=== block 1 ===
**Block 1: signal wires by layer**

Only two layers are drawn.
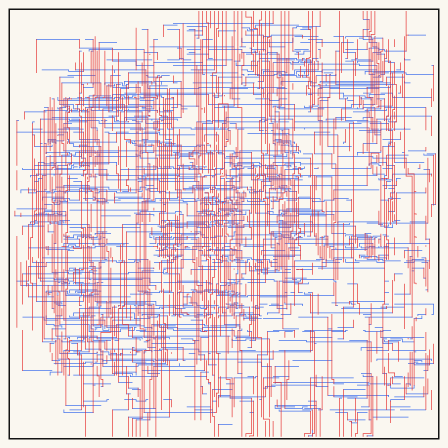
**Block 1: close-up of the layout**

Region (63, 13) to (88, 38) µm. Cells in grey, sequential cells in the stronger grey; small squares are vias.
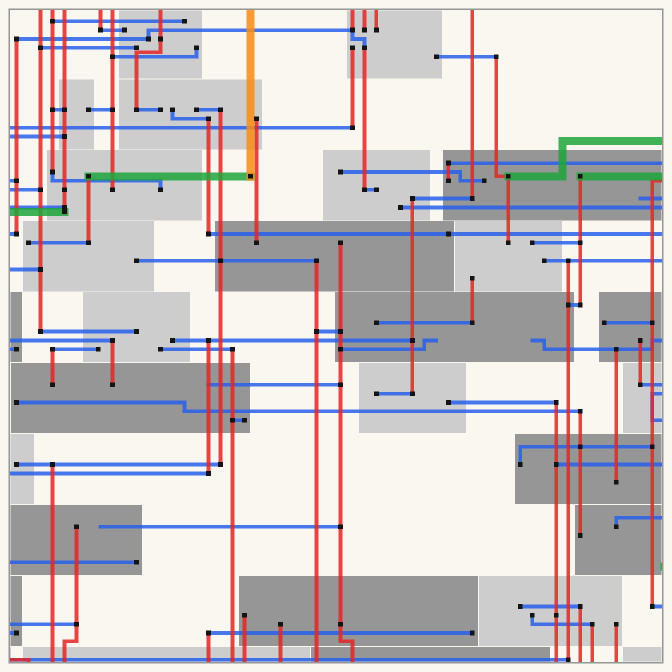
**Block 1: routing congestion map**

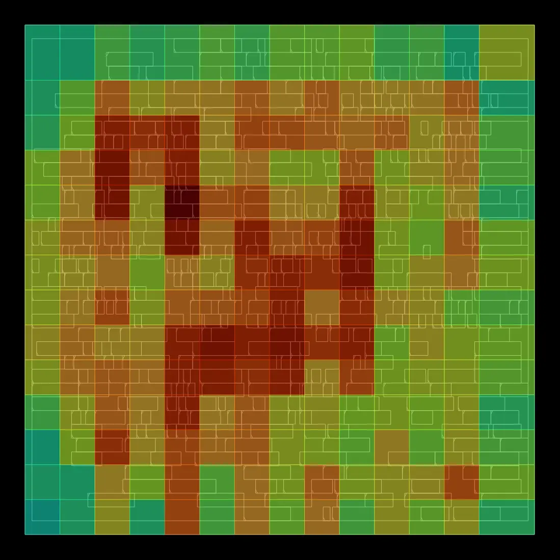
[src/rtl/ms108_pkg.sv]
// ms108_pkg: definitions shared by the issue-stage scoreboard and its decoder.
//   - 4-bit opcode constants ALU_LW .. ALU_MULI (10..15 are pass-through codes)
//   - bit positions of the opcode/rd/rs/rt fields inside a 32-bit instruction
//   - WB_EN_BIT: write-enable bit of the 6-bit writeback tag
//   - dec_t: decoded register usage of one instruction
package ms108_pkg;

    localparam logic [3:0] ALU_LW    = 4'd0;
    localparam logic [3:0] ALU_SW    = 4'd1;
    localparam logic [3:0] ALU_LI    = 4'd2;
    localparam logic [3:0] ALU_ADDU  = 4'd3;
    localparam logic [3:0] ALU_ADDIU = 4'd4;
    localparam logic [3:0] ALU_SLL   = 4'd5;
    localparam logic [3:0] ALU_MUL   = 4'd6;
    localparam logic [3:0] ALU_BGE   = 4'd7;
    localparam logic [3:0] ALU_J     = 4'd8;
    localparam logic [3:0] ALU_MULI  = 4'd9;

    localparam int OP_MSB = 31;
    localparam int OP_LSB = 28;
    localparam int RD_MSB = 27;
    localparam int RD_LSB = 23;
    localparam int RS_MSB = 22;
    localparam int RS_LSB = 18;
    localparam int RT_MSB = 17;
    localparam int RT_LSB = 13;

    localparam int WB_EN_BIT = 5;

    typedef struct packed {
        logic       use_src1;
        logic [4:0] src1;
        logic       use_src2;
        logic [4:0] src2;
        logic       use_dest;
        logic [4:0] dest;
    } dec_t;

endpackage

[src/rtl/reg_scoreboard_if.sv]
// reg_scoreboard_if: bundle of every scoreboard signal except clock and reset.
//   Handshakes (both strict valid/ready): a transfer happens on a rising edge
//   exactly when valid and ready are both high; valid must not depend on ready.
//     decode -> scoreboard : ir_i / ir_valid_i / ir_ready_o
//     scoreboard -> execute: issue_ir_o / issue_valid_o / exec_ready_i
//   Side inputs : wb_num_i (writeback tag), flush_i (discard issue register)
//   Status      : busy_o, stall_cnt_o, spurious_wb_o
//   Modports    : slave = scoreboard side, master = surrounding pipeline.
interface reg_scoreboard_if #(
    parameter int STALL_CNT_W = 16
);
    logic [31:0]            ir_i;
    logic                   ir_valid_i;
    logic                   ir_ready_o;
    logic [31:0]            issue_ir_o;
    logic                   issue_valid_o;
    logic                   exec_ready_i;
    logic [5:0]             wb_num_i;
    logic                   flush_i;
    logic [31:0]            busy_o;
    logic [STALL_CNT_W-1:0] stall_cnt_o;
    logic                   spurious_wb_o;

    modport slave (
        input  ir_i, ir_valid_i, exec_ready_i, wb_num_i, flush_i,
        output ir_ready_o, issue_ir_o, issue_valid_o, busy_o, stall_cnt_o,
               spurious_wb_o
    );

    modport master (
        output ir_i, ir_valid_i, exec_ready_i, wb_num_i, flush_i,
        input  ir_ready_o, issue_ir_o, issue_valid_o, busy_o, stall_cnt_o,
               spurious_wb_o
    );

endinterface

[src/rtl/scb_decode.sv]
// scb_decode: combinational decode of an instruction's register usage.
//   ir  : 32-bit instruction
//   dec : {use_src1, src1, use_src2, src2, use_dest, dest}
// src1 is always rs; src2 is rd for stores/branches and rt for reg-reg ALU ops.
module scb_decode
    import ms108_pkg::*;
(
    input  logic [31:0] ir,
    output dec_t        dec
);

    logic [3:0] op;
    assign op = ir[OP_MSB:OP_LSB];

    always_comb begin
        dec          = '0;
        dec.src1     = ir[RS_MSB:RS_LSB];
        dec.dest     = ir[RD_MSB:RD_LSB];
        dec.src2     = ir[RT_MSB:RT_LSB];
        case (op)
            ALU_LW, ALU_ADDIU, ALU_SLL, ALU_MULI: begin
                dec.use_src1 = 1'b1;
                dec.use_dest = 1'b1;
            end
            ALU_SW, ALU_BGE: begin
                dec.use_src1 = 1'b1;
                dec.use_src2 = 1'b1;
                dec.src2     = ir[RD_MSB:RD_LSB];
            end
            ALU_LI: begin
                dec.use_dest = 1'b1;
            end
            ALU_ADDU, ALU_MUL: begin
                dec.use_src1 = 1'b1;
                dec.use_src2 = 1'b1;
                dec.use_dest = 1'b1;
            end
            default: begin
                // J and the pass-through opcodes touch no registers.
            end
        endcase
    end

endmodule

[src/rtl/reg_scoreboard.sv]
// reg_scoreboard: issue-stage hazard controller.
//   clk_i   : rising-edge clock
//   rst_n_i : asynchronous active-low reset
//   bus     : reg_scoreboard_if.slave (instruction in, issue out, writeback,
//             flush, busy vector, stall counter, sticky spurious-writeback flag)
// Holds instructions with RAW/WAW hazards against a 32-bit busy vector and
// issues accepted ones through a one-entry register with backpressure.
// Build option: define SCB_WB_BYPASS_EN to let a same-cycle writeback clear
// the busy bit seen by the hazard check (issue one cycle earlier).
module reg_scoreboard
    import ms108_pkg::*;
#(
    parameter int STALL_CNT_W = 16
)
(
    input  logic            clk_i,
    input  logic            rst_n_i,
    reg_scoreboard_if.slave bus
);

    dec_t                   dec;
    logic [31:0]            busy_q;
    logic [31:0]            busy_chk;
    logic [31:0]            busy_next;
    logic [31:0]            issue_ir_q;
    logic                   issue_valid_q;
    logic [STALL_CNT_W-1:0] stall_cnt_q;
    logic                   spurious_q;
    logic                   wb_en;
    logic [4:0]             wb_reg;
    logic                   hazard;
    logic                   ready;
    logic                   accept;

    scb_decode u_decode (
        .ir  (bus.ir_i),
        .dec (dec)
    );

    assign wb_en  = bus.wb_num_i[WB_EN_BIT];
    assign wb_reg = bus.wb_num_i[4:0];

    // Busy view used only by the hazard check.
    always_comb begin
        busy_chk = busy_q;
`ifdef SCB_WB_BYPASS_EN
        if (wb_en) begin
            busy_chk[wb_reg] = 1'b0;
        end
`endif
    end

    always_comb begin
        hazard = (dec.use_src1 && busy_chk[dec.src1]) ||
                 (dec.use_src2 && busy_chk[dec.src2]) ||
                 (dec.use_dest && busy_chk[dec.dest]);
        ready  = !hazard && !bus.flush_i && (!issue_valid_q || bus.exec_ready_i);
        accept = bus.ir_valid_i && ready;
    end

    // Clear first, then set: an accept marking the register being written
    // back in the same cycle leaves it busy.
    always_comb begin
        busy_next = busy_q;
        if (wb_en) begin
            busy_next[wb_reg] = 1'b0;
        end
        if (accept && dec.use_dest) begin
            busy_next[dec.dest] = 1'b1;
        end
    end

    always_ff @(posedge clk_i or negedge rst_n_i) begin
        if (!rst_n_i) begin
            busy_q        <= '0;
            issue_ir_q    <= '0;
            issue_valid_q <= 1'b0;
            stall_cnt_q   <= '0;
            spurious_q    <= 1'b0;
        end else begin
            busy_q <= busy_next;
            if (wb_en && !busy_q[wb_reg]) begin
                spurious_q <= 1'b1;
            end
            // accept is already gated by flush_i.
            if (bus.flush_i) begin
                issue_valid_q <= 1'b0;
            end else if (accept) begin
                issue_ir_q    <= bus.ir_i;
                issue_valid_q <= 1'b1;
            end else if (bus.exec_ready_i) begin
                issue_valid_q <= 1'b0;
            end
            if (bus.ir_valid_i && !ready && (stall_cnt_q != '1)) begin
                stall_cnt_q <= stall_cnt_q + {{(STALL_CNT_W-1){1'b0}}, 1'b1};
            end
        end
    end

    assign bus.ir_ready_o    = ready;
    assign bus.issue_ir_o    = issue_ir_q;
    assign bus.issue_valid_o = issue_valid_q;
    assign bus.busy_o        = busy_q;
    assign bus.stall_cnt_o   = stall_cnt_q;
    assign bus.spurious_wb_o = spurious_q;

endmodule

[src/flat_wrapper.sv]
// flat-port wrapper written by rule: the top's interface ports become plain ports
module reg_scoreboard_flat import ms108_pkg::*;
#(
    parameter int STALL_CNT_W = 16
)
  (clk_i, rst_n_i, bus_ir_i, bus_ir_valid_i, bus_exec_ready_i, bus_wb_num_i, bus_flush_i, bus_ir_ready_o, bus_issue_ir_o, bus_issue_valid_o, bus_busy_o, bus_stall_cnt_o, bus_spurious_wb_o);
  reg_scoreboard_if #(.STALL_CNT_W(STALL_CNT_W)) bus_i ();
  input  logic clk_i;
  input  logic rst_n_i;
  input wire logic [$bits(bus_i.ir_i)-1:0] bus_ir_i;
  input wire logic [$bits(bus_i.ir_valid_i)-1:0] bus_ir_valid_i;
  input wire logic [$bits(bus_i.exec_ready_i)-1:0] bus_exec_ready_i;
  input wire logic [$bits(bus_i.wb_num_i)-1:0] bus_wb_num_i;
  input wire logic [$bits(bus_i.flush_i)-1:0] bus_flush_i;
  output wire logic [$bits(bus_i.ir_ready_o)-1:0] bus_ir_ready_o;
  output wire logic [$bits(bus_i.issue_ir_o)-1:0] bus_issue_ir_o;
  output wire logic [$bits(bus_i.issue_valid_o)-1:0] bus_issue_valid_o;
  output wire logic [$bits(bus_i.busy_o)-1:0] bus_busy_o;
  output wire logic [$bits(bus_i.stall_cnt_o)-1:0] bus_stall_cnt_o;
  output wire logic [$bits(bus_i.spurious_wb_o)-1:0] bus_spurious_wb_o;
  assign bus_i.ir_i = bus_ir_i;
  assign bus_i.ir_valid_i = bus_ir_valid_i;
  assign bus_i.exec_ready_i = bus_exec_ready_i;
  assign bus_i.wb_num_i = bus_wb_num_i;
  assign bus_i.flush_i = bus_flush_i;
  assign bus_ir_ready_o = bus_i.ir_ready_o;
  assign bus_issue_ir_o = bus_i.issue_ir_o;
  assign bus_issue_valid_o = bus_i.issue_valid_o;
  assign bus_busy_o = bus_i.busy_o;
  assign bus_stall_cnt_o = bus_i.stall_cnt_o;
  assign bus_spurious_wb_o = bus_i.spurious_wb_o;
  reg_scoreboard #(.STALL_CNT_W(STALL_CNT_W)) u_core (.clk_i(clk_i), .rst_n_i(rst_n_i), .bus(bus_i));
endmodule
[config.mk]
export PLATFORM = sky130hd
export DESIGN_NAME = reg_scoreboard_flat
export DESIGN_NICKNAME = d
export VERILOG_FILES = /design/src/rtl/ms108_pkg.sv /design/src/rtl/reg_scoreboard_if.sv /design/src/rtl/scb_decode.sv /design/src/rtl/reg_scoreboard.sv /design/src/flat_wrapper.sv
export SDC_FILE = /design/constraint.sdc
export NUM_CORES = 1
export LEC_CHECK = 0
export CORE_UTILIZATION = 55
export CTS_BUF_LIST = sky130_fd_sc_hd__clkbuf_2 sky130_fd_sc_hd__clkbuf_4 sky130_fd_sc_hd__clkbuf_8
export DETAILED_ROUTE_END_ITERATION = 16
export DONT_BUFFER_PORTS = 1
export GPL_TIMING_DRIVEN = 0
export HOLD_SLACK_MARGIN = 0.03
export PLACE_DENSITY = 0.71
export RECOVER_POWER = 50
export SLEW_MARGIN = 20
export SYNTH_ARGS = -nofsm -noshare
export SYNTH_HDL_FRONTEND = slang
export SYNTH_SLANG_ARGS = --single-unit
[constraint.sdc]
create_clock -name clk_i -period 4.9 [get_ports clk_i]
set_input_delay 1.225 -clock clk_i [delete_from_list [all_inputs] [get_ports clk_i]]
set_output_delay 1.225 -clock clk_i [all_outputs]
set_load 0.01 [all_outputs]
==> reports/qor.yml <==
pwr:
  clk-power_uw: 560
  total_power_uw: 1970
  seq_power_uw: 994
  ir_drop_uv: 180
  combPwrFrac: 0.212
synthesis:
  synth_cell_types: 59
  ys_chip_area_mm2: 0.00535
  synth-cells-yosys: 454
  topCombFamilyByArea: "AND-OR/OR-AND gates"
  ys_sh_xor: 0.0260
  synth_area_leader_cell: "dfrtp_1"
  synthArstFlopShare: 1.00
  synth-main-ff-cell: "dfrtp_1"
  yosys_warnings: 0
  ys_sh_mux: 0.196
  ys_sh_adder: 0.00234
  synth_top_area_share: 0.384
detailed_routing:
  met2_length_mm: 7.20
  maxUsedRoutingLayer: "met4"
  drcViolationCount: 0
  wl_met1_mm: 5.85
  first_iter_violations: 287
  dr_wl_met3_mm: 1.52
  num_vias: 4228
  wl_mm: 15.0
global_routing:
  grt_pass1_wl_mm: 23.2
  grt-busiest-layer: "met2"
  grt.total_usage: 0.308
placed_design:
  routabilityCongestion: 0.943
  place_area_mm2: 0.00551
  dp_hpwl_mm: 10.8
final_timing:
  whs_ns: 0.540
  fin_crit_ns: 4.75
  hold_violations: 0
  max_slew_margin: 0.490
  max_freq_mhz: 210
  fin_skew_ns: 0.0149
  tns_ns: 0
worst_setup_path:
  reg2regPathDepth: 12
  crit_type: "input port to output pin"
  reg2reg_to: "u_core.bus.busy_o[3]"
  cp.arrival_ns: 3.53
  critical_path.cell_chain: "buf_2 > xor2_2 > nor3_4 > nor2_2 > mux4_2 > o311ai_2 > o41ai_4 > buf_4 > inv_2"
  max_stage_delay_ns: 0.55
  cp.required_ns: 3.67
  r2r_start: "u_core.bus.busy_o[27]"
  worst_setup_path_start_kind: "input port"
final_layout:
  bufAreaShareNonClock: 0.0344
  final_layout_top_logic_cells: "dfrtp_1, o21ai_0, o41ai_2"
  clockBufferCount: 12
  comb_area_mm2: 0.00310
  flop_area_mm2: 0.00205
  stdcell_area_mm2: 0.00578
  fill_cells: 749
  final-clk-cell-share: 0.0394
  largest_class: "logic gates"
  stdcell_count: 601
  nets: 511
floorplanning:
  die_area_mm2: 0.0101
  die_h_um: 101
  core_mm2: 0.00933
  io_pins: 126
  dieWidth_um: 101
cts:
  cts_tree: "done"
  cts_setup_buffers: 0
  clk_latency_ns: 0.37
outcome:
  outcome: "completed"
job:
  openroad.warnings: 26
About 'signal wires by layer' of block 1:
met2 -> red  # wire length 7200 µm
met1 -> blue  # wire length 5850 µm

About 'close-up of the layout' of block 1:
met4 -> orange
met3 -> green
met1 -> blue
met2 -> red
sequential cells in the window = 7
most frequent = dfrtp_1 (7), mux2_2 (3), mux2_4 (2)
cells with their middle in the window = 18
netlist names of flops here include = u_core.bus.issue_ir_o (7)

About 'routing congestion map' of block 1:
GR Util met2: 0.497
DR WL/cell: 25.0 µm
met1 Track Usage GR: 0.389
final core occ: 0.619

-- how the worst max path moves through the flow --
stage                  from        endpoint  slack, ns  depth (start not counted)
3_5_place_dp   bus_ir_i[23]  bus_ir_ready_o       0.05                          8
3_3_place_gp   bus_ir_i[23]  bus_ir_ready_o       0.02                          8
2_1_floorplan  bus_ir_i[23]  bus_ir_ready_o       0.50                          8
4_1_cts        bus_ir_i[23]  bus_ir_ready_o       0.02                          8
5_1_grt        bus_ir_i[29]  bus_ir_ready_o       0.07                         10
6_report       bus_ir_i[29]  bus_ir_ready_o       0.15                          9
-- cells in the mapped netlist (all sizes together) (4+ instances only) --
| cell type | n |
|---|---|
| a2111o | 4 |
| a21oi | 7 |
| a22oi | 5 |
| a32oi | 4 |
| and3 | 15 |
| buf | 19 |
| clkbuf | 14 |
| dfrtp | 82 |
| inv | 9 |
| mux2 | 33 |
| mux4 | 27 |
| nand2 | 24 |
| nand2b | 9 |
| nand3 | 26 |
| nand3b | 5 |
| nand4 | 9 |
| nor2 | 13 |
| nor2b | 7 |
| nor3 | 4 |
| nor3b | 5 |
| o21ai | 51 |
| o41ai | 33 |
| xnor2 | 11 |
| xor2 | 4 |

=== block 2 ===
## src/rtl/uart_rx_xor.sv

```systemverilog
// Oversampling UART receiver with XOR payload decryption (rx side of the uart_top link).
// Optional parity check is enabled with `define UART_RX_PARITY_EN.
module uart_rx_xor #(
  parameter int              DBIT   = 8,
  parameter int              S_TICK = 16,
  parameter logic [DBIT-1:0] KEY    = '0
`ifdef UART_RX_PARITY_EN
  , parameter bit            PARITY_ODD = 1'b0
`endif
) (
  input  logic            clk,
  input  logic            reset_n,
  input  logic            s_tick,
  input  logic            rx_serial,
  output logic [DBIT-1:0] rx_data,
  output logic            rx_done,
  output logic            rx_frame_error
`ifdef UART_RX_PARITY_EN
  , output logic          rx_parity_error
`endif
);
  localparam int SW = $clog2(S_TICK);
  localparam int NW = $clog2(DBIT + 1);
  localparam logic [SW-1:0] S_LAST = SW'(S_TICK - 1);
  localparam logic [SW-1:0] S_MID  = SW'(S_TICK / 2 - 1);
  localparam logic [NW-1:0] N_LAST = NW'(DBIT - 1);

  typedef enum logic [2:0] {
    IDLE, START, DATA,
`ifdef UART_RX_PARITY_EN
    PARITY,
`endif
    STOP
  } state_t;

  state_t          state, state_n;
  logic [SW-1:0]   s, s_n;
  logic [NW-1:0]   n, n_n;
  logic [DBIT-1:0] shift, shift_n, data_n;
  logic            sync1, rx_s;
  logic            done_n, ferr_n, stop_hit;
`ifdef UART_RX_PARITY_EN
  logic            par, par_n, perr_n;
`endif

  // state + datapath registers
  always_ff @(posedge clk) begin
    if (!reset_n) begin
      state          <= IDLE;
      s              <= '0;
      n              <= '0;
      shift          <= '0;
      sync1          <= 1'b1;
      rx_s           <= 1'b1;
      rx_data        <= '0;
      rx_done        <= 1'b0;
      rx_frame_error <= 1'b0;
`ifdef UART_RX_PARITY_EN
      par             <= 1'b0;
      rx_parity_error <= 1'b0;
`endif
    end else begin
      state          <= state_n;
      s              <= s_n;
      n              <= n_n;
      shift          <= shift_n;
      sync1          <= rx_serial;
      rx_s           <= sync1;
      rx_data        <= data_n;
      rx_done        <= done_n;
      rx_frame_error <= ferr_n;
`ifdef UART_RX_PARITY_EN
      par             <= par_n;
      rx_parity_error <= perr_n;
`endif
    end
  end

  // next state
  always_comb begin
    state_n = state;
    s_n     = s;
    n_n     = n;
    shift_n = shift;
`ifdef UART_RX_PARITY_EN
    par_n   = par;
`endif
    case (state)
      IDLE: if (!rx_s) begin
        state_n = START;
        s_n     = '0;
      end
      START: if (s_tick) begin
        if (s == S_MID) begin
          s_n     = '0;
          n_n     = '0;
          state_n = rx_s ? IDLE : DATA;  // high at mid start bit: glitch, not a frame
        end else s_n = s + 1'b1;
      end
      DATA: if (s_tick) begin
        if (s == S_LAST) begin
          s_n     = '0;
          shift_n = {rx_s, shift[DBIT-1:1]};
          n_n     = n + 1'b1;
`ifdef UART_RX_PARITY_EN
          if (n == N_LAST) state_n = PARITY;
`else
          if (n == N_LAST) state_n = STOP;
`endif
        end else s_n = s + 1'b1;
      end
`ifdef UART_RX_PARITY_EN
      PARITY: if (s_tick) begin
        if (s == S_LAST) begin
          s_n     = '0;
          par_n   = rx_s;
          state_n = STOP;
        end else s_n = s + 1'b1;
      end
`endif
      STOP: if (s_tick) begin
        if (s == S_LAST) begin
          s_n     = '0;
          state_n = IDLE;  // leave at mid stop bit so back-to-back frames are caught
        end else s_n = s + 1'b1;
      end
      default: state_n = IDLE;
    endcase
  end

  // outputs: update only on the stop-bit sample, otherwise hold
  always_comb begin
    stop_hit = (state == STOP) && s_tick && (s == S_LAST);
    done_n   = stop_hit;
    data_n   = stop_hit ? (shift ^ KEY) : rx_data;
    ferr_n   = stop_hit ? ~rx_s : rx_frame_error;
`ifdef UART_RX_PARITY_EN
    perr_n   = stop_hit ? (^shift ^ par ^ PARITY_ODD) : rx_parity_error;
`endif
  end
endmodule

```

## config.mk

```make
export PLATFORM = sky130hd
export DESIGN_NAME = uart_rx_xor
export DESIGN_NICKNAME = d
export VERILOG_FILES = /design/src/rtl/uart_rx_xor.sv
export SDC_FILE = /design/constraint.sdc
export NUM_CORES = 1
export LEC_CHECK = 0
export ABC_AREA = 1
export CAP_MARGIN = 20
export CORE_MARGIN = 4
export CORE_UTILIZATION = 49
export DETAILED_ROUTE_END_ITERATION = 16
export PLACE_DENSITY_LB_ADDON = 0.12
export SLEW_MARGIN = 10
export SYNTH_ARGS = -nofsm -noshare
export SYNTH_HDL_FRONTEND = slang
export SYNTH_SLANG_ARGS = --single-unit
```

## constraint.sdc

```tcl
create_clock -name clk -period 1.25 [get_ports clk]
set_input_delay 0.25 -clock clk [delete_from_list [all_inputs] [get_ports clk]]
set_output_delay 0.25 -clock clk [all_outputs]
set_load 0.01 [all_outputs]
```

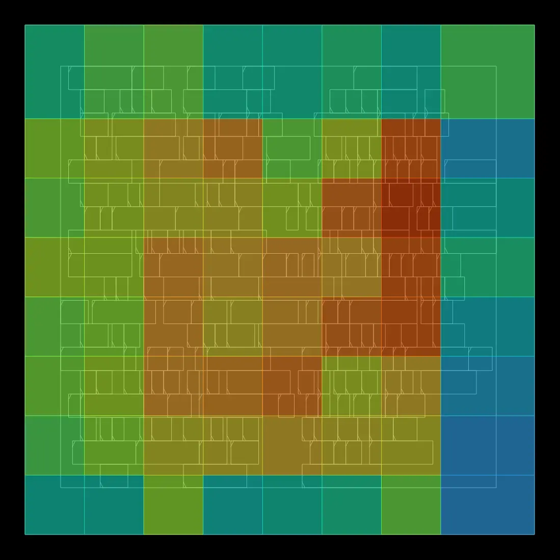
**Above:** block 2 (routing congestion map).
Total GRT Usage: 0.197
DR WL/cell: 12.4 µm

==> reports/qor.yml <==
final_timing:
  setup_ws_ns: -0.0803
  final-setup-viol-count: 23
  slew_viol_final: 0
  fin_crit_ns: 1.33
final_layout:
  final-clk-cell-share: 0.0340
  post-route-util: 0.713
  stdcell_count: 244
worst_setup_path:
  reg2regPathDepth: 6
  worstSetupEndpoint: "shift[4]"
  cp_slowest_cell: "dfxtp_2"
synthesis:
  synth_top_area_share: 0.468
  synth-cells-yosys: 174
cts:
  cts-htree-levels: 2
detailed_routing:
  via_per_inst: 5.17
  num_vias: 1261
outcome:
  violations: "setup timing"
  outcome: "complete, but fails checks"
placed_design:
  routabilityCongestion: 0.865
==> repair_timing <==
action                                  4_1_cts  5_1_grt
buffers inserted                              1        2
pin swaps                                     2        5
endpoints found under the setup margin       34       28
endpoints found under the hold margin         0        0
gates cloned                                  1        1
resized                                      22       26
hold buffers                                  0        0
==> cell usage in the layout (no fill, tap or decap), types with 2 or more instances in the layout <==
master           synthesis  final
dlygate4sd2_1            0      9
nor2_1                  47     40
o21ai_0                 23     10
nand3_1                  9      9
a21oi_1                  9      8
o21ai_1                  0     10
nor3_4                   1      2
nand2_2                  3      3
inv_1                   10     10
dfxtp_2                  0      3
nor2_2                   1      7
clkdlybuf4s50_1          0      3
buf_6                    1      2
dfxtp_1                 30     26
clkbuf_4                 0      5
or2_2                    2      2
o21ai_2                  0      3
nand2_1                 25     24
buf_4                    1     17
==> cells by family after synthesis <==
family,count (synthesis),synth area share
XOR/XNOR,2,0.0136
AND/OR/NAND/NOR,92,0.319
flip-flops,30,0.468
adder cells (fa/ha/maj),2,0.0195
AND-OR/OR-AND,32,0.125
buffers and inverters,16,0.0556
==> report_power, final <==
part,switching (µW),internal (µW)
Clock,320,272
Combinational,529,324
Sequential,83.2,1020

=== block 3 ===
**Block 3: routing congestion map**

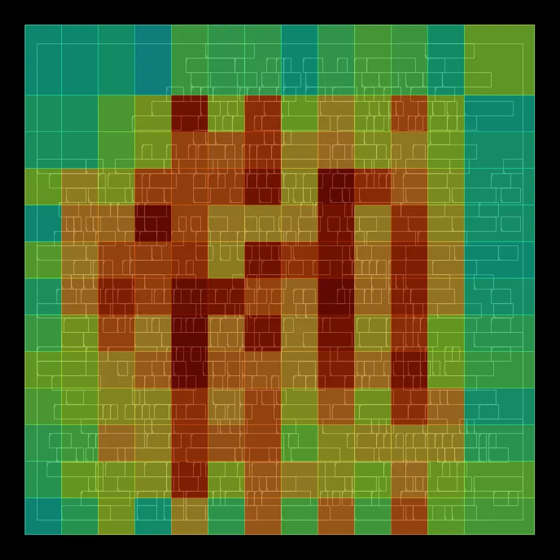
**Block 3: floorplan with the power grid**

Bar = 20 µm. Pins as bars on the die edge. Tap cells in grey.
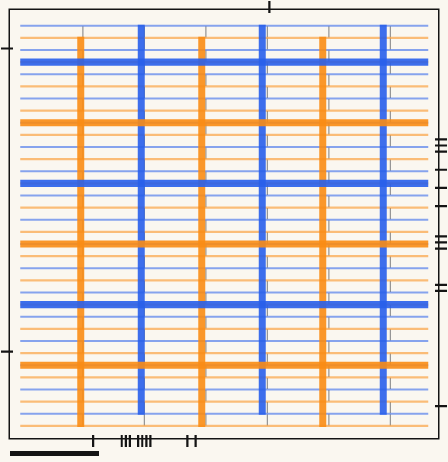
## config.mk

```make
export PLATFORM = sky130hd
export DESIGN_NAME = lfu_cache_tracker
export DESIGN_NICKNAME = d
export VERILOG_FILES = /design/src/rtl/lfu_cache_tracker.sv
export SDC_FILE = /design/constraint.sdc
export NUM_CORES = 1
export LEC_CHECK = 0
export ABC_CLOCK_PERIOD_IN_PS = 4690
export CORE_MARGIN = 2
export CORE_UTILIZATION = 55
export DETAILED_ROUTE_END_ITERATION = 16
export PLACE_DENSITY = 0.75
export SYNTH_ARGS = -nofsm -noshare
export SYNTH_HDL_FRONTEND = slang
export SYNTH_SLANG_ARGS = --single-unit
```

## constraint.sdc

```tcl
create_clock -name clk -period 4.69 [get_ports clk]
set_input_delay 0.938 -clock clk [delete_from_list [all_inputs] [get_ports clk]]
set_output_delay 0.938 -clock clk [all_outputs]
set_load 0.01 [all_outputs]
```

## src/rtl/lfu_cache_tracker.sv

```systemverilog
// rtl/lfu_cache_tracker.sv - LFU occupancy tracker with sequential min-scan eviction
module lfu_cache_tracker #(
  parameter int NUM_SLOTS = 4,
  parameter int CAPACITY  = 4,
  parameter int CNT_W     = 8,
  parameter int AGING     = 1,
  parameter int ID_W      = $clog2(NUM_SLOTS)
) (
  input  logic                 clk,
  input  logic                 rst,
  input  logic                 req_valid,
  output logic                 req_ready,
  input  logic [ID_W-1:0]      req_id,
  output logic                 resp_valid,
  output logic                 resp_hit,
  output logic                 evict_valid,
  output logic [ID_W-1:0]      evict_id,
  output logic [NUM_SLOTS-1:0] resident,
  input  logic [ID_W-1:0]      dbg_sel,
  output logic [CNT_W-1:0]     dbg_count
);
  localparam int               ID_SPAN  = 1 << ID_W;
  localparam int               OCC_W    = $clog2(NUM_SLOTS + 1);
  localparam logic [CNT_W-1:0] CNT_MAX  = '1;
  // (max >> 1) + 1 is exactly the top bit of the counter
  localparam logic [CNT_W-1:0] CNT_AGED = CNT_W'(1) << (CNT_W - 1);
  localparam logic [OCC_W-1:0] OCC_CAP  = OCC_W'(CAPACITY);
  localparam logic [ID_W-1:0]  LAST_ID  = ID_W'(NUM_SLOTS - 1);

  typedef enum logic [1:0] {IDLE, ACCESS, SCAN, EVICT} state_t;
  state_t state, state_nxt;

  logic [CNT_W-1:0]   count [NUM_SLOTS];
  logic [OCC_W-1:0]   occupancy;
  logic [ID_W-1:0]    cur_id, scan_idx, min_id;
  logic [CNT_W-1:0]   min_val;
  logic [ID_SPAN-1:0] id_ok, res_pad;
  logic [CNT_W-1:0]   cnt_pad [ID_SPAN];
  logic               hit_sat;

  // Widen slot state to the full id space; ids past NUM_SLOTS read as invalid/zero
  for (genvar g = 0; g < ID_SPAN; g++) begin : g_pad
    if (g < NUM_SLOTS) begin : g_real
      assign id_ok[g]   = 1'b1;
      assign res_pad[g] = resident[g];
      assign cnt_pad[g] = count[g];
    end else begin : g_void
      assign id_ok[g]   = 1'b0;
      assign res_pad[g] = 1'b0;
      assign cnt_pad[g] = '0;
    end
  end

  assign req_ready = (state == IDLE);
  assign dbg_count = cnt_pad[dbg_sel];
  assign hit_sat   = (cnt_pad[cur_id] == CNT_MAX);

  // State register
  always_ff @(posedge clk or negedge rst) begin
    if (!rst) state <= IDLE;
    else      state <= state_nxt;
  end

  // Next-state: out-of-range ids are accepted but never leave IDLE
  always_comb begin
    state_nxt = state;
    case (state)
      IDLE:    if (req_valid && id_ok[req_id]) state_nxt = ACCESS;
      ACCESS:  state_nxt = (!res_pad[cur_id] && occupancy >= OCC_CAP) ? SCAN : IDLE;
      SCAN:    if (scan_idx == LAST_ID) state_nxt = EVICT;
      EVICT:   state_nxt = IDLE;
      default: state_nxt = IDLE;
    endcase
  end

  // Counters, residency, min-scan and registered response pulses
  always_ff @(posedge clk or negedge rst) begin
    if (!rst) begin
      for (int i = 0; i < NUM_SLOTS; i++) count[i] <= '0;
      resident    <= '0;
      occupancy   <= '0;
      cur_id      <= '0;
      scan_idx    <= '0;
      min_id      <= '0;
      min_val     <= '0;
      resp_valid  <= 1'b0;
      resp_hit    <= 1'b0;
      evict_valid <= 1'b0;
      evict_id    <= '0;
    end else begin
      resp_valid  <= 1'b0;
      resp_hit    <= 1'b0;
      evict_valid <= 1'b0;
      case (state)
        IDLE: if (req_valid) cur_id <= req_id;
        ACCESS: begin
          if (res_pad[cur_id]) begin
            resp_valid <= 1'b1;
            resp_hit   <= 1'b1;
            for (int i = 0; i < NUM_SLOTS; i++) begin
              if (cur_id == ID_W'(i)) begin
                if (!hit_sat)         count[i] <= count[i] + 1'b1;
                else if (AGING != 0)  count[i] <= CNT_AGED;
              end else if (hit_sat && AGING != 0) begin
                count[i] <= count[i] >> 1;
              end
            end
          end else if (occupancy < OCC_CAP) begin
            resp_valid <= 1'b1;
            occupancy  <= occupancy + 1'b1;
            for (int i = 0; i < NUM_SLOTS; i++) begin
              if (cur_id == ID_W'(i)) begin
                resident[i] <= 1'b1;
                count[i]    <= CNT_W'(1);
              end
            end
          end else begin
            scan_idx <= '0;
            min_val  <= '1;
            min_id   <= '0;
          end
        end
        SCAN: begin
          // Strict compare keeps the lowest index on ties
          if (res_pad[scan_idx] && cnt_pad[scan_idx] < min_val) begin
            min_val <= cnt_pad[scan_idx];
            min_id  <= scan_idx;
          end
          scan_idx <= scan_idx + 1'b1;
        end
        EVICT: begin
          for (int i = 0; i < NUM_SLOTS; i++) begin
            if (min_id == ID_W'(i)) begin
              resident[i] <= 1'b0;
              count[i]    <= '0;
            end else if (cur_id == ID_W'(i)) begin
              resident[i] <= 1'b1;
              count[i]    <= CNT_W'(1);
            end
          end
          resp_valid  <= 1'b1;
          evict_valid <= 1'b1;
          evict_id    <= min_id;
        end
        default: ;
      endcase
    end
  end
endmodule

```

==> reports/qor.yml <==
outcome:
  outcome: "completed"
detailed_routing:
  detail_route.wl_per_cell_um: 21.3
  wl_mm: 13.7
  first_iter_violations: 498
  first_pass_iters: 6
  drcViolationCount: 0
  antenna_left: 0
final_timing:
  tns_ns: 0
  max_freq_mhz: 269
  max_slew_margin: 0.421
  final-setup-viol-count: 0
  tightest_slew_ns: 0.868
  setup_ws_ns: 0.977
  fin_crit_ns: 3.71
final_layout:
  final-clk-cell-share: 0.0378
  stdcell_count: 644
  flop_area_mm2: 0.00150
  sh_comb_area: 0.570
  nonClockInverterCount: 25
  stdcell_area_mm2: 0.00509
  clockBufferCount: 10
  signal_buffers: 29
  bufAreaShareNonClock: 0.0535
cts:
  cts_hold_buf: 0
  cts_setup_buffers: 0
  clk_latency_ns: 0.36
  cts-root-buf: "clkbuf_8"
placed_design:
  place_area_mm2: 0.00490
  port_buffers: 24
  routabilityCongestion: 1.01
worst_setup_path:
  worstSetupEndpoint: "dbg_count[6]"
  cp.arrival_ns: 2.78
  reg2regPathDepth: 7
  cpLargestDelayFamily: "buffers and inverters"
  r2r_start: "cur_id[0]"
  crit_buf_inv: 2
  critical_path.cell_chain: "clkdlybuf4s50_1 > mux4_2 > clkdlybuf4s50_1"
  worstSetupEndpointType: "output pin"
  reg2reg_to: "cnt_pad[14]"
  cp.required_ns: 3.75
  crit_type: "input port to output pin"
synthesis:
  ys_chip_area_mm2: 0.00466
  synth_cell_types: 63
  synth.net_count: 550
  synthArstFlopShare: 1.00
  synthMostInstantiatedCell: "nand2_1"
  synth_top_area_share: 0.322
  synth-cells-yosys: 530
  yosys_warnings: 0
  postSynthSeqShare: 0.322
  syn_area_mm2: 0.00466
global_routing:
  antenna_found_initial: 0
  grt_start_max_net_pins: 61
  grt_pass1_wl_mm: 22.1
  first_global_vias: 4261
pwr:
  power_leader: "combinational cells"
  p_leak_uw: 0.00207
  seq_power_uw: 898
  switchingPower_uw: 1400
  total_power_uw: 2840
hold_path:
  holdPathStages: 1
  hold_class: "flip-flop to flip-flop"
floorplanning:
  io_pins: 25
  die_area_mm2: 0.00922
  well_tap_count: 105
  row_count: 33
job:
  cap_violations: 0
About 'routing congestion map' of block 3:
met1 Track Usage GR: 0.433
grt peak-use layer: met2
Total GRT Usage: 0.317

About 'floorplan with the power grid' of block 3:
VDD -> blue
VSS -> orange
met5 straps = 6
rows = 33
met1 rails = 34
signal pins = 25

## cell families after synthesis
kind of cell / after synthesis / share of synthesized area
adders and majority gates: 13 / 0.0349
xor gates and xnor gates: 4 / 0.00752
DFF: 60 / 0.322
and+or+nand+nor: 198 / 0.206
AOI/OAI and AO/OA: 140 / 0.208
buffers and inverters: 61 / 0.0545
muxes: 54 / 0.167
## routing by layer
| metal | track usage | routed length [µm] | vias up |
|---|---|---|---|
| met3 | 0.0681 | 1300 | 46 |
| met5 | 0 | 0 | - |
| met1 | 0.433 | 5670 | 2122 |
| li1 | - | - | 1994 |
| met4 | 0.135 | 384 | 0 |
| met2 | 0.488 | 6330 | 284 |
## cells in the final DEF, fill, tap and decap left out, drive strengths merged, types with 11 or more instances in the layout
cell	Yosys	layout
o21ai	34	34
nor2	43	43
nand3	30	30
dfrtp	60	60
inv	25	25
ha	13	13
mux2i	28	28
clkdlybuf4s50	0	23
o22ai	11	11
mux4	18	18
a21oi	26	26
o32ai	12	12
nand2	69	69

=== block 4 ===
**Block 4: sequential cells grouped by signal name**

Other sequential cells in the stronger grey, the rest of the logic in the fainter grey.
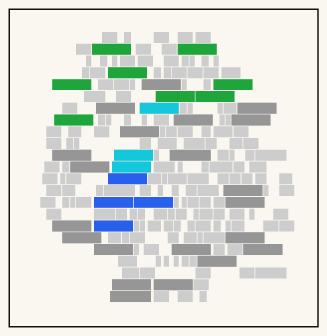
**Block 4: routing congestion map**

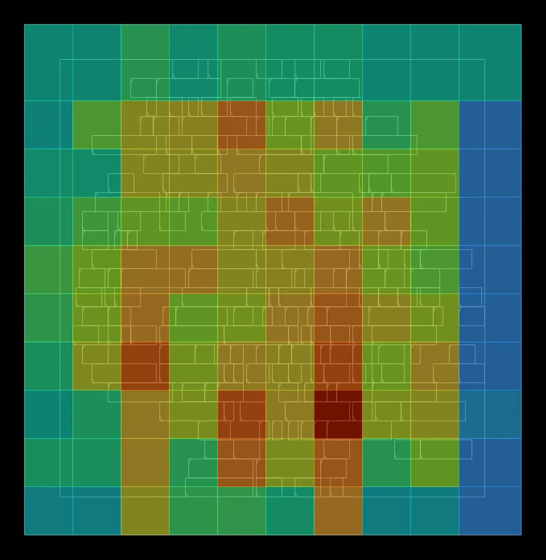
**Block 4: floorplan with the power grid**

Bar = 20 µm. Pins as bars on the die edge. Tap cells in grey.
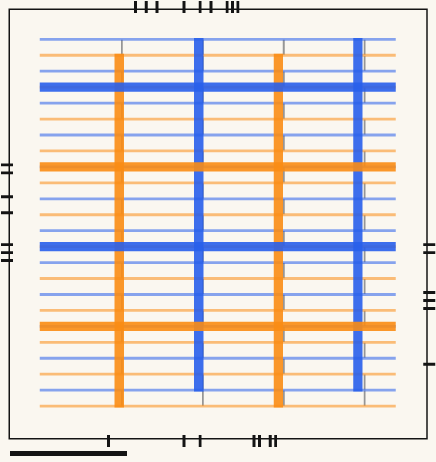
**src/rtl/cmp_pkg.sv**
```systemverilog
// cmp_pkg: shared state and result encodings for the serial magnitude comparator
package cmp_pkg;
  typedef enum logic [1:0] {
    S_IDLE = 2'd0,
    S_SCAN = 2'd1,
    S_HOLD = 2'd2
  } state_e;
  localparam logic [1:0] RES_GT = 2'b10;
  localparam logic [1:0] RES_EQ = 2'b00;
  localparam logic [1:0] RES_LT = 2'b01;
endpackage

```
**src/rtl/bit_cmp_cell.sv**
```systemverilog
// bit_cmp_cell: combinational 1-bit unsigned compare
module bit_cmp_cell (
  input  logic a_i,
  input  logic b_i,
  output logic gt_o,
  output logic eq_o,
  output logic lt_o
);
  assign gt_o = a_i & ~b_i;
  assign lt_o = ~a_i & b_i;
  assign eq_o = ~(a_i ^ b_i);
endmodule

```
**src/rtl/serial_mag_comparator.sv**
```systemverilog
// serial_mag_comparator: MSB-first bit-serial unsigned compare with valid/ready result hold
module serial_mag_comparator
  import cmp_pkg::*;
#(
  parameter int WIDTH      = 8,
  parameter bit EARLY_EXIT = 1'b1
) (
  input  logic                       clk,
  input  logic                       rst_n,
  input  logic                       start_i,
  input  logic [WIDTH-1:0]           a_i,
  input  logic [WIDTH-1:0]           b_i,
  output logic                       busy_o,
  output logic                       res_valid_o,
  input  logic                       res_ready_i,
  output logic                       gt_o,
  output logic                       eq_o,
  output logic                       lt_o,
  output logic [$clog2(WIDTH+1)-1:0] cycles_o
);
  localparam int IW = (WIDTH > 1) ? $clog2(WIDTH) : 1;
  localparam int CW = $clog2(WIDTH+1);
  state_e           state_q;
  logic [WIDTH-1:0] a_q, b_q;
  logic [IW-1:0]    idx_q;
  logic [CW-1:0]    cnt_q, cycles_q;
  logic [1:0]       res_q, res_d;
  logic             seen_q, valid_q, gt_q, eq_q, lt_q;
  logic             c_gt, c_eq, c_lt, done;
  bit_cmp_cell u_cell (
    .a_i  (a_q[WIDTH-1]),
    .b_i  (b_q[WIDTH-1]),
    .gt_o (c_gt),
    .eq_o (c_eq),
    .lt_o (c_lt)
  );
  // The first differing bit decides; {gt,lt} of the cell is already the result code.
  assign res_d = seen_q ? res_q : {c_gt, c_lt};
  assign done  = (EARLY_EXIT && !c_eq) || idx_q == '0;
  always_ff @(posedge clk or negedge rst_n) begin
    if (!rst_n) begin
      state_q  <= S_IDLE;
      a_q      <= '0;
      b_q      <= '0;
      idx_q    <= '0;
      cnt_q    <= '0;
      cycles_q <= '0;
      res_q    <= RES_EQ;
      seen_q   <= 1'b0;
      valid_q  <= 1'b0;
      gt_q     <= 1'b0;
      eq_q     <= 1'b0;
      lt_q     <= 1'b0;
    end else begin
      case (state_q)
        S_IDLE: if (start_i) begin
          a_q     <= a_i;
          b_q     <= b_i;
          idx_q   <= IW'(WIDTH-1);
          cnt_q   <= '0;
          seen_q  <= 1'b0;
          res_q   <= RES_EQ;
          state_q <= S_SCAN;
        end
        S_SCAN: begin
          a_q   <= a_q << 1;
          b_q   <= b_q << 1;
          idx_q <= idx_q - 1'b1;
          cnt_q <= cnt_q + 1'b1;
          if (!c_eq && !seen_q) begin
            seen_q <= 1'b1;
            res_q  <= {c_gt, c_lt};
          end
          if (done) begin
            gt_q     <= res_d == RES_GT;
            eq_q     <= res_d == RES_EQ;
            lt_q     <= res_d == RES_LT;
            cycles_q <= cnt_q + 1'b1;
            state_q  <= S_HOLD;
          end
        end
        S_HOLD: if (valid_q && res_ready_i) begin
          valid_q <= 1'b0;
          gt_q    <= 1'b0;
          eq_q    <= 1'b0;
          lt_q    <= 1'b0;
          state_q <= S_IDLE;
        end else begin
          valid_q <= 1'b1;
        end
        default: state_q <= S_IDLE;
      endcase
    end
  end
  assign busy_o      = state_q != S_IDLE;
  assign res_valid_o = valid_q;
  assign gt_o        = gt_q;
  assign eq_o        = eq_q;
  assign lt_o        = lt_q;
  assign cycles_o    = cycles_q;
endmodule
```
**config.mk**
```make
export PLATFORM = sky130hd
export DESIGN_NAME = serial_mag_comparator
export DESIGN_NICKNAME = d
export VERILOG_FILES = /design/src/rtl/cmp_pkg.sv /design/src/rtl/bit_cmp_cell.sv /design/src/rtl/serial_mag_comparator.sv
export SDC_FILE = /design/constraint.sdc
export NUM_CORES = 1
export LEC_CHECK = 0
export CORE_AREA = 5 5 66 68
export DETAILED_ROUTE_END_ITERATION = 16
export DIE_AREA = 0 0 71 73
export HOLD_SLACK_MARGIN = 0.15
export PLACE_DENSITY = 0.76
export SLEW_MARGIN = 15
export SYNTH_ARGS = -nofsm -noshare
export SYNTH_HDL_FRONTEND = slang
export SYNTH_SLANG_ARGS = --single-unit
```
**constraint.sdc**
```tcl
create_clock -name clk -period 1.6 [get_ports clk]
set_clock_uncertainty 0.05 [all_clocks]
set_input_delay 0.32 -clock clk [delete_from_list [all_inputs] [get_ports clk]]
set_output_delay 0.32 -clock clk [all_outputs]
set_load 0.005 [all_outputs]
```
==> reports/qor.yml <==
detailed_routing:
  via_per_inst: 5.15
  drcViolationCount: 0
  antenna_left: 0
  dr_wl_met3_um: 113
  wl_met1_mm: 1.48
  first_pass_iters: 4
  wl_mm: 3.48
  detail_route.wl_per_cell_um: 14.1
  maxUsedRoutingLayer: "met4"
  met2_length_mm: 1.80
cts:
  cts_hold_buf: 0
  cts-root-buf: "clkbuf_8"
  clk_latency_ns: 0.28
  cts_tree: "done"
  cts-htree-levels: 2
  numCtsBuffers: 5
  cts_sinks: 36
final_layout:
  layout.cells.most_common: "dfrtp_1"
  fill_cells: 336
  drive_gt1_frac: 0.168
  final-clk-cell-share: 0.0349
  signal_buffers: 46
  logic_gate_count: 97
  stdcell_count: 246
  stdcell_area_mm2: 0.00222
  seq_cell_count: 36
outcome:
  outcome: "completed"
floorplanning:
  io_pins: 29
  fp_util: 0.444
  row_count: 23
  die_area_mm2: 0.00518
  dieWidth_um: 71
worst_setup_path:
  crit_buf_inv: 1
  path_max_fanout: 2
  worst_setup_path_start_kind: "flip-flop"
  max_stage_delay_ns: 0.53
  path_depth: 1
  cp_slowest_cell: "clkdlybuf4s50_1"
  cp.required_ns: 1.23
  crit_path_start: "res_valid_o"
  critical_path.cell_chain: "clkdlybuf4s50_1"
synthesis:
  ys.flops: 36
  synth.net_count: 175
  ys_sh_mux: 0.113
  synthSimpleGateAreaFrac: 0.0949
  postSynthSeqShare: 0.534
  ys_sh_xor: 0.0156
  ys_sh_aoi: 0.142
  topCombFamilyByArea: "AND-OR/OR-AND gates"
  ys_sh_adder: 0.0371
  yosys_warnings: 0
  syn_area_mm2: 0.00169
global_routing:
  grt-ovfl-total: 0
  grt_pass1_wl_mm: 6.03
  grt_start_max_net_pins: 37
  grt-busiest-layer: "met2"
  grt.total_usage: 0.150
final_timing:
  fin_crit_ns: 1.55
  whs_ns: 0.349
  slew_viol_final: 0
placed_design:
  place_area_mm2: 0.00205
  pre_cts_ws_ns: -0.0344
pwr:
  p_comb_uw: 2140
  power_leader: "combinational cells"
  intPower_uw: 2770
  p_leak_uw: 0.00103
  switchingPower_uw: 1550
  seq_power_share: 0.368
  swShare: 0.358
job:
  openroad.warnings: 27
## Picture notes: 'sequential cells grouped by signal name' of block 4
cnt_q -> blue  # placed flops 4
idx_q -> cyan  # placed flops 3
b_q -> green  # placed flops 8
not coloured = 21
final core occ: 0.585
Seq/total area: 0.407
Reg area: 903 µm²
Power Sequential: 1590 µW

## Picture notes: 'routing congestion map' of block 4
met1 Track Usage GR: 0.163
GR Util met2: 0.269

## Picture notes: 'floorplan with the power grid' of block 4
VDD -> blue
VSS -> orange
signal pins = 29
met4 straps = 4
tap cells = 50
met5 straps = 4
Core Box Area: 0.00380 mm²
VDD IR-drop max: 785 µV

## sequential cells by signal, summed over array words and instances, names as in the netlist
| name | count |
|---|---|
| seen_q | 1 |
| eq_o | 1 |
| state_q | 2 |
| idx_q | 3 |
| cnt_q | 4 |
| a_q | 8 |
| gt_o | 1 |
| cycles_o | 4 |
| res_q | 2 |
| lt_o | 1 |
| b_q | 8 |
| res_valid_o | 1 |
## what timing repair did
item / 4_1_cts / 5_1_grt
pin swaps: 1 / 0
buffers inserted: 4 / 7
setup endpoints to repair: 4 / 13
resized: 6 / 0
## synthesized netlist by cell type, drive strengths merged
master	count	share of area
dfrtp	36	0.53
nand2	23	0.053
mux2i	18	0.11
o21ai	18	0.053
inv	10	0.022
buf	7	0.042
a21oi	5	0.015
a22o	5	0.026
ha	5	0.037
nand3	3	0.0089
a22oi	2	0.0089
a32o	2	0.012
nor2	2	0.0044
xnor2	2	0.010
a211o	1	0.0052
a21o	1	0.0044
a2bb2oi	1	0.0052
and2	1	0.0037
mux2	1	0.0067
nand2b	1	0.0037
nor2b	1	0.0082
nor3b	1	0.0044
nor4b	1	0.0089
o21bai	1	0.0067
o2bb2ai	1	0.0052
xor2	1	0.0052

=== block 5 ===
--- config.mk ---
export PLATFORM = sky130hd
export DESIGN_NAME = byte_serial_logic_ctrl
export DESIGN_NICKNAME = d
export VERILOG_FILES = /design/src/rtl/byte_serial_logic_ctrl_pkg.sv /design/src/rtl/byte_serial_logic_ctrl_slice.sv /design/src/rtl/byte_serial_logic_ctrl.sv
export SDC_FILE = /design/constraint.sdc
export NUM_CORES = 1
export LEC_CHECK = 0
export ABC_AREA = 1
export CAP_MARGIN = 0
export CELL_PAD_IN_SITES_DETAIL_PLACEMENT = 0
export CELL_PAD_IN_SITES_GLOBAL_PLACEMENT = 1
export CORE_AREA = 2 2 119 121
export CTS_CLUSTER_SIZE = 16
export DETAILED_ROUTE_END_ITERATION = 10
export DIE_AREA = 0 0 121 123
export GPL_TIMING_DRIVEN = 0
export PLACE_DENSITY = 0.77
export SLEW_MARGIN = 20
export SYNTH_ARGS = -nofsm -noshare
export SYNTH_HDL_FRONTEND = slang
export SYNTH_SLANG_ARGS = --single-unit
--- constraint.sdc ---
create_clock -name clock -period 2.1 [get_ports clock]
set_input_delay 0.525 -clock clock [delete_from_list [all_inputs] [get_ports clock]]
set_output_delay 0.525 -clock clock [all_outputs]
set_load 0.05 [all_outputs]
--- src/rtl/byte_serial_logic_ctrl_pkg.sv ---
// ---------------------------------------------------------------------------
// logic_seq_pkg
// Shared constants for the byte-serial logic sequencer.
//   - OP_*  : 2-bit opcode encodings accepted on the opcode port
//   - state_e: FSM state encodings (S_IDLE, S_RUN, S_DONE)
// ---------------------------------------------------------------------------
package logic_seq_pkg;

    localparam logic [1:0] OP_AND  = 2'b00;
    localparam logic [1:0] OP_OR   = 2'b01;
    localparam logic [1:0] OP_XOR  = 2'b10;
    localparam logic [1:0] OP_ANDN = 2'b11;

    typedef enum logic [1:0] {
        S_IDLE = 2'b00,
        S_RUN  = 2'b01,
        S_DONE = 2'b10
    } state_e;

endpackage

--- src/rtl/byte_serial_logic_ctrl_slice.sv ---
// ---------------------------------------------------------------------------
// logic_slice_8
// Purely combinational 8-bit bitwise logic slice.
// Ports:
//   a_i      [7:0] first operand byte
//   b_i      [7:0] second operand byte
//   opcode_i [1:0] OP_AND / OP_OR / OP_XOR / OP_ANDN
//   y_o      [7:0] selected result byte
// ---------------------------------------------------------------------------
module logic_slice_8
    import logic_seq_pkg::*;
(
    input  logic [7:0] a_i,
    input  logic [7:0] b_i,
    input  logic [1:0] opcode_i,
    output logic [7:0] y_o
);

    logic [7:0] b_and;
    logic [7:0] and_y;
    logic [7:0] or_y;
    logic [7:0] xor_y;

    // ANDN shares the AND gate array; only the b input is inverted.
    assign b_and = (opcode_i == OP_ANDN) ? ~b_i : b_i;
    assign and_y = a_i & b_and;
    assign or_y  = a_i | b_i;
    assign xor_y = a_i ^ b_i;

    always_comb begin
        y_o = and_y;
        case (opcode_i)
            OP_OR:   y_o = or_y;
            OP_XOR:  y_o = xor_y;
            default: y_o = and_y;
        endcase
    end

endmodule

--- src/rtl/byte_serial_logic_ctrl.sv ---
// ---------------------------------------------------------------------------
// byte_serial_logic_ctrl
// 32-bit bitwise logic (AND/OR/XOR/ANDN) computed one byte per cycle through
// a single 8-bit slice, LSB first. Valid/ready on both sides.
// Ports:
//   clock, reset          clock; synchronous active-high reset
//   in_valid / in_ready   operand handshake (in_ready = state IDLE)
//   opcode [1:0]          00 AND, 01 OR, 10 XOR, 11 ANDN (a & ~b)
//   operand_a, operand_b  DATA_WIDTH operands
//   out_valid / out_ready result handshake (out_valid = state DONE)
//   result                DATA_WIDTH result register
//   busy                  state is RUN
//   zero                  result == 0 (only with LOGIC_SEQ_ZERO_FLAG_EN)
// Build option: define LOGIC_SEQ_ZERO_FLAG_EN to add the zero flag.
//
// state  | meaning
// IDLE   | waiting for an operation, in_ready=1
// RUN    | processing byte[cnt] through the slice
// DONE   | result held, out_valid=1 until out_ready
// ---------------------------------------------------------------------------
module byte_serial_logic_ctrl
    import logic_seq_pkg::*;
#(
    parameter int DATA_WIDTH = 32
)
(
    input  logic                  clock,
    input  logic                  reset,
    input  logic                  in_valid,
    output logic                  in_ready,
    input  logic [1:0]            opcode,
    input  logic [DATA_WIDTH-1:0] operand_a,
    input  logic [DATA_WIDTH-1:0] operand_b,
    output logic                  out_valid,
    input  logic                  out_ready,
    output logic [DATA_WIDTH-1:0] result,
    output logic                  busy
`ifdef LOGIC_SEQ_ZERO_FLAG_EN
    ,
    output logic                  zero
`endif
);

    localparam int NUM_SLICES = DATA_WIDTH / 8;
    localparam int CNT_W      = (NUM_SLICES > 1) ? $clog2(NUM_SLICES) : 1;
    localparam logic [CNT_W-1:0] LAST_CNT = CNT_W'(NUM_SLICES - 1);

    state_e                state_q, state_d;
    logic [CNT_W-1:0]      cnt_q,   cnt_d;
    logic [DATA_WIDTH-1:0] a_q,     a_d;
    logic [DATA_WIDTH-1:0] b_q,     b_d;
    logic [DATA_WIDTH-1:0] res_q,   res_d;
    logic [1:0]            op_q,    op_d;
`ifdef LOGIC_SEQ_ZERO_FLAG_EN
    logic                  zero_q,  zero_d;
`endif

    logic [7:0] slice_a;
    logic [7:0] slice_b;
    logic [7:0] slice_y;

    assign slice_a = a_q[{cnt_q, 3'b000} +: 8];
    assign slice_b = b_q[{cnt_q, 3'b000} +: 8];

    logic_slice_8 u_slice (
        .a_i      (slice_a),
        .b_i      (slice_b),
        .opcode_i (op_q),
        .y_o      (slice_y)
    );

    always_comb begin
        state_d = state_q;
        cnt_d   = cnt_q;
        a_d     = a_q;
        b_d     = b_q;
        op_d    = op_q;
        res_d   = res_q;
`ifdef LOGIC_SEQ_ZERO_FLAG_EN
        zero_d  = zero_q;
`endif
        case (state_q)
            S_IDLE: begin
                if (in_valid) begin
                    a_d     = operand_a;
                    b_d     = operand_b;
                    op_d    = opcode;
                    res_d   = '0;
                    cnt_d   = '0;
`ifdef LOGIC_SEQ_ZERO_FLAG_EN
                    zero_d  = 1'b1;
`endif
                    state_d = S_RUN;
                end
            end
            S_RUN: begin
                res_d[{cnt_q, 3'b000} +: 8] = slice_y;
`ifdef LOGIC_SEQ_ZERO_FLAG_EN
                if (slice_y != 8'h00) begin
                    zero_d = 1'b0;
                end
`endif
                cnt_d = cnt_q + 1'b1;
                if (cnt_q == LAST_CNT) begin
                    cnt_d   = '0;
                    state_d = S_DONE;
                end
            end
            S_DONE: begin
                if (out_ready) begin
                    state_d = S_IDLE;
                end
            end
            default: state_d = S_IDLE;
        endcase
    end

    always_ff @(posedge clock) begin
        if (reset) begin
            state_q <= S_IDLE;
            cnt_q   <= '0;
            a_q     <= '0;
            b_q     <= '0;
            op_q    <= OP_AND;
            res_q   <= '0;
`ifdef LOGIC_SEQ_ZERO_FLAG_EN
            zero_q  <= 1'b1;
`endif
        end else begin
            state_q <= state_d;
            cnt_q   <= cnt_d;
            a_q     <= a_d;
            b_q     <= b_d;
            op_q    <= op_d;
            res_q   <= res_d;
`ifdef LOGIC_SEQ_ZERO_FLAG_EN
            zero_q  <= zero_d;
`endif
        end
    end

    assign in_ready  = (state_q == S_IDLE);
    assign busy      = (state_q == S_RUN);
    assign out_valid = (state_q == S_DONE);
    assign result    = res_q;
`ifdef LOGIC_SEQ_ZERO_FLAG_EN
    assign zero      = zero_q;
`endif

endmodule
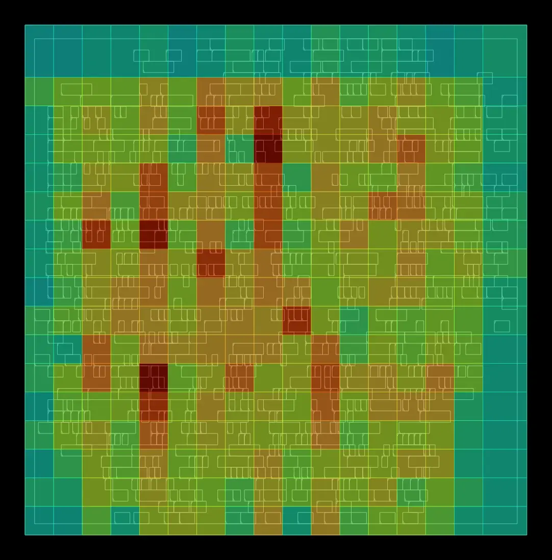
**Above:** block 5 (routing congestion map).
final core occ: 0.467
DR WL/cell: 14.5 µm
grt peak-use layer: met2

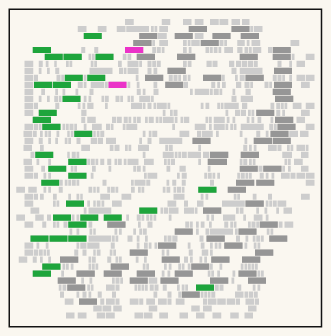
**Above:** block 5 (sequential cells grouped by signal name).
Other sequential cells in the stronger grey, the rest of the logic in the fainter grey.
b_q -> green  # placed flops 32
op_q -> magenta  # placed flops 2
Seq/total area: 0.322
Power Sequential: 2120 µW
Reg area: 0.00204 mm²

==> reports/qor.yml <==
outcome:
  outcome: "completed"
placed_design:
  pre_cts_ws_ns: -0.101
  place_area_mm2: 0.00602
worst_setup_path:
  cp_slowest_cell: "clkdlybuf4s50_1"
  critical_path.cell_chain: "clkdlybuf4s50_1"
  path_max_fanout: 2
  reg2regPathDepth: 13
pwr:
  swShare: 0.283
  p_leak_uw: 0.00249
global_routing:
  grt_util_met3: 0.0411
  grt.met1_usage: 0.255
  grt_pass1_wl_mm: 22.6
  grt-ovfl-total: 0
detailed_routing:
  drcViolationCount: 0
  met2_length_mm: 6.82
synthesis:
  syn_avg_cell_area_um2: 7.04
cts:
  clock_path_buffers: 2
-- layout make-up --
| type | instances | area, µm² |
|---|---|---|
| fillers | 1419 | 7260 |
| multi-input cells | 512 | 2420 |
| flip-flops and latches | 102 | 2040 |
| repair buffers | 105 | 1040 |
| clock buffers | 13 | 270 |
| plain buffers | 42 | 264 |
| well taps | 180 | 225 |
| inverters | 20 | 85.1 |
| clock inverters | 1 | 5.00 |
-- what timing repair did --
action                                  in CTS  in global routing
buffers inserted                             0                  2
endpoints found under the setup margin       3                 30
pin swaps                                    0                  9
resized                                      3                 14
-- power groups by stage --
stage          registers [µW]  clock network, µW  logic (µW)
2_1_floorplan            2150                  0         572
3_3_place_gp             2160                  0         895
3_5_place_dp             2160                  0         908
4_1_cts                  2120               1610         908
5_1_grt                  2130               1680        1030
6_report                 2120               1570         911
-- cell usage after synthesis, drive strengths merged --
cell    count  area [µm²]
a21oi      36         180
buf        23         185
clkbuf     19        71.3
dfxtp     102        2040
ha         15         188
inv        20        85.1
nand2     168         663
nand3      53         275
nand4      16         100
nor2      145         552
nor3        2        32.5
o21a        1        7.51
o21ai      76         380

=== block 6 ===
$ cat config.mk
export PLATFORM = sky130hd
export DESIGN_NAME = bumpy_move_scheduler
export DESIGN_NICKNAME = d
export VERILOG_FILES = /design/src/rtl/bumpy_move_scheduler.sv
export SDC_FILE = /design/constraint.sdc
export NUM_CORES = 1
export LEC_CHECK = 0
export CORE_MARGIN = 10
export CORE_UTILIZATION = 54
export CTS_CLUSTER_SIZE = 40
export DETAILED_ROUTE_END_ITERATION = 6
export GPL_TIMING_DRIVEN = 1
export PLACE_DENSITY_LB_ADDON = 0.12
export SKIP_CTS_REPAIR_TIMING = 1
export SLEW_MARGIN = 20
export SYNTH_ARGS = -nofsm -noshare
export SYNTH_HDL_FRONTEND = slang
export SYNTH_SLANG_ARGS = --single-unit
$ cat constraint.sdc
create_clock -name clk -period 2.6 [get_ports clk]
set_clock_uncertainty 0.15 [all_clocks]
set_input_delay 0.26 -clock clk [delete_from_list [all_inputs] [get_ports clk]]
set_output_delay 0.26 -clock clk [all_outputs]
set_load 0.05 [all_outputs]
$ cat src/rtl/bumpy_move_scheduler.sv
// Move scheduler: captures key presses, queues them and issues one motion command per landing.
// Optional CMD_QUEUE_EN selects a QUEUE_DEPTH FIFO instead of a single newest-wins holding register.
module bumpy_move_scheduler #(
    parameter int QUEUE_DEPTH        = 4,
    parameter int AIR_TIMEOUT_FRAMES = 90,
    parameter int SETTLE_FRAMES      = 2
) (
    input  logic                           clk,
    input  logic                           resetN,
    input  logic                           startOfFrame,
    input  logic                           keyRightN,
    input  logic                           keyLeftN,
    input  logic                           keyJumpN,
    input  logic                           collision,
    input  logic [3:0]                     HitEdgeCode,
    output logic                           cmdRightN,
    output logic                           cmdLeftN,
    output logic                           cmdJumpN,
    output logic                           respawnN,
    output logic                           busy,
    output logic [$clog2(QUEUE_DEPTH):0]   queueCount,
    output logic                           dropPulse
);
    localparam int CW = $clog2(QUEUE_DEPTH) + 1;
    localparam logic [9:0] AIR_LIMIT = 10'(AIR_TIMEOUT_FRAMES);
    localparam logic [3:0] SET_LIMIT = 4'(SETTLE_FRAMES);
    localparam logic [1:0] CMD_RIGHT = 2'b01;
    localparam logic [1:0] CMD_LEFT  = 2'b10;
    localparam logic [1:0] CMD_JUMP  = 2'b11;

    typedef enum logic [1:0] {GROUNDED, ISSUE, AIRBORNE, SETTLE} state_t;

    state_t      state_reg, state_next;
    logic [9:0]  air_cnt_reg, air_cnt_next;
    logic [3:0]  set_cnt_reg, set_cnt_next;
    logic [1:0]  cmd_reg;
    logic [2:0]  key_reg, key_dly_reg;
    logic [2:0]  press;
    logic        push, pop, flush, do_push, drop_next;
    logic [1:0]  push_cmd, head_cmd;
    logic        respawn_reg, drop_reg;
    logic        unused_edges;

    assign unused_edges = &{1'b0, HitEdgeCode[3:1]};

    // Key bits packed as {jump, right, left}; released level is 1
    always_ff @(posedge clk or negedge resetN) begin
        if (!resetN) begin
            key_reg     <= 3'b111;
            key_dly_reg <= 3'b111;
        end else begin
            key_reg     <= {keyJumpN, keyRightN, keyLeftN};
            key_dly_reg <= key_reg;
        end
    end

    assign press = key_dly_reg & ~key_reg;

    always_comb begin
        push     = |press;
        push_cmd = CMD_LEFT;
        if (press[2])      push_cmd = CMD_JUMP;
        else if (press[1]) push_cmd = CMD_RIGHT;
    end

`ifdef CMD_QUEUE_EN
    localparam int AW = $clog2(QUEUE_DEPTH);

    logic [1:0]    mem [QUEUE_DEPTH];
    logic [AW-1:0] wr_ptr_reg, rd_ptr_reg;
    logic [CW-1:0] count_reg;
    logic          full;

    assign full      = (count_reg == CW'(QUEUE_DEPTH));
    assign do_push   = push && !flush && (!full || pop);
    assign drop_next = push && !do_push;
    assign head_cmd  = mem[rd_ptr_reg];
    assign queueCount = count_reg;

    always_ff @(posedge clk) begin
        if (do_push) mem[wr_ptr_reg] <= push_cmd;
    end

    always_ff @(posedge clk or negedge resetN) begin
        if (!resetN) begin
            wr_ptr_reg <= '0;
            rd_ptr_reg <= '0;
            count_reg  <= '0;
        end else if (flush) begin
            wr_ptr_reg <= '0;
            rd_ptr_reg <= '0;
            count_reg  <= '0;
        end else begin
            if (do_push) wr_ptr_reg <= wr_ptr_reg + 1'b1;
            if (pop)     rd_ptr_reg <= rd_ptr_reg + 1'b1;
            if (do_push && !pop)      count_reg <= count_reg + 1'b1;
            else if (pop && !do_push) count_reg <= count_reg - 1'b1;
        end
    end
`else
    logic       hold_valid_reg;
    logic [1:0] hold_cmd_reg;

    assign do_push    = push && !flush;
    assign drop_next  = push && (flush || (hold_valid_reg && !pop));
    assign head_cmd   = hold_cmd_reg;
    assign queueCount = {{(CW-1){1'b0}}, hold_valid_reg};

    always_ff @(posedge clk or negedge resetN) begin
        if (!resetN) begin
            hold_valid_reg <= 1'b0;
            hold_cmd_reg   <= 2'b00;
        end else if (flush) begin
            hold_valid_reg <= 1'b0;
        end else if (do_push) begin
            hold_valid_reg <= 1'b1;
            hold_cmd_reg   <= push_cmd;
        end else if (pop) begin
            hold_valid_reg <= 1'b0;
        end
    end
`endif

    always_comb begin
        state_next   = state_reg;
        air_cnt_next = air_cnt_reg;
        set_cnt_next = set_cnt_reg;
        pop          = 1'b0;
        flush        = 1'b0;
        case (state_reg)
            GROUNDED: begin
                if (startOfFrame && (queueCount != '0)) begin
                    pop        = 1'b1;
                    state_next = ISSUE;
                end
            end
            ISSUE: begin
                if (startOfFrame) begin
                    air_cnt_next = '0;
                    state_next   = AIRBORNE;
                end
            end
            AIRBORNE: begin
                // Landing has priority over a timeout on the same clock
                if (collision && HitEdgeCode[0]) begin
                    set_cnt_next = '0;
                    state_next   = SETTLE;
                end else if (startOfFrame) begin
                    if (air_cnt_reg + 10'd1 >= AIR_LIMIT) begin
                        flush        = 1'b1;
                        air_cnt_next = '0;
                        state_next   = GROUNDED;
                    end else begin
                        air_cnt_next = air_cnt_reg + 10'd1;
                    end
                end
            end
            SETTLE: begin
                if (SET_LIMIT == 4'd0) begin
                    state_next = GROUNDED;
                end else if (startOfFrame) begin
                    if (set_cnt_reg + 4'd1 >= SET_LIMIT) state_next = GROUNDED;
                    else set_cnt_next = set_cnt_reg + 4'd1;
                end
            end
            default: state_next = GROUNDED;
        endcase
    end

    always_ff @(posedge clk or negedge resetN) begin
        if (!resetN) begin
            state_reg   <= GROUNDED;
            air_cnt_reg <= '0;
            set_cnt_reg <= '0;
            cmd_reg     <= 2'b00;
            respawn_reg <= 1'b0;
            drop_reg    <= 1'b0;
        end else begin
            state_reg   <= state_next;
            air_cnt_reg <= air_cnt_next;
            set_cnt_reg <= set_cnt_next;
            if (pop) cmd_reg <= head_cmd;
            respawn_reg <= flush;
            drop_reg    <= drop_next;
        end
    end

    // Outputs decode from state so an async reset releases a pending command at once
    assign cmdRightN = !((state_reg == ISSUE) && (cmd_reg == CMD_RIGHT));
    assign cmdLeftN  = !((state_reg == ISSUE) && (cmd_reg == CMD_LEFT));
    assign cmdJumpN  = !((state_reg == ISSUE) && (cmd_reg == CMD_JUMP));
    assign respawnN  = !respawn_reg;
    assign busy      = (state_reg != GROUNDED);
    assign dropPulse = drop_reg;

endmodule

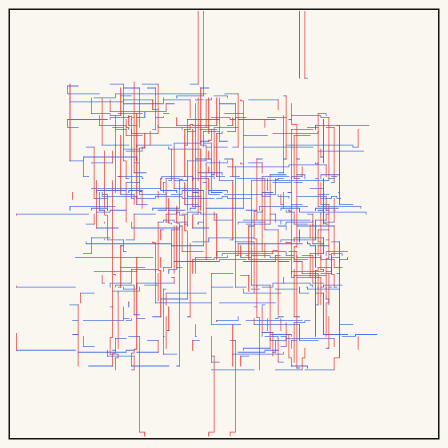
**Above:** block 6 (signal wires by layer).
Only two layers are drawn.
met2 -> red  # wire length 1470 µm
met1 -> blue  # wire length 1330 µm

==> reports/qor.yml <==
synthesis:
  yosys_warnings: 0
  synth-main-ff-cell: "dfrtp_1"
  ys_sh_aoi: 0.187
floorplanning:
  well_tap_count: 31
final_layout:
  clockBufferCount: 5
  bufAreaShareNonClock: 0.0818
  largest_reg_flops: 10
outcome:
  outcome: "completed"
worst_setup_path:
  cp_slowest_cell: "dfrtp_1"
pwr:
  seq_power_share: 0.406
  switchingPower_uw: 568
placed_design:
  place_area_mm2: 0.00170
final_timing:
  hold_violations: 0
cts:
  cts_tree: "done"
  clock_path_buffers: 2
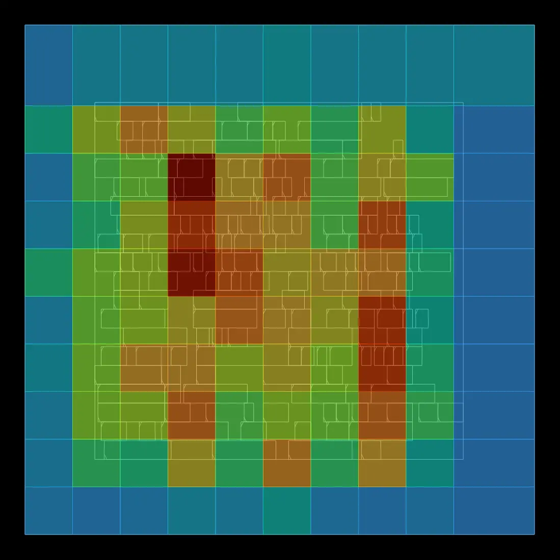
**Above:** block 6 (routing congestion map).
grt peak-use layer: met2
met3 Usage GRT: 0.0552
Total GRT Usage: 0.124
DR WL/cell: 14.8 µm

-- placed cells by master (no fill, tap or decap), types with 3 or more instances in the layout --
master and count:
dfrtp_1 23, nand2_1 15, clkdlybuf4s50_1 14, inv_1 9
o21ai_0 8, nand2b_1 6, nor2_1 6, and2_1 6
dfstp_2 6, a21oi_1 5, a21o_1 5, clkbuf_4 5
nand3_1 4, ha_1 4, or2_2 3, a31oi_1 3
nor2b_1 3, nand3b_1 3
-- cell usage after synthesis, types with 2 or more instances --
cell type  instances  area share
a31oi_1            3       0.012
nand3_1            4       0.013
a311oi_1           2       0.011
nand3b_1           3       0.014
a21boi_0           2      0.0096
and2_1             6       0.024
nor3_1             2      0.0064
nand2_1           15       0.036
a21oi_1            5       0.016
dfrtp_1           23        0.37
or2_2              3       0.012
o21ai_0            8       0.026
dfstp_2            6        0.10
ha_1               4       0.032
nor2_1             6       0.014
nand2b_1           6       0.024
mux2_2             2       0.014
nor2b_1            3       0.012
a2111oi_0          4       0.022
inv_1              9       0.022
a21o_1             5       0.024
buf_4              5       0.024

=== block 7 ===
**Block 7: M4 wires**

Cells faint in the background.
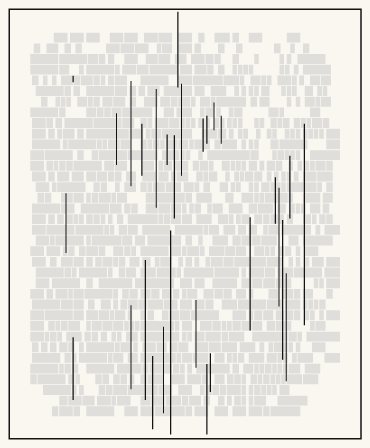
**Block 7: close-up of the layout**

Region (54, 15) to (79, 40) µm. Cells in grey, sequential cells in the stronger grey; small squares are vias.
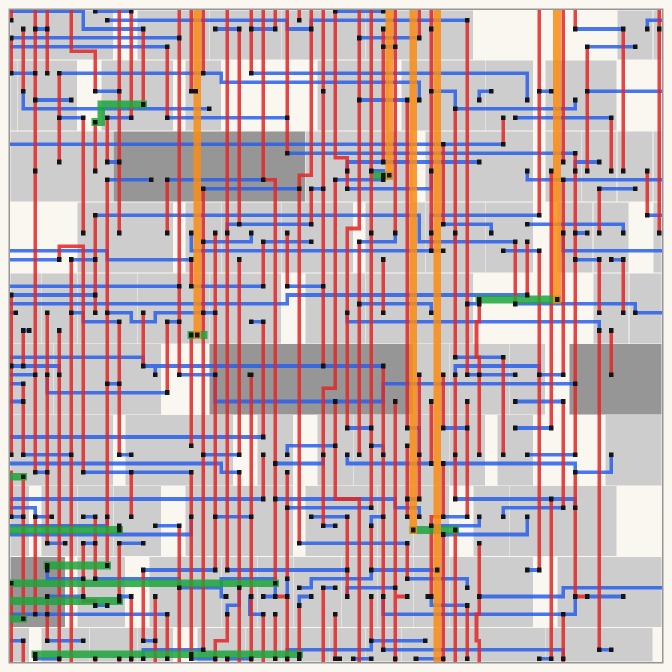
File: config.mk
export PLATFORM = sky130hd
export DESIGN_NAME = pc_unit
export DESIGN_NICKNAME = d
export VERILOG_FILES = /design/src/rtl/pc_unit_pkg.sv /design/src/rtl/pc_redirect_buf.sv /design/src/rtl/pc_unit.sv
export SDC_FILE = /design/constraint.sdc
export NUM_CORES = 1
export LEC_CHECK = 0
export ABC_AREA = 1
export CAP_MARGIN = 20
export CORE_ASPECT_RATIO = 1.25
export CORE_MARGIN = 5
export CORE_UTILIZATION = 51
export CTS_BUF_LIST = sky130_fd_sc_hd__clkbuf_4
export DETAILED_ROUTE_END_ITERATION = 10
export HOLD_SLACK_MARGIN = 0.12
export PLACE_DENSITY = 0.89
export SLEW_MARGIN = 20
export SYNTH_ARGS = -nofsm -noshare
export SYNTH_HDL_FRONTEND = slang
export SYNTH_SLANG_ARGS = --single-unit
File: constraint.sdc
create_clock -name clk -period 1.48 [get_ports clk]
set_input_delay 0.222 -clock clk [delete_from_list [all_inputs] [get_ports clk]]
set_output_delay 0.222 -clock clk [all_outputs]
set_load 0.02 [all_outputs]
File: src/rtl/pc_unit_pkg.sv
// pc_unit_pkg: shared constants and types for the fetch-stage program counter.
//   PC_RESET_VEC  - default pcF after reset
//   PC_EXC_VEC    - default exception handler entry address
//   PC_IMEM_BASE  - lowest legal fetch address (inclusive)
//   PC_IMEM_END   - highest legal fetch address (inclusive)
//   pend_state_t  - state encoding of the stalled-redirect buffer
package pc_unit_pkg;

  localparam logic [31:0] PC_RESET_VEC = 32'h0000_3000;
  localparam logic [31:0] PC_EXC_VEC   = 32'h0000_4180;
  localparam logic [31:0] PC_IMEM_BASE = 32'h0000_3000;
  localparam logic [31:0] PC_IMEM_END  = 32'h0000_6FFC;
  localparam int unsigned PC_INC       = 4;

  typedef enum logic {
    PEND_IDLE = 1'b0,
    PEND_HELD = 1'b1
  } pend_state_t;

endpackage

File: src/rtl/pc_redirect_buf.sv
// pc_redirect_buf: one-entry buffer that remembers a branch/jump redirect
// which arrived while fetch was stalled, so it can be applied on the next
// enabled cycle.
// Ports:
//   clk, reset    - clock, synchronous active-high reset
//   en            - fetch advance enable (0 = stall)
//   req, eretD    - exception entry / eret return; both discard the buffer
//   redir_valid   - redirect request this cycle
//   redir_target  - redirect target address
//   pend_valid    - buffer holds a redirect (state == PEND_HELD)
//   pend_target   - buffered redirect target
//   pend_state    - FSM state, exposed for observation
//
// Handshake: redir_valid is a single-cycle request with no ready; the
// redirect is either consumed this cycle (en=1) or captured here (en=0).
// A newer stalled redirect overwrites an older buffered one.
module pc_redirect_buf
  import pc_unit_pkg::*;
#(
  parameter int unsigned WIDTH = 32
) (
  input  logic             clk,
  input  logic             reset,
  input  logic             en,
  input  logic             req,
  input  logic             eretD,
  input  logic             redir_valid,
  input  logic [WIDTH-1:0] redir_target,
  output logic             pend_valid,
  output logic [WIDTH-1:0] pend_target,
  output pend_state_t      pend_state
);

  pend_state_t      state_q, state_d;
  logic [WIDTH-1:0] target_q, target_d;

  always_ff @(posedge clk) begin
    if (reset) begin
      state_q  <= PEND_IDLE;
      target_q <= '0;
    end else begin
      state_q  <= state_d;
      target_q <= target_d;
    end
  end

  always_comb begin
    state_d  = state_q;
    target_d = target_q;
    if (req || eretD) begin
      // Exception entry and eret make any buffered redirect stale.
      state_d = PEND_IDLE;
    end else if (en) begin
      // Enabled cycle: a fresh redirect or the buffered one is consumed by
      // the PC mux, so the buffer is empty afterwards either way.
      state_d = PEND_IDLE;
    end else if (redir_valid) begin
      state_d  = PEND_HELD;
      target_d = redir_target;
    end
  end

  assign pend_valid  = (state_q == PEND_HELD);
  assign pend_target = target_q;
  assign pend_state  = state_q;

endmodule

File: src/rtl/pc_unit.sv
// pc_unit: fetch-stage program counter for the pipelined MIPS core.
// Next-PC priority: reset, exception entry (req), eret return (eretD),
// redirect (en & redir_valid), buffered redirect (en & pend_valid),
// sequential increment (en). With en=0 pcF holds and a redirect is buffered.
// Ports:
//   clk, reset    - clock, synchronous active-high reset
//   en            - fetch advance enable (0 = stall)
//   req           - exception/interrupt request, jumps to EXC_VEC
//   eretD         - eret decoded, returns to epc
//   epc           - return address from CP0
//   redir_valid   - branch/jump redirect request
//   redir_target  - redirect target
//   pcF           - current fetch PC
//   pend_valid    - a stalled redirect is buffered
//   adelF         - pcF misaligned or outside [IMEM_BASE, IMEM_END]
module pc_unit
  import pc_unit_pkg::*;
#(
  parameter int unsigned      WIDTH     = 32,
  parameter logic [WIDTH-1:0] RESET_VEC = WIDTH'(PC_RESET_VEC),
  parameter logic [WIDTH-1:0] EXC_VEC   = WIDTH'(PC_EXC_VEC),
  parameter int unsigned      INC       = PC_INC,
  parameter logic [WIDTH-1:0] IMEM_BASE = WIDTH'(PC_IMEM_BASE),
  parameter logic [WIDTH-1:0] IMEM_END  = WIDTH'(PC_IMEM_END)
) (
  input  logic             clk,
  input  logic             reset,
  input  logic             en,
  input  logic             req,
  input  logic             eretD,
  input  logic [WIDTH-1:0] epc,
  input  logic             redir_valid,
  input  logic [WIDTH-1:0] redir_target,
  output logic [WIDTH-1:0] pcF,
  output logic             pend_valid,
  output logic             adelF
);

  logic [WIDTH-1:0] pc_q, pc_d;
  logic [WIDTH-1:0] pend_target;
  pend_state_t      pend_state;

  pc_redirect_buf #(
    .WIDTH(WIDTH)
  ) u_redirect_buf (
    .clk         (clk),
    .reset       (reset),
    .en          (en),
    .req         (req),
    .eretD       (eretD),
    .redir_valid (redir_valid),
    .redir_target(redir_target),
    .pend_valid  (pend_valid),
    .pend_target (pend_target),
    .pend_state  (pend_state)
  );

  always_comb begin
    pc_d = pc_q;
    if (req) begin
      pc_d = EXC_VEC;
    end else if (eretD) begin
      pc_d = epc;
    end else if (en) begin
      if (redir_valid) begin
        pc_d = redir_target;
      end else if (pend_valid) begin
        pc_d = pend_target;
      end else begin
        // Truncating add: wraps modulo 2^WIDTH.
        pc_d = pc_q + WIDTH'(INC);
      end
    end
  end

  always_ff @(posedge clk) begin
    if (reset) begin
      pc_q <= RESET_VEC;
    end else begin
      pc_q <= pc_d;
    end
  end

  assign pcF   = pc_q;
  assign adelF = (pc_q[1:0] != 2'b00) || (pc_q < IMEM_BASE) || (pc_q > IMEM_END);

endmodule
==> reports/qor.yml <==
global_routing:
  antenna_found_initial: 1
  grt-ovfl-total: 0
  grt.met1_usage: 0.410
synthesis:
  yosys_warnings: 0
  ys_sh_mux: 0
  ys_sh_adder: 0.00313
  synth.area.top_cells: "dfxtp_1, nand2_1, a21oi_1"
  synth_cell_types: 39
  synth-main-ff-cell: "dfxtp_1"
  synthMostInstantiatedCell: "nand2_1"
  ys.flops: 65
  syn_area_mm2: 0.00400
  ys_sh_aoi: 0.199
final_layout:
  comb_area_mm2: 0.00257
  nets: 876
  area_growth_pct: 55.4
cts:
  cts-root-buf: "clkbuf_4"
  cts_sinks: 65
  cts_hold_buf: 0
  clk_latency_ns: 0.43
final_timing:
  max_freq_mhz: 561
  hold_violations: 0
  final-setup-viol-count: 7
  setup_ws_ns: -0.302
hold_path:
  hold_class: "input port to flip-flop"
detailed_routing:
  first_iter_violations: 428
  num_vias: 5281
  wl_met1_mm: 6.07
outcome:
  violations: "setup timing"
  outcome: "complete, but fails checks"
pwr:
  swShare: 0.315
  switchingPower_uw: 1400
floorplanning:
  dieWidth_um: 89.2
## Picture notes: 'M4 wires' of block 7
main direction = vertical
wire length on this layer = 605 µm
share of all routed wire = 3.8%
nets with wire on the layer = 27

## Picture notes: 'close-up of the layout' of block 7
met2 -> red
met4 -> orange
met3 -> green
met1 -> blue
most frequent = nand2_1 (17), buf_4 (9)
cells with their middle in the window = 70
sequential cells in the window = 2
netlist names of flops here include = pcF (2)

==> layout by cell type (no fill, tap or decap), types with 19 or more instances in the layout <==
cell	instances
nand2_1	158
buf_4	93
clkdlybuf4s50_1	68
a21oi_1	51
nor2_1	48
inv_1	46
nand3_1	44
dfxtp_1	44
o21ai_0	24
clkbuf_2	24
a221oi_1	20
nand2_2	19
==> power by group through the flow <==
| stage | Combinational [µW] | Clock, µW | Sequential, µW |
|---|---|---|---|
| CTS | 1040 | 1480 | 1870 |
| finish | 1090 | 1480 | 1880 |
| global placement | 1040 | 0 | 1900 |
| floorplan | 361 | 0 | 1980 |
| detailed placement | 1050 | 0 | 1900 |
| global route | 1170 | 1580 | 1880 |
==> registers in the layout, summed over array words and instances (netlist names), named ones only <==
name / count
pcF: 30
u_redirect_buf.pend_state: 1
u_redirect_buf.pend_target: 32
==> metrics by stage <==
stage | worst slack, ns | area, µm²
after floorplan | 0.0208 | 4010
after global placement | -0.232 | 5730
after detailed placement | -0.301 | 5730
after CTS | -0.289 | 5950
after global routing | -0.436 | 6220
final | -0.302 | 6220
==> tightest hold or removal path, cell delays in order <==
cell     delay, ns
buf_2         0.13
buf_12        0.18
nand3_1       0.10
a21oi_1       0.06

=== block 8 ===
**Block 8: M4 wires**

Cells faint in the background.
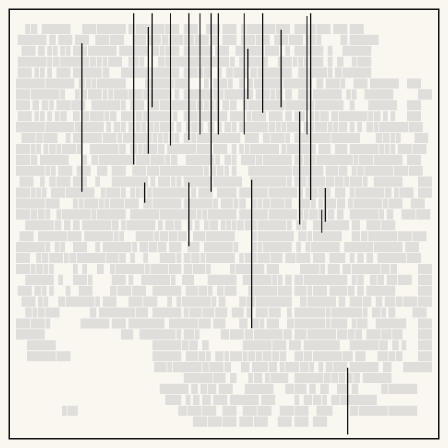
==> config.mk <==
export PLATFORM = sky130hd
export DESIGN_NAME = program_load_sequencer
export DESIGN_NICKNAME = d
export VERILOG_FILES = /design/src/rtl/program_load_sequencer.sv
export SDC_FILE = /design/constraint.sdc
export NUM_CORES = 1
export LEC_CHECK = 0
export ABC_CLOCK_PERIOD_IN_PS = 3300
export CORE_UTILIZATION = 50
export CTS_CLUSTER_DIAMETER = 100
export DETAILED_ROUTE_END_ITERATION = 7
export GPL_TIMING_DRIVEN = 0
export PLACE_DENSITY = 0.89
export SLEW_MARGIN = 0
export SYNTH_ARGS = -nofsm -noshare
export SYNTH_HDL_FRONTEND = slang
export SYNTH_SLANG_ARGS = --single-unit
==> constraint.sdc <==
create_clock -name clk -period 3.3 [get_ports clk]
set_input_delay 0.825 -clock clk [delete_from_list [all_inputs] [get_ports clk]]
set_output_delay 0.825 -clock clk [all_outputs]
set_load 0.05 [all_outputs]
==> src/rtl/program_load_sequencer.sv <==
// Program/data loader that streams words into instruction and data memories,
// then hands control to the processor and counts cycles until it reports completion.
module program_load_sequencer #(
  parameter int ADDR_W     = 8,
  parameter int IMEM_DEPTH = 256,
  parameter int DMEM_DEPTH = 256
) (
  input  logic              clk,
  input  logic              reset,
  input  logic              start_signal,
  input  logic              add_into,
  input  logic [31:0]       new_instruction,
  input  logic              in_valid,
  input  logic              end_signal,
  output logic              imem_we,
  output logic [ADDR_W-1:0] imem_addr,
  output logic [31:0]       imem_wdata,
  output logic              dmem_we,
  output logic [ADDR_W-1:0] dmem_addr,
  output logic [31:0]       dmem_wdata,
  output logic [ADDR_W:0]   prog_size,
  output logic [ADDR_W:0]   data_size,
  output logic              cpu_run,
  output logic              done,
  output logic              overflow,
  output logic [31:0]       run_cycles,
  output logic [2:0]        state
);

  typedef enum logic [2:0] {
    LOAD_I = 3'd0,
    LOAD_D = 3'd1,
    RUN    = 3'd2,
    HALT   = 3'd3
  } state_t;

  // Pointer values at which a memory is full; pointers are one bit wider than addresses.
  localparam logic [ADDR_W:0] IMEM_LIMIT = (ADDR_W+1)'(IMEM_DEPTH);
  localparam logic [ADDR_W:0] DMEM_LIMIT = (ADDR_W+1)'(DMEM_DEPTH);
  localparam logic [ADDR_W:0] PTR_ZERO   = {(ADDR_W+1){1'b0}};
  localparam logic [ADDR_W:0] PTR_ONE    = {{ADDR_W{1'b0}}, 1'b1};
  localparam logic [31:0]     RUN_MAX    = 32'hFFFF_FFFF;

  state_t              state_q, state_d;
  logic [ADDR_W:0]     iptr_q, iptr_d;
  logic [ADDR_W:0]     dptr_q, dptr_d;
  logic                imem_we_q, imem_we_d;
  logic [ADDR_W-1:0]   imem_addr_q, imem_addr_d;
  logic [31:0]         imem_wdata_q, imem_wdata_d;
  logic                dmem_we_q, dmem_we_d;
  logic [ADDR_W-1:0]   dmem_addr_q, dmem_addr_d;
  logic [31:0]         dmem_wdata_q, dmem_wdata_d;
  logic                cpu_run_q, cpu_run_d;
  logic                done_q, done_d;
  logic                overflow_q, overflow_d;
  logic [31:0]         run_cycles_q, run_cycles_d;
  logic                accept_s;

  // State and datapath registers
  always_ff @(posedge clk) begin
    if (reset) begin
      state_q      <= LOAD_I;
      iptr_q       <= PTR_ZERO;
      dptr_q       <= PTR_ZERO;
      imem_we_q    <= 1'b0;
      imem_addr_q  <= {ADDR_W{1'b0}};
      imem_wdata_q <= 32'd0;
      dmem_we_q    <= 1'b0;
      dmem_addr_q  <= {ADDR_W{1'b0}};
      dmem_wdata_q <= 32'd0;
      cpu_run_q    <= 1'b0;
      done_q       <= 1'b0;
      overflow_q   <= 1'b0;
      run_cycles_q <= 32'd0;
    end else begin
      state_q      <= state_d;
      iptr_q       <= iptr_d;
      dptr_q       <= dptr_d;
      imem_we_q    <= imem_we_d;
      imem_addr_q  <= imem_addr_d;
      imem_wdata_q <= imem_wdata_d;
      dmem_we_q    <= dmem_we_d;
      dmem_addr_q  <= dmem_addr_d;
      dmem_wdata_q <= dmem_wdata_d;
      cpu_run_q    <= cpu_run_d;
      done_q       <= done_d;
      overflow_q   <= overflow_d;
      run_cycles_q <= run_cycles_d;
    end
  end

  // Next-state, write issue and counters
  always_comb begin
    state_d      = state_q;
    iptr_d       = iptr_q;
    dptr_d       = dptr_q;
    imem_we_d    = 1'b0;
    imem_addr_d  = imem_addr_q;
    imem_wdata_d = imem_wdata_q;
    dmem_we_d    = 1'b0;
    dmem_addr_d  = dmem_addr_q;
    dmem_wdata_d = dmem_wdata_q;
    overflow_d   = overflow_q;
    run_cycles_d = run_cycles_q;
    accept_s     = in_valid && ((state_q == LOAD_I) || (state_q == LOAD_D));

    case (state_q)
      LOAD_I: begin
        // Words are routed by the current state, so a word arriving with add_into still lands in imem.
        if (accept_s) begin
          if (iptr_q == IMEM_LIMIT) begin
            overflow_d = 1'b1;
          end else begin
            imem_we_d    = 1'b1;
            imem_addr_d  = iptr_q[ADDR_W-1:0];
            imem_wdata_d = new_instruction;
            iptr_d       = iptr_q + PTR_ONE;
          end
        end else begin
          iptr_d = iptr_q;
        end
        if (start_signal) begin
          state_d = (iptr_q != PTR_ZERO) ? RUN : HALT;
        end else if (add_into) begin
          state_d = LOAD_D;
        end else begin
          state_d = LOAD_I;
        end
      end
      LOAD_D: begin
        if (accept_s) begin
          if (dptr_q == DMEM_LIMIT) begin
            overflow_d = 1'b1;
          end else begin
            dmem_we_d    = 1'b1;
            dmem_addr_d  = dptr_q[ADDR_W-1:0];
            dmem_wdata_d = new_instruction;
            dptr_d       = dptr_q + PTR_ONE;
          end
        end else begin
          dptr_d = dptr_q;
        end
        if (start_signal) begin
          state_d = (iptr_q != PTR_ZERO) ? RUN : HALT;
        end else begin
          state_d = LOAD_D;
        end
      end
      RUN: begin
        if (run_cycles_q != RUN_MAX) begin
          run_cycles_d = run_cycles_q + 32'd1;
        end else begin
          run_cycles_d = run_cycles_q;
        end
        if (end_signal) begin
          state_d = HALT;
        end else begin
          state_d = RUN;
        end
      end
      HALT: begin
        state_d = HALT;
      end
      default: begin
        state_d = LOAD_I;
      end
    endcase

    // Status flags are registered from the next state so cpu_run is high on the first RUN cycle.
    cpu_run_d = (state_d == RUN);
    done_d    = (state_d == HALT);
  end

  assign imem_we    = imem_we_q;
  assign imem_addr  = imem_addr_q;
  assign imem_wdata = imem_wdata_q;
  assign dmem_we    = dmem_we_q;
  assign dmem_addr  = dmem_addr_q;
  assign dmem_wdata = dmem_wdata_q;
  assign prog_size  = iptr_q;
  assign data_size  = dptr_q;
  assign cpu_run    = cpu_run_q;
  assign done       = done_q;
  assign overflow   = overflow_q;
  assign run_cycles = run_cycles_q;
  assign state      = state_q;

endmodule

==> reports/qor.yml <==
cts:
  clk_latency_ns: 0.53
  numCtsBuffers: 17
  cts_resized: 0
  cts_hold_buf: 0
  clock_path_buffers: 2
  cts.clk_slew.worst_paths_ns: 0.07
  cts_setup_buffers: 0
detailed_routing:
  detail_route.wl_per_cell_um: 17.3
  first_pass_iters: 5
  maxUsedRoutingLayer: "met4"
  met2_length_mm: 8.61
  antenna_left: 0
hold_path:
  hold_class: "flip-flop to flip-flop"
final_timing:
  fin_crit_ns: 2.78
  whs_ns: 0.459
  hold_violations: 0
  setup_ws_ns: 0.523
  max_slew_margin: 0.560
  tightest_slew_ns: 0.659
  rsz0062_at_grt: "no"
final_layout:
  clockBufferCount: 18
  drive_gt1_frac: 0.0633
  signal_buffers: 214
  sh_comb_area: 0.317
  comb_area_mm2: 0.00254
  final-clk-cell-share: 0.0757
  seq_share: 0.343
  final_layout_top_logic_cells: "nand2_1, clkdlybuf4s50_1, dfxtp_1"
pwr:
  power_density_mw_per_mm2: 526
floorplanning:
  row_count: 37
  well_tap_count: 136
synthesis:
  synth.area.top_cells: "dfxtp_1, nand2_1, a21oi_1"
  syn_area_mm2: 0.00548
  edf_count: 0
  synth_area_leader_cell: "dfxtp_1"
  yosys_warnings: 0
  syn_avg_cell_area_um2: 8.27
  synth-main-ff-cell: "dfxtp_1"
  ys_sh_mux: 0.0116
  synthCells: 663
  ys.flops: 137
  synth.net_count: 706
  ys_sh_aoi: 0.140
  synth_top_area_share: 0.500
  synth-cells-yosys: 663
placed_design:
  port_buffers: 174
  place_area_mm2: 0.00740
  dp.cells: 973
  routabilityCongestion: 0.855
global_routing:
  grt_pass1_wl_mm: 27.3
  grt-ovfl-total: 0
  antenna_found_initial: 0
  first_global_vias: 5690
worst_setup_path:
  critical_path.cell_chain: "clkdlybuf4s50_1 > clkbuf_1 > clkbuf_1 > clkbuf_1 > a21oi_1"
  cpLargestDelayFamily: "buffers and inverters"
  max_stage_delay_ns: 0.62
  crit_buf_inv: 4
outcome:
  outcome: "completed"
## Picture notes: 'M4 wires' of block 8
wire length on this layer = 573 µm
share of all routed wire = 3.3%

power by group:
part | switching [µW] | internal (µW) | leakage (µW)
clock | 773 | 1170 | 0.000293
sequential | 37.7 | 1700 | 0.00111
combinational | 352 | 174 | 0.00141
total | 1160 | 3050 | 0.00281
synth_stat cells (2+ instances only):
cell / number
nand2_1: 179
dfxtp_1: 137
a21oi_1: 103
nor2_1: 40
clkbuf_1: 28
nand4_1: 20
xor2_1: 20
o21ai_0: 14
or3_1: 11
nand3_1: 10
inv_1: 9
buf_2: 8
and3_1: 7
and4_1: 7
ha_1: 5
o31ai_1: 5
or4_1: 5
nand2b_1: 4
nor2b_1: 4
nor3_1: 4
o2111ai_1: 4
and2_1: 3
mux2_1: 3
mux2i_1: 3
xnor2_1: 3
a31o_2: 2
buf_1: 2
nand3b_1: 2
o31ai_4: 2
or2_2: 2
worst paths after layout:
check / startpoint / to / depth (start not counted)
max: reset / dmem_wdata[0] / 5
max reg2reg: prog_size[0] / imem_wdata[14] / 8
min reg2reg: imem_addr[3] / imem_addr[3] / 2
min: imem_addr[3] / imem_addr[3] / 2

=== block 9 ===
## config.mk

```make
export PLATFORM = sky130hd
export DESIGN_NAME = lock_mode_ctrl
export DESIGN_NICKNAME = d
export VERILOG_FILES = /design/src/rtl/lock_mode_ctrl.sv
export SDC_FILE = /design/constraint.sdc
export NUM_CORES = 1
export LEC_CHECK = 0
export CAP_MARGIN = 30
export CORE_MARGIN = 1.5
export CORE_UTILIZATION = 40
export CTS_CLUSTER_DIAMETER = 50
export CTS_CLUSTER_SIZE = 30
export DETAILED_ROUTE_END_ITERATION = 10
export SLEW_MARGIN = 25
export SYNTH_ARGS = -nofsm -noshare
export SYNTH_HDL_FRONTEND = slang
export SYNTH_SLANG_ARGS = --single-unit
export TNS_END_PERCENT = 50
```

## constraint.sdc

```tcl
create_clock -name clk -period 5.02 [get_ports clk]
set_input_delay 1.004 -clock clk [delete_from_list [all_inputs] [get_ports clk]]
set_output_delay 1.004 -clock clk [all_outputs]
set_load 0.02 [all_outputs]
```

## src/rtl/lock_mode_ctrl.sv

```systemverilog
// -----------------------------------------------------------------------------
// lock_mode_ctrl
//
// Mode sequencer for the 3-digit switch password lock. It debounces the four
// push-buttons and turns them into the 5-bit mode code `big_current_state`,
// which drives the per-digit verification sequencer. It also tracks whether a
// password has been stored. The sequencer's LED feedback ends each verify
// attempt, and a third failure forces a timed lockout.
//
// Mode codes: 0 IDLE, 1 SET, 2 CONFIRM, 3 VPREP, 4 VERIFY, 5 LOCKOUT.
//
// Optional feature macro: IDLE_TIMEOUT_EN
//   When it is defined, SET and VPREP fall back to IDLE after TIMEOUT_CYCLES
//   cycles with no accepted press. When it is undefined, those modes wait
//   indefinitely and no inactivity counter is built.
//
// Parameters:
//   DEB_CYCLES     : consecutive stable synchronized samples needed to accept a
//                    button level (2..255)
//   VERIFY_CYCLES  : cycles spent in VERIFY (>= 12)
//   LOCKOUT_CYCLES : cycles spent in LOCKOUT
//   TIMEOUT_CYCLES : inactivity limit for SET/VPREP (IDLE_TIMEOUT_EN only)
//
// Ports:
//   clk               : system clock
//   rst               : synchronous active-high reset
//   btn_set           : raw button, enter password-set mode
//   btn_ok            : raw button, confirm the entered password
//   btn_verify        : raw button, start a verify attempt
//   btn_go            : raw button, launch the compare
//   test              : when 1, a confirm does not store the password
//   pass_led          : pass indication from the verification sequencer
//   fail_led2         : third-failure indication from the verification sequencer
//   big_current_state : registered mode code
//   pwd_valid         : registered, a password has been confirmed
//   lockout           : registered, high while in LOCKOUT
// -----------------------------------------------------------------------------

// Per-button front end: a 2-FF synchronizer, a stability counter, and a
// one-cycle pulse on each accepted rising level.
module lock_btn_deb #(
  parameter int unsigned DEB_CYCLES = 20
) (
  input  logic clk,
  input  logic rst,
  input  logic btn,
  output logic press
);

  localparam logic [7:0] DEB_LAST = 8'(DEB_CYCLES - 1);

  logic       sync_p0;
  logic       sync_p1;
  logic       level_p2;
  logic [7:0] stab_cnt;

  always_ff @(posedge clk) begin
    if (rst) begin
      sync_p0  <= 1'b0;
      sync_p1  <= 1'b0;
      level_p2 <= 1'b0;
      stab_cnt <= 8'd0;
      press    <= 1'b0;
    end else begin
      // stage p0/p1: metastability synchronizer
      sync_p0 <= btn;
      sync_p1 <= sync_p0;
      // stage p2: accepted level plus press pulse
      press   <= 1'b0;
      if (sync_p1 != level_p2) begin
        // A run of DEB_CYCLES differing samples flips the accepted level.
        // Any agreeing sample restarts the run.
        if (stab_cnt == DEB_LAST) begin
          level_p2 <= sync_p1;
          stab_cnt <= 8'd0;
          press    <= sync_p1;
        end else begin
          stab_cnt <= stab_cnt + 8'd1;
        end
      end else begin
        stab_cnt <= 8'd0;
      end
    end
  end

endmodule

module lock_mode_ctrl #(
  parameter int unsigned DEB_CYCLES     = 20,
  parameter int unsigned VERIFY_CYCLES  = 12,
  parameter int unsigned LOCKOUT_CYCLES = 100,
  parameter int unsigned TIMEOUT_CYCLES = 1000
) (
  input  logic       clk,
  input  logic       rst,
  input  logic       btn_set,
  input  logic       btn_ok,
  input  logic       btn_verify,
  input  logic       btn_go,
  input  logic       test,
  input  logic       pass_led,
  input  logic       fail_led2,
  output logic [4:0] big_current_state,
  output logic       pwd_valid,
  output logic       lockout
);

  typedef enum logic [4:0] {
    ST_IDLE    = 5'd0,
    ST_SET     = 5'd1,
    ST_CONFIRM = 5'd2,
    ST_VPREP   = 5'd3,
    ST_VERIFY  = 5'd4,
    ST_LOCKOUT = 5'd5
  } state_t;

  localparam logic [31:0] VERIFY_LAST  = 32'(VERIFY_CYCLES - 1);
  localparam logic [31:0] LOCKOUT_LAST = 32'(LOCKOUT_CYCLES - 1);

  // Saturating increment: timing counters stick at all-ones and never wrap.
  function automatic logic [31:0] sat_inc(input logic [31:0] v);
    return (v == 32'hFFFF_FFFF) ? v : v + 32'd1;
  endfunction

  state_t      state;
  logic [31:0] phase_cnt;
  logic        press_set;
  logic        press_ok;
  logic        press_verify;
  logic        press_go;

  // The mode code is the state register itself, so it is registered.
  assign big_current_state = state;

  // The pass LED does not steer the FSM. A non-failing attempt always ends
  // in IDLE, and the sequencer's own LEDs already show the pass.
  logic pass_unused;
  assign pass_unused = pass_led;

  lock_btn_deb #(.DEB_CYCLES(DEB_CYCLES)) u_deb_set (
    .clk   (clk),
    .rst   (rst),
    .btn   (btn_set),
    .press (press_set)
  );

  lock_btn_deb #(.DEB_CYCLES(DEB_CYCLES)) u_deb_ok (
    .clk   (clk),
    .rst   (rst),
    .btn   (btn_ok),
    .press (press_ok)
  );

  lock_btn_deb #(.DEB_CYCLES(DEB_CYCLES)) u_deb_verify (
    .clk   (clk),
    .rst   (rst),
    .btn   (btn_verify),
    .press (press_verify)
  );

  lock_btn_deb #(.DEB_CYCLES(DEB_CYCLES)) u_deb_go (
    .clk   (clk),
    .rst   (rst),
    .btn   (btn_go),
    .press (press_go)
  );

`ifdef IDLE_TIMEOUT_EN
  localparam logic [31:0] TIMEOUT_LIMIT = 32'(TIMEOUT_CYCLES);

  logic [31:0] idle_cnt;
  logic        any_press;
  logic        idle_expired;

  // SET and VPREP are only ever entered on a press, so clearing on every
  // press also clears the counter on entry to those states.
  assign any_press    = press_set | press_ok | press_verify | press_go;
  assign idle_expired = !any_press && (idle_cnt >= TIMEOUT_LIMIT);

  always_ff @(posedge clk) begin
    if (rst) begin
      idle_cnt <= 32'd0;
    end else begin
      idle_cnt <= any_press ? 32'd0 : sat_inc(idle_cnt);
    end
  end
`else
  logic        idle_expired;
  logic [31:0] tmo_unused;

  assign idle_expired = 1'b0;
  assign tmo_unused   = 32'(TIMEOUT_CYCLES);
`endif

  always_ff @(posedge clk) begin
    if (rst) begin
      state     <= ST_IDLE;
      pwd_valid <= 1'b0;
      lockout   <= 1'b0;
      phase_cnt <= 32'd0;
    end else begin
      phase_cnt <= sat_inc(phase_cnt);
      // When several pulses land together, only the highest-priority legal one
      // acts. The order is set > ok > verify > go.
      case (state)
        ST_IDLE: begin
          if (press_set) begin
            state <= ST_SET;
          end else if (press_verify && pwd_valid) begin
            state <= ST_VPREP;
          end
        end

        ST_SET: begin
          if (press_set) begin
            state <= ST_SET;
          end else if (press_ok) begin
            state <= ST_CONFIRM;
          end else if (idle_expired) begin
            state <= ST_IDLE;
          end
        end

        ST_CONFIRM: begin
          state <= ST_IDLE;
          if (!test) begin
            pwd_valid <= 1'b1;
          end
        end

        ST_VPREP: begin
          if (press_set) begin
            state <= ST_SET;
          end else if (press_go) begin
            state     <= ST_VERIFY;
            phase_cnt <= 32'd0;
          end else if (idle_expired) begin
            state <= ST_IDLE;
          end
        end

        ST_VERIFY: begin
          // The window covers the downstream compare and its LED update.
          // The LEDs are sampled at its end.
          if (phase_cnt >= VERIFY_LAST) begin
            phase_cnt <= 32'd0;
            if (fail_led2) begin
              state   <= ST_LOCKOUT;
              lockout <= 1'b1;
            end else begin
              state <= ST_IDLE;
            end
          end
        end

        ST_LOCKOUT: begin
          // Forgetting the password forces a new SET. That SET also clears
          // the downstream LEDs.
          if (phase_cnt >= LOCKOUT_LAST) begin
            state     <= ST_IDLE;
            lockout   <= 1'b0;
            pwd_valid <= 1'b0;
          end
        end

        default: begin
          state   <= ST_IDLE;
          lockout <= 1'b0;
        end
      endcase
    end
  end

endmodule

```

==> reports/qor.yml <==
pwr:
  p_comb_uw: 91.9
  ir_drop_uv: 170
  switchingPower_uw: 314
floorplanning:
  io_pins: 16
  row_count: 35
final_layout:
  layout.cells.most_common: "dfxtp_1"
  nets: 450
  stdcell_area_mm2: 0.00428
  final_layout_top_logic_cells: "dfxtp_1, nor2_1, xnor2_1"
synthesis:
  topCombFamilyByArea: "simple AND/OR/NAND/NOR gates"
  edf_count: 0
  synthCells: 428
  synthSimpleGateAreaFrac: 0.296
  synth_top_area_share: 0.447
final_timing:
  tns_ns: 0
  rsz0062_at_grt: "no"
  max_freq_mhz: 382
  fin_skew_ns: 0.0123
job:
  cap_violations: 0
  openroad.warnings: 27
detailed_routing:
  first_pass_iters: 4
  detail_route.wl_per_cell_um: 12.7
  num_vias: 2948
  drcViolationCount: 0
worst_setup_path:
  worst_setup_path_start_kind: "flip-flop"
  cp.arrival_ns: 1.62
  reg2regPathDepth: 6
  cpLargestDelayFamily: "buffers and inverters"
  critical_path.cell_chain: "clkdlybuf4s50_1"
  cp_slowest_cell: "clkdlybuf4s50_1"
  worstSetupEndpoint: "big_current_state[2]"
  path_max_fanout: 12
  r2r_start: "phase_cnt[0]"
cts:
  cts_resized: 0
  cts_sinks: 85
  cts-htree-levels: 3
placed_design:
  port_buffers: 12
global_routing:
  grt-ovfl-total: 0
  antenna_found_initial: 0
outcome:
  outcome: "completed"
-- cells in the mapped netlist (4+ instances only) --
cell      instances
inv_1             5
ha_1              5
clkbuf_1         13
nor3_1           12
nor4_1           20
nand2_1          18
nand4_1          12
xor2_1           20
mux2i_1           6
nor2_1           72
a21oi_1          13
xnor2_1          26
a211oi_1          6
or3_1             8
and3_1            7
o21ai_0           6
nand3_1          25
or4_1             5
nor4b_1           4
a311oi_1          4
dfxtp_1          85
nor2b_1           9
and4_1            4
-- layer usage --
metal  track usage  share of wire  vias up
met5             0              0        -
met4        0.0780          0.024        0
met3        0.0340          0.039       14
met2         0.223           0.41       40
met1         0.224           0.53     1344
li1              -              -     1550
-- final cells by class --
class	count	area share
Multi-Input combinational cell	321	0.471
Clock buffer	11	0.0330
Timing Repair Buffer	14	0.0316
Clock inverter	5	0.0251
Sequential cell	85	0.398
Inverter	5	0.00438
Tap cell	129	0.0377
-- sequential cells by signal (all words and copies together) (netlist names), 3 cells and up --
register / cells
u_deb_go.stab_cnt: 8
big_current_state: 3
phase_cnt: 32
u_deb_verify.stab_cnt: 8
u_deb_set.stab_cnt: 8
u_deb_ok.stab_cnt: 8
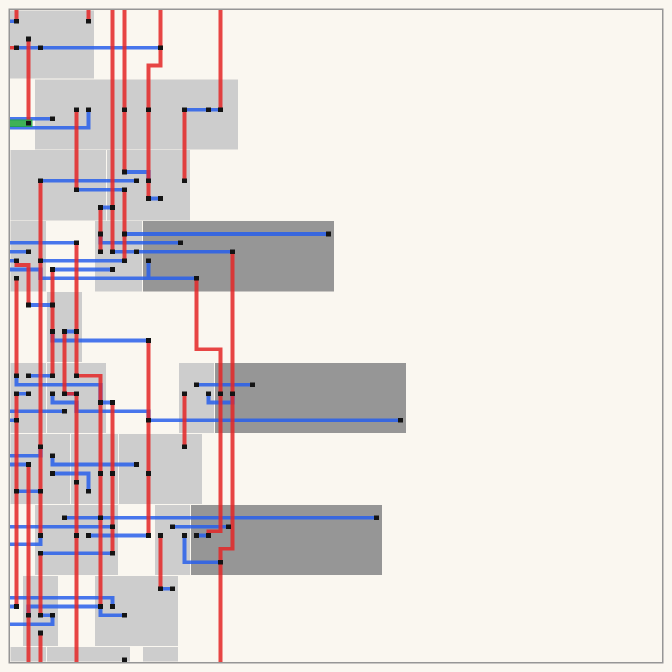
**Above:** block 9 (close-up of the layout).
Region (63, 13) to (88, 38) µm. Cells in grey, sequential cells in the stronger grey; small squares are vias.
met2 -> red
met3 -> green
met1 -> blue
netlist names of flops here include = phase_cnt (3)
most frequent = nor2_1 (3), dfxtp_1 (3), xor2_1 (2)
cells with their middle in the window = 18
sequential cells in the window = 3

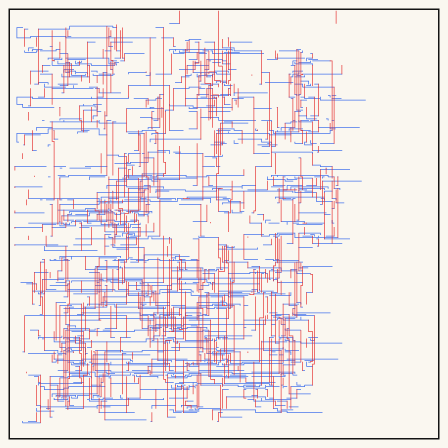
**Above:** block 9 (signal wires by layer).
Only two layers are drawn.
met2 -> red  # wire length 2950 µm
met1 -> blue  # wire length 3810 µm


=== block 10 ===
--- src/rtl/ps2_pkg.sv ---
// PS/2 receive path shared definitions: scancodes, rx FSM states,
// and the game-key scancode map returning {hit, index}.
package ps2_pkg;

    localparam logic [7:0] PS2_BREAK = 8'hF0;
    localparam logic [7:0] PS2_EXT   = 8'hE0;

    localparam logic [7:0] SC_A = 8'h1C;
    localparam logic [7:0] SC_D = 8'h23;
    localparam logic [7:0] SC_E = 8'h24;
    localparam logic [7:0] SC_F = 8'h2B;
    localparam logic [7:0] SC_G = 8'h34;
    localparam logic [7:0] SC_R = 8'h2D;
    localparam logic [7:0] SC_S = 8'h1B;
    localparam logic [7:0] SC_T = 8'h2C;

    typedef enum logic [1:0] {
        IDLE,
        SHIFT,
        CHECK
    } rx_state_t;

    typedef struct packed {
        logic       hit;
        logic [2:0] idx;
    } key_map_t;

    function automatic key_map_t map_scancode(
        input logic [7:0] code
    );
        key_map_t m;
        m.hit = 1'b1;
        m.idx = 3'd0;
        case (code)
            SC_A:    m.idx = 3'd0;
            SC_D:    m.idx = 3'd1;
            SC_E:    m.idx = 3'd2;
            SC_F:    m.idx = 3'd3;
            SC_G:    m.idx = 3'd4;
            SC_R:    m.idx = 3'd5;
            SC_S:    m.idx = 3'd6;
            SC_T:    m.idx = 3'd7;
            default: m.hit = 1'b0;
        endcase
        return m;
    endfunction

endpackage

--- src/rtl/ps2_frame_rx.sv ---
// PS/2 frame deserialiser: pin synchronisers, falling-edge detect,
// IDLE/SHIFT/CHECK FSM, inactivity timeout and start/parity/stop checks.
// Ports: clk, reset (async high), ps2_clk, ps2_data (raw pins);
//        byte_valid (1-cycle, good frame), rx_byte, frame_err (1-cycle).
import ps2_pkg::*;

module ps2_frame_rx #(
    parameter int SYNC_STAGES    = 2,
    parameter int TIMEOUT_CYCLES = 50000
) (
    input  logic       clk,
    input  logic       reset,
    input  logic       ps2_clk,
    input  logic       ps2_data,
    output logic       byte_valid,
    output logic [7:0] rx_byte,
    output logic       frame_err
);

    localparam int TW = $clog2(TIMEOUT_CYCLES);
    localparam logic [TW-1:0] TLIM = TW'(TIMEOUT_CYCLES - 1);

    logic [SYNC_STAGES-1:0] csync;
    logic [SYNC_STAGES-1:0] dsync;
    logic                   clk_q;
    logic                   fall;
    logic                   din;

    rx_state_t   state;
    rx_state_t   next;
    logic [10:0] sr;
    logic [3:0]  bitcnt;
    logic [TW-1:0] tcnt;
    logic        tmo;
    logic        ok;

    // Synchronisers idle high so reset never fakes a falling edge.
    always_ff @(posedge clk or posedge reset) begin
        if (reset) begin
            csync <= '1;
            dsync <= '1;
            clk_q <= 1'b1;
        end else begin
            csync <= {csync[SYNC_STAGES-2:0], ps2_clk};
            dsync <= {dsync[SYNC_STAGES-2:0], ps2_data};
            clk_q <= csync[SYNC_STAGES-1];
        end
    end

    assign fall = clk_q & ~csync[SYNC_STAGES-1];
    assign din  = dsync[SYNC_STAGES-1];

    assign tmo = (state == SHIFT) && !fall && (tcnt == TLIM);

    always_ff @(posedge clk or posedge reset) begin
        if (reset) begin
            state <= IDLE;
        end else begin
            state <= next;
        end
    end

    always_comb begin
        next = state;
        unique case (state)
            IDLE: begin
                if (fall) next = SHIFT;
            end
            SHIFT: begin
                if (fall && bitcnt == 4'd10) next = CHECK;
                else if (tmo)                next = IDLE;
            end
            CHECK: begin
                next = IDLE;
            end
            default: begin
                next = IDLE;
            end
        endcase
    end

    // LSB-first: after 11 edges sr[0]=start, sr[8:1]=data,
    // sr[9]=parity, sr[10]=stop.
    always_ff @(posedge clk or posedge reset) begin
        if (reset) begin
            sr     <= '0;
            bitcnt <= '0;
            tcnt   <= '0;
        end else begin
            if (fall && state != CHECK) begin
                sr <= {din, sr[10:1]};
            end
            if (fall && state == IDLE) begin
                bitcnt <= 4'd1;
            end else if (fall && state == SHIFT) begin
                bitcnt <= bitcnt + 4'd1;
            end
            if (fall || state != SHIFT) begin
                tcnt <= '0;
            end else if (!tmo) begin
                tcnt <= tcnt + 1'b1;
            end
        end
    end

    always_comb begin
        ok         = ~sr[0] & (^sr[9:1]) & sr[10];
        rx_byte    = sr[8:1];
        byte_valid = (state == CHECK) && ok;
        frame_err  = ((state == CHECK) && !ok) || tmo;
    end

endmodule

--- src/rtl/ps2_key_receiver.sv ---
// PS/2 keyboard game-key receiver: F0/E0 prefix tracking, scancode
// mapping and registered key events. Optional build macro
// PS2_KEY_TYPEMATIC_FILTER_EN drops make events for keys already held.
// Ports: clk, reset (async high), ps2_clk, ps2_data, en;
//        key_valid, key_value, key_release, key_ext, frame_err.
import ps2_pkg::*;

module ps2_key_receiver #(
    parameter int SYNC_STAGES    = 2,
    parameter int TIMEOUT_CYCLES = 50000,
    parameter int KEY_W          = 4,
    parameter int NO_KEY         = 9
) (
    input  logic             clk,
    input  logic             reset,
    input  logic             ps2_clk,
    input  logic             ps2_data,
    input  logic             en,
    output logic             key_valid,
    output logic [KEY_W-1:0] key_value,
    output logic             key_release,
    output logic             key_ext,
    output logic             frame_err
);

    logic       byte_valid;
    logic [7:0] rx_byte;
    logic       break_f;
    logic       ext_f;
    logic       is_brk;
    logic       is_ext;
    logic       final_b;
    logic       suppress;
    logic       fire;
    key_map_t   m;

    ps2_frame_rx #(
        .SYNC_STAGES    (SYNC_STAGES),
        .TIMEOUT_CYCLES (TIMEOUT_CYCLES)
    ) u_rx (
        .clk        (clk),
        .reset      (reset),
        .ps2_clk    (ps2_clk),
        .ps2_data   (ps2_data),
        .byte_valid (byte_valid),
        .rx_byte    (rx_byte),
        .frame_err  (frame_err)
    );

    assign m       = map_scancode(rx_byte);
    assign is_brk  = (rx_byte == PS2_BREAK);
    assign is_ext  = (rx_byte == PS2_EXT);
    assign final_b = byte_valid && !is_brk && !is_ext;

`ifdef PS2_KEY_TYPEMATIC_FILTER_EN
    logic [7:0] held;

    // A repeated make for a held key is keyboard auto-repeat.
    assign suppress = !break_f && held[m.idx];

    always_ff @(posedge clk or posedge reset) begin
        if (reset) begin
            held <= '0;
        end else if (final_b && m.hit && en) begin
            held[m.idx] <= !break_f;
        end
    end
`else
    assign suppress = 1'b0;
`endif

    assign fire = final_b && m.hit && en && !suppress;

    always_ff @(posedge clk or posedge reset) begin
        if (reset) begin
            break_f     <= 1'b0;
            ext_f       <= 1'b0;
            key_valid   <= 1'b0;
            key_value   <= KEY_W'(NO_KEY);
            key_release <= 1'b0;
            key_ext     <= 1'b0;
        end else begin
            key_valid <= 1'b0;
            if (byte_valid && is_brk) begin
                break_f <= 1'b1;
            end else if (byte_valid && is_ext) begin
                ext_f <= 1'b1;
            end else if (final_b) begin
                break_f <= 1'b0;
                ext_f   <= 1'b0;
            end
            if (fire) begin
                key_valid   <= 1'b1;
                key_value   <= KEY_W'(m.idx);
                key_release <= break_f;
                key_ext     <= ext_f;
            end
        end
    end

endmodule

--- config.mk ---
export PLATFORM = sky130hd
export DESIGN_NAME = ps2_key_receiver
export DESIGN_NICKNAME = d
export VERILOG_FILES = /design/src/rtl/ps2_pkg.sv /design/src/rtl/ps2_frame_rx.sv /design/src/rtl/ps2_key_receiver.sv
export SDC_FILE = /design/constraint.sdc
export NUM_CORES = 1
export LEC_CHECK = 0
export CORE_MARGIN = 2
export CORE_UTILIZATION = 55
export DETAILED_ROUTE_END_ITERATION = 7
export GPL_ROUTABILITY_DRIVEN = 0
export PLACE_DENSITY = 0.83
export SLEW_MARGIN = 10
export SYNTH_ARGS = -nofsm -noshare
export SYNTH_HDL_FRONTEND = slang
export SYNTH_SLANG_ARGS = --single-unit
--- constraint.sdc ---
create_clock -name clk -period 3.8 [get_ports clk]
set_input_delay 0.76 -clock clk [delete_from_list [all_inputs] [get_ports clk]]
set_output_delay 0.76 -clock clk [all_outputs]
set_load 0.03 [all_outputs]
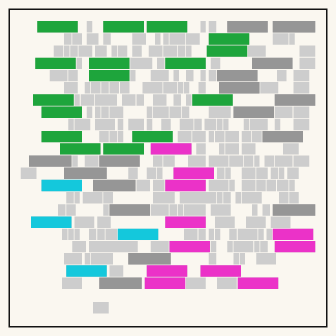
**Above:** block 10 (sequential cells grouped by signal name).
Other sequential cells in the stronger grey, the rest of the logic in the fainter grey.
u_rx.sr -> magenta  # placed flops 11
u_rx.tcnt -> green  # placed flops 16
u_rx.bitcnt -> cyan  # placed flops 4
not coloured = 16
Power Sequential: 602 µW
final core occ: 0.628
Reg area: 0.00118 mm²

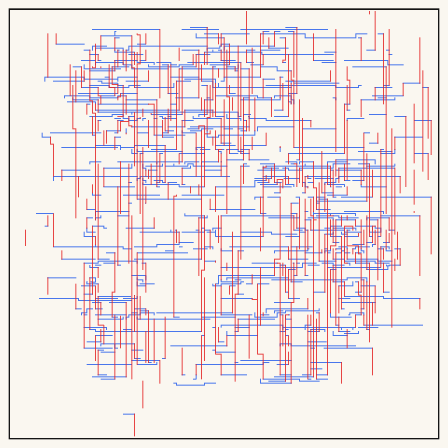
**Above:** block 10 (signal wires by layer).
Only two layers are drawn.
met2 -> red  # wire length 2060 µm
met1 -> blue  # wire length 1980 µm
via count: 1730
Total GRT Usage: 0.194

worst reg2reg max path: stages (launching register included):
cell and delay (ns):
dfrtp_1 0.40, inv_1 0.08, ha_1 0.29, xnor3_1 0.42
xor2_1 0.32, o2111a_1 0.39, mux2_1 0.35
flip-flops by register name (all words and copies together) (netlist names):
name and count:
key_release 1, u_rx.bitcnt 4, u_rx.tcnt 16, key_valid 1, u_rx.sr 11, u_rx.dsync 2
u_rx.csync 2, key_ext 1, u_rx.state 2, u_rx.clk_q 1, ext_f 1, key_value 4
break_f 1
cells by family after synthesis:
kind of cell               after synthesis
and+or+nand+nor                         88
AOI/OAI and AO/OA                       36
DFF                                     47
xor gates and xnor gates                13
adders and majority gates               15
muxes                                    9
buffers and inverters                   23
area by class of cell:
class / count / area share
timing repair buffer: 13 / 0.0473
clock buffer: 7 / 0.0283
tap: 52 / 0.0241
multi-input combinational: 161 / 0.427
inverter: 17 / 0.0236
sequential: 47 / 0.439
clock inverter: 1 / 0.0111
through the flow:
stage	power, µW	hold WS [ns]
2_1_floorplan	845	0.345
3_5_place_dp	915	0.347
6_report	1270	0.349
5_1_grt	1350	0.363
3_3_place_gp	901	0.345
4_1_cts	1280	0.354
==> reports/qor.yml <==
worst_setup_path:
  crit_path_start: "u_rx.sr[1]"
  worst_setup_path_start_kind: "flip-flop"
  rrSetupSlack_ns: 1.45
  cpLargestDelayFamily: "buffers and inverters"
  r2r_start: "u_rx.sr[1]"
  max_stage_delay_ns: 0.72
  crit_type: "flip-flop to output pin"
pwr:
  intPower_uw: 877
  pwr-share-clk: 0.283
  p_leak_uw: 0.00116
  p_comb_uw: 306
  clk-power_uw: 359
  power_leader: "sequential cells"
  ir_drop_uv: 334
  swShare: 0.308
  switchingPower_uw: 390
detailed_routing:
  met2_length_mm: 2.06
  maxUsedRoutingLayer: "met4"
  first_pass_iters: 4
  antenna_left: 0
  detail_route.wl_per_cell_um: 14.5
  drcViolationCount: 0
outcome:
  outcome: "completed"
synthesis:
  syn_area_mm2: 0.00242
  synthSimpleGateAreaFrac: 0.205
  top_cells_by_count: "dfrtp_1, nand2_1, inv_1, nor2_1, ha_1"
  topCombFamilyByArea: "simple AND/OR/NAND/NOR gates"
  syn_avg_cell_area_um2: 10.5
  synth.net_count: 251
  postSynthSeqShare: 0.489
  yosys_warnings: 0
  synthMostInstantiatedCell: "dfrtp_1"
  synth_area_leader_cell: "dfrtp_1"
cts:
  numCtsBuffers: 5
  cts_tree: "done"
  cts_hold_buf: 0
final_timing:
  tns_ns: 0
  rsz0062_at_grt: "no"
  slew_viol_final: 0
  max_freq_mhz: 293
  fin_skew_ns: 0.0105
global_routing:
  grt-busiest-layer: "met2"
  grt-ovfl-total: 0
  grt_util_met3: 0.0519
final_layout:
  fill_cells: 339
  area_growth_pct: 11.4
  layout.cells.most_common: "dfrtp_1"
hold_path:
  hold_class: "flip-flop to flip-flop"
  holdPathStages: 0
placed_design:
  pre_cts_ws_ns: 0.706
  dp.cells: 290

=== block 11 ===
**Block 11: close-up of the layout**

Region (67, 14) to (92, 39) µm. Cells in grey, sequential cells in the stronger grey; small squares are vias.
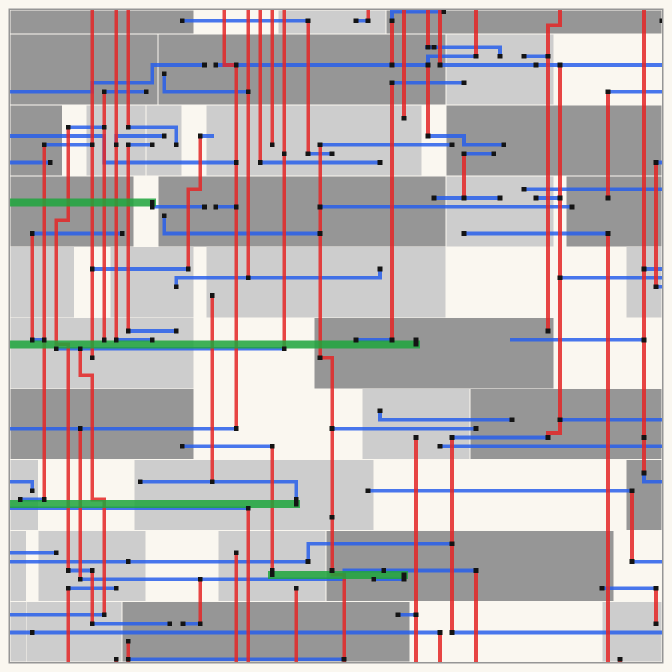
**Block 11: sequential cells grouped by signal name**

Other sequential cells in the stronger grey, the rest of the logic in the fainter grey.
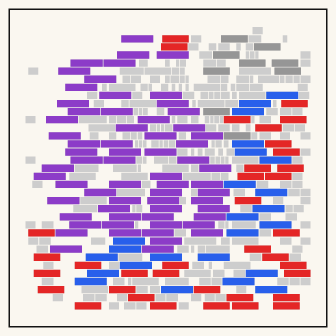
File: src/rtl/window_buffer.sv
// Streaming NxN sliding-window generator: buffers the previous N-1 raster rows and
// emits every complete stride-1 window as a packed bus, with valid/ready on both sides.
module window_buffer #(
    parameter int N           = 3,
    parameter int BitSize     = 4,
    parameter int ImageWidth  = 8,
    parameter int ImageHeight = 8
) (
    input  logic                      clk,
    input  logic                      res_n,
    input  logic                      in_valid,
    output logic                      in_ready,
    input  logic signed [BitSize-1:0] in_data,
    output logic                      out_valid,
    input  logic                      out_ready,
    output logic [BitSize*N*N-1:0]    out_data,
    output logic                      out_last
);

    localparam int CW = (ImageWidth  > 1) ? $clog2(ImageWidth)  : 1;
    localparam int RW = (ImageHeight > 1) ? $clog2(ImageHeight) : 1;
    localparam logic [CW-1:0] COL_LAST  = CW'(ImageWidth - 1);
    localparam logic [CW-1:0] COL_FIRST = CW'(N - 1);
    localparam logic [RW-1:0] ROW_LAST  = RW'(ImageHeight - 1);
    localparam logic [RW-1:0] ROW_FILL  = RW'(N - 2);

    typedef enum logic {FILL, STREAM} state_t;

    state_t        state, state_next;
    logic [CW-1:0] col;
    logic [RW-1:0] row;
    logic          accept;
    logic          emit;
    logic          frame_end;

    logic signed [BitSize-1:0] line_mem [ImageWidth][N-1];
    logic signed [BitSize-1:0] win_p0   [N][N];
    logic signed [BitSize-1:0] win_next [N][N];
    logic [BitSize*N*N-1:0]    packed_next;

    logic                      vld_p1;
    logic                      last_p1;
    logic [BitSize*N*N-1:0]    data_p1;

    assign in_ready  = !vld_p1 || out_ready;
    assign accept    = in_valid && in_ready;
    assign frame_end = (row == ROW_LAST) && (col == COL_LAST);
    assign emit      = accept && (state == STREAM) && (col >= COL_FIRST);

    // Window after this pixel: shift left one column, append the new column
    // built from the line buffers (older rows) on top of the incoming pixel.
    always_comb begin
        for (int r = 0; r < N; r++) begin
            for (int c = 0; c < N - 1; c++) begin
                win_next[r][c] = win_p0[r][c+1];
            end
        end
        for (int r = 0; r < N - 1; r++) begin
            win_next[r][N-1] = line_mem[col][r];
        end
        win_next[N-1][N-1] = in_data;
    end

    always_comb begin
        packed_next = '0;
        for (int r = 0; r < N; r++) begin
            for (int c = 0; c < N; c++) begin
                packed_next[BitSize*(N*N-1-(r*N+c)) +: BitSize] = win_next[r][c];
            end
        end
    end

    // p0: window shift register and line buffers (data only, no reset)
    always_ff @(posedge clk) begin
        if (accept) begin
            for (int r = 0; r < N; r++) begin
                for (int c = 0; c < N; c++) begin
                    win_p0[r][c] <= win_next[r][c];
                end
            end
            for (int k = 0; k < N - 1; k++) begin
                line_mem[col][k] <= win_next[k+1][N-1];
            end
        end
    end

    always_comb begin
        state_next = state;
        case (state)
            FILL:    if (accept && row == ROW_FILL && col == COL_LAST) state_next = STREAM;
            STREAM:  if (accept && frame_end) state_next = FILL;
            default: state_next = FILL;
        endcase
    end

    always_ff @(posedge clk or negedge res_n) begin
        if (!res_n) begin
            state <= FILL;
            col   <= '0;
            row   <= '0;
        end else begin
            state <= state_next;
            if (accept) begin
                if (col == COL_LAST) begin
                    col <= '0;
                    row <= (row == ROW_LAST) ? '0 : row + RW'(1);
                end else begin
                    col <= col + CW'(1);
                end
            end
        end
    end

    // p1: output register; a drain and a new window in the same cycle keep it full
    always_ff @(posedge clk or negedge res_n) begin
        if (!res_n) begin
            vld_p1  <= 1'b0;
            last_p1 <= 1'b0;
            data_p1 <= '0;
        end else if (emit) begin
            vld_p1  <= 1'b1;
            last_p1 <= frame_end;
            data_p1 <= packed_next;
        end else if (out_ready) begin
            vld_p1  <= 1'b0;
            last_p1 <= 1'b0;
        end
    end

    assign out_valid = vld_p1;
    assign out_last  = last_p1;
    assign out_data  = data_p1;

endmodule

File: config.mk
export PLATFORM = sky130hd
export DESIGN_NAME = window_buffer
export DESIGN_NICKNAME = d
export VERILOG_FILES = /design/src/rtl/window_buffer.sv
export SDC_FILE = /design/constraint.sdc
export NUM_CORES = 1
export LEC_CHECK = 0
export ABC_CLOCK_PERIOD_IN_PS = 2810
export CAP_MARGIN = 20
export CORE_MARGIN = 5
export CORE_UTILIZATION = 55
export DETAILED_ROUTE_END_ITERATION = 10
export PLACE_DENSITY = 0.85
export SLEW_MARGIN = 20
export SYNTH_ARGS = -nofsm -noshare
export SYNTH_HDL_FRONTEND = slang
export SYNTH_SLANG_ARGS = --single-unit
File: constraint.sdc
create_clock -name clk -period 2.81 [get_ports clk]
set_input_delay 0.562 -clock clk [delete_from_list [all_inputs] [get_ports clk]]
set_output_delay 0.562 -clock clk [all_outputs]
set_load 0.01 [all_outputs]
==> reports/qor.yml <==
final_layout:
  comb_area_mm2: 0.00121
  antennaDiodeCount: 0
  signal_buffers: 68
  largest_class: "sequential cells"
  drive_gt1_frac: 0.277
  final-clk-cell-share: 0.0938
  area_growth_pct: 24.9
worst_setup_path:
  cp_common_cell: "clkdlybuf4s50_1"
  worstSetupEndpointType: "output pin"
  rrSetupSlack_ns: 0.64
  worst_setup_path_start_kind: "input port"
  path_max_fanout: 5
  critical_path.cell_chain: "clkdlybuf4s50_1 > nand2b_1 > clkdlybuf4s50_1"
final_timing:
  fin_skew_ns: 0.00872
  tightest_slew_ns: 0.609
cts:
  cts_hold_buf: 0
  cts_tree: "done"
  cts_sinks: 133
floorplanning:
  die_area_mm2: 0.0113
  row_count: 35
  die_h_um: 106
outcome:
  outcome: "completed"
synthesis:
  synthArstFlopShare: 0.338
  synthMostInstantiatedCell: "edfxtp_1"
  yosys_warnings: 0
  ys_sh_aoi: 0.0196
  syn_avg_cell_area_um2: 17.9
  syn_area_mm2: 0.00509
  synth.area.top_cells: "edfxtp_1, dfrtp_1, mux2_2"
placed_design:
  port_buffers: 46
  place_area_mm2: 0.00577
job:
  openroad.warnings: 29
detailed_routing:
  wl_mm: 9.47
  antenna_left: 0
pwr:
  combPwrFrac: 0.304
  total_power_uw: 7640
  swShare: 0.293
hold_path:
  hold_class: "input port to async pin"
global_routing:
  first_global_vias: 2941
  grt_pass1_wl_mm: 15.3
About 'close-up of the layout' of block 11:
met1 -> blue
met2 -> red
met3 -> green
sequential cells in the window = 9
netlist names of flops here include = win_p0 (6), out_data (2)
cells with their middle in the window = 24
most frequent = edfxtp_1 (7), mux2_2 (6)

About 'sequential cells grouped by signal name' of block 11:
line_mem -> purple  # placed flops 64
win_p0 -> blue  # placed flops 24
out_data -> red  # placed flops 36
final core occ: 0.695
Reg area: 0.00377 mm²
Power Sequential: 3140 µW
Seq/total area: 0.592

registers in the layout, summed over array words and instances, names as in the netlist:
name,count
line_mem,64
state,1
out_valid,1
col,3
out_data,36
out_last,1
row,3
win_p0,24
layer usage:
layer | GRT usage | up-vias | part of all wire
met2 | 0.308 | 91 | 0.53
met4 | 0.0805 | 0 | 0.019
met3 | 0.0565 | 13 | 0.053
met5 | 0 | - | 0
li1 | - | 1225 | -
met1 | 0.217 | 1397 | 0.40
worst paths after layout:
check	start	depth (start not counted)	end
setup / recovery	out_ready	3	in_ready
hold / removal	res_n	1	out_valid
setup reg to reg	col[1]	5	out_data[24]
hold reg to reg	win_p0[1][1]	0	win_p0[1][5]
max in group asynchronous	res_n	2	out_data[6]
min in group clk	win_p0[1][1]	0	win_p0[1][5]
power by group through the flow:
| stage | combinational [µW] | clock [µW] | sequential, µW |
|---|---|---|---|
| after floorplan | 1230 | 0 | 3220 |
| final | 2320 | 2180 | 3140 |
| after global routing | 2500 | 2290 | 3210 |
| after CTS | 2350 | 2210 | 3150 |
| after global placement | 2210 | 0 | 3140 |
| after detailed placement | 2310 | 0 | 3180 |


==> layout pictures side by side <==
Floorplan with the power grid.
Bar = 20 µm. Pins as bars on the die edge. Tap cells in grey.
picture 1
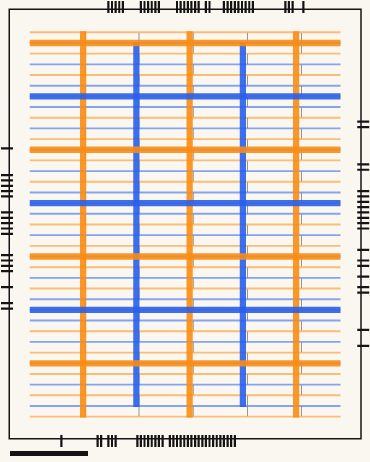
picture 2
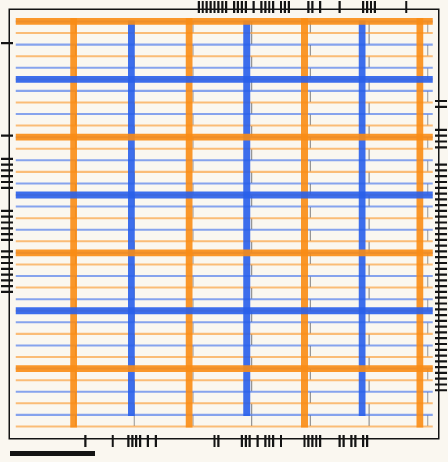
picture 3
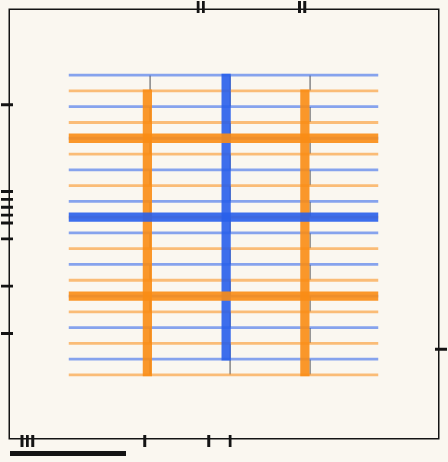
picture 4
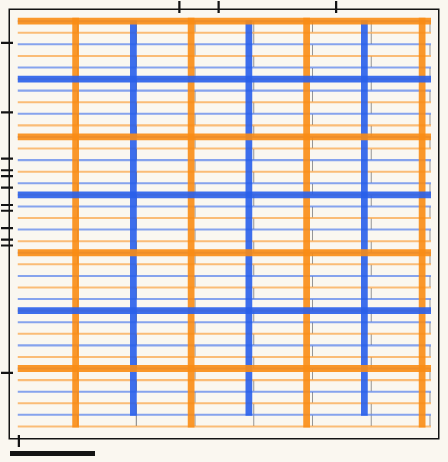
picture 5
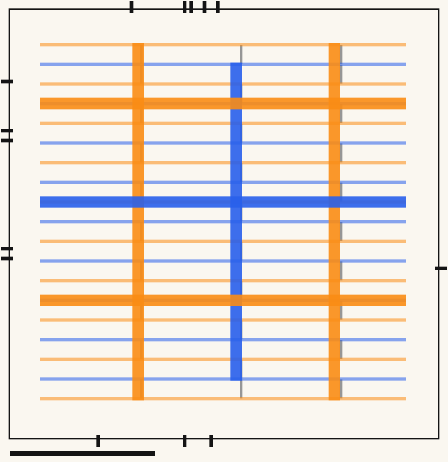
picture 6
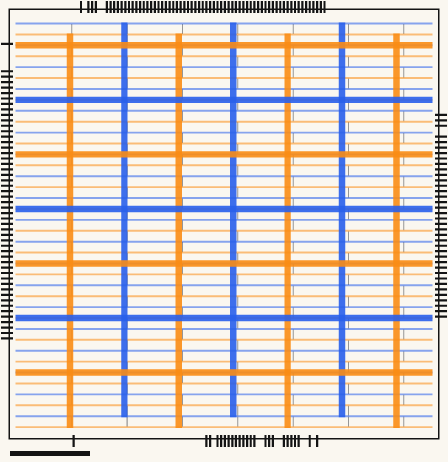
The one with the most pins is picture 6.
picture 6: block 8
picture 5: block 2
picture 4: block 9
picture 2: block 1
picture 1: block 7
picture 3: block 6

Key to picture 5:
VSS -> orange
VDD -> blue
met5 straps = 3
tap cells = 30
rows = 18
met1 rails = 19


==> notes/layouts.md <==
Pictures saved along the way, in no particular order.

M4 wires.
Cells faint in the background.
panel A
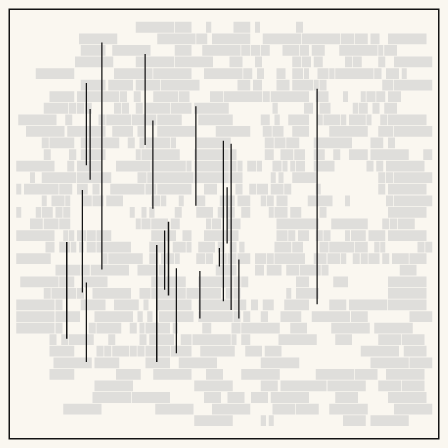
panel B
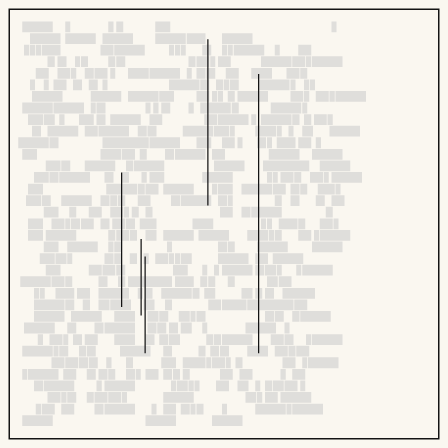
panel C
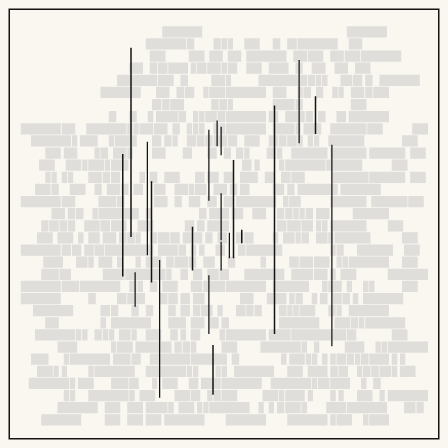
For block 9, see panel B.
For block 3, see panel C.
For block 1, see panel A.

Key to panel B:
main direction = vertical
longest straight run = 65.3 µm

No activity file was given, so power comes from the tool's default toggle rates.
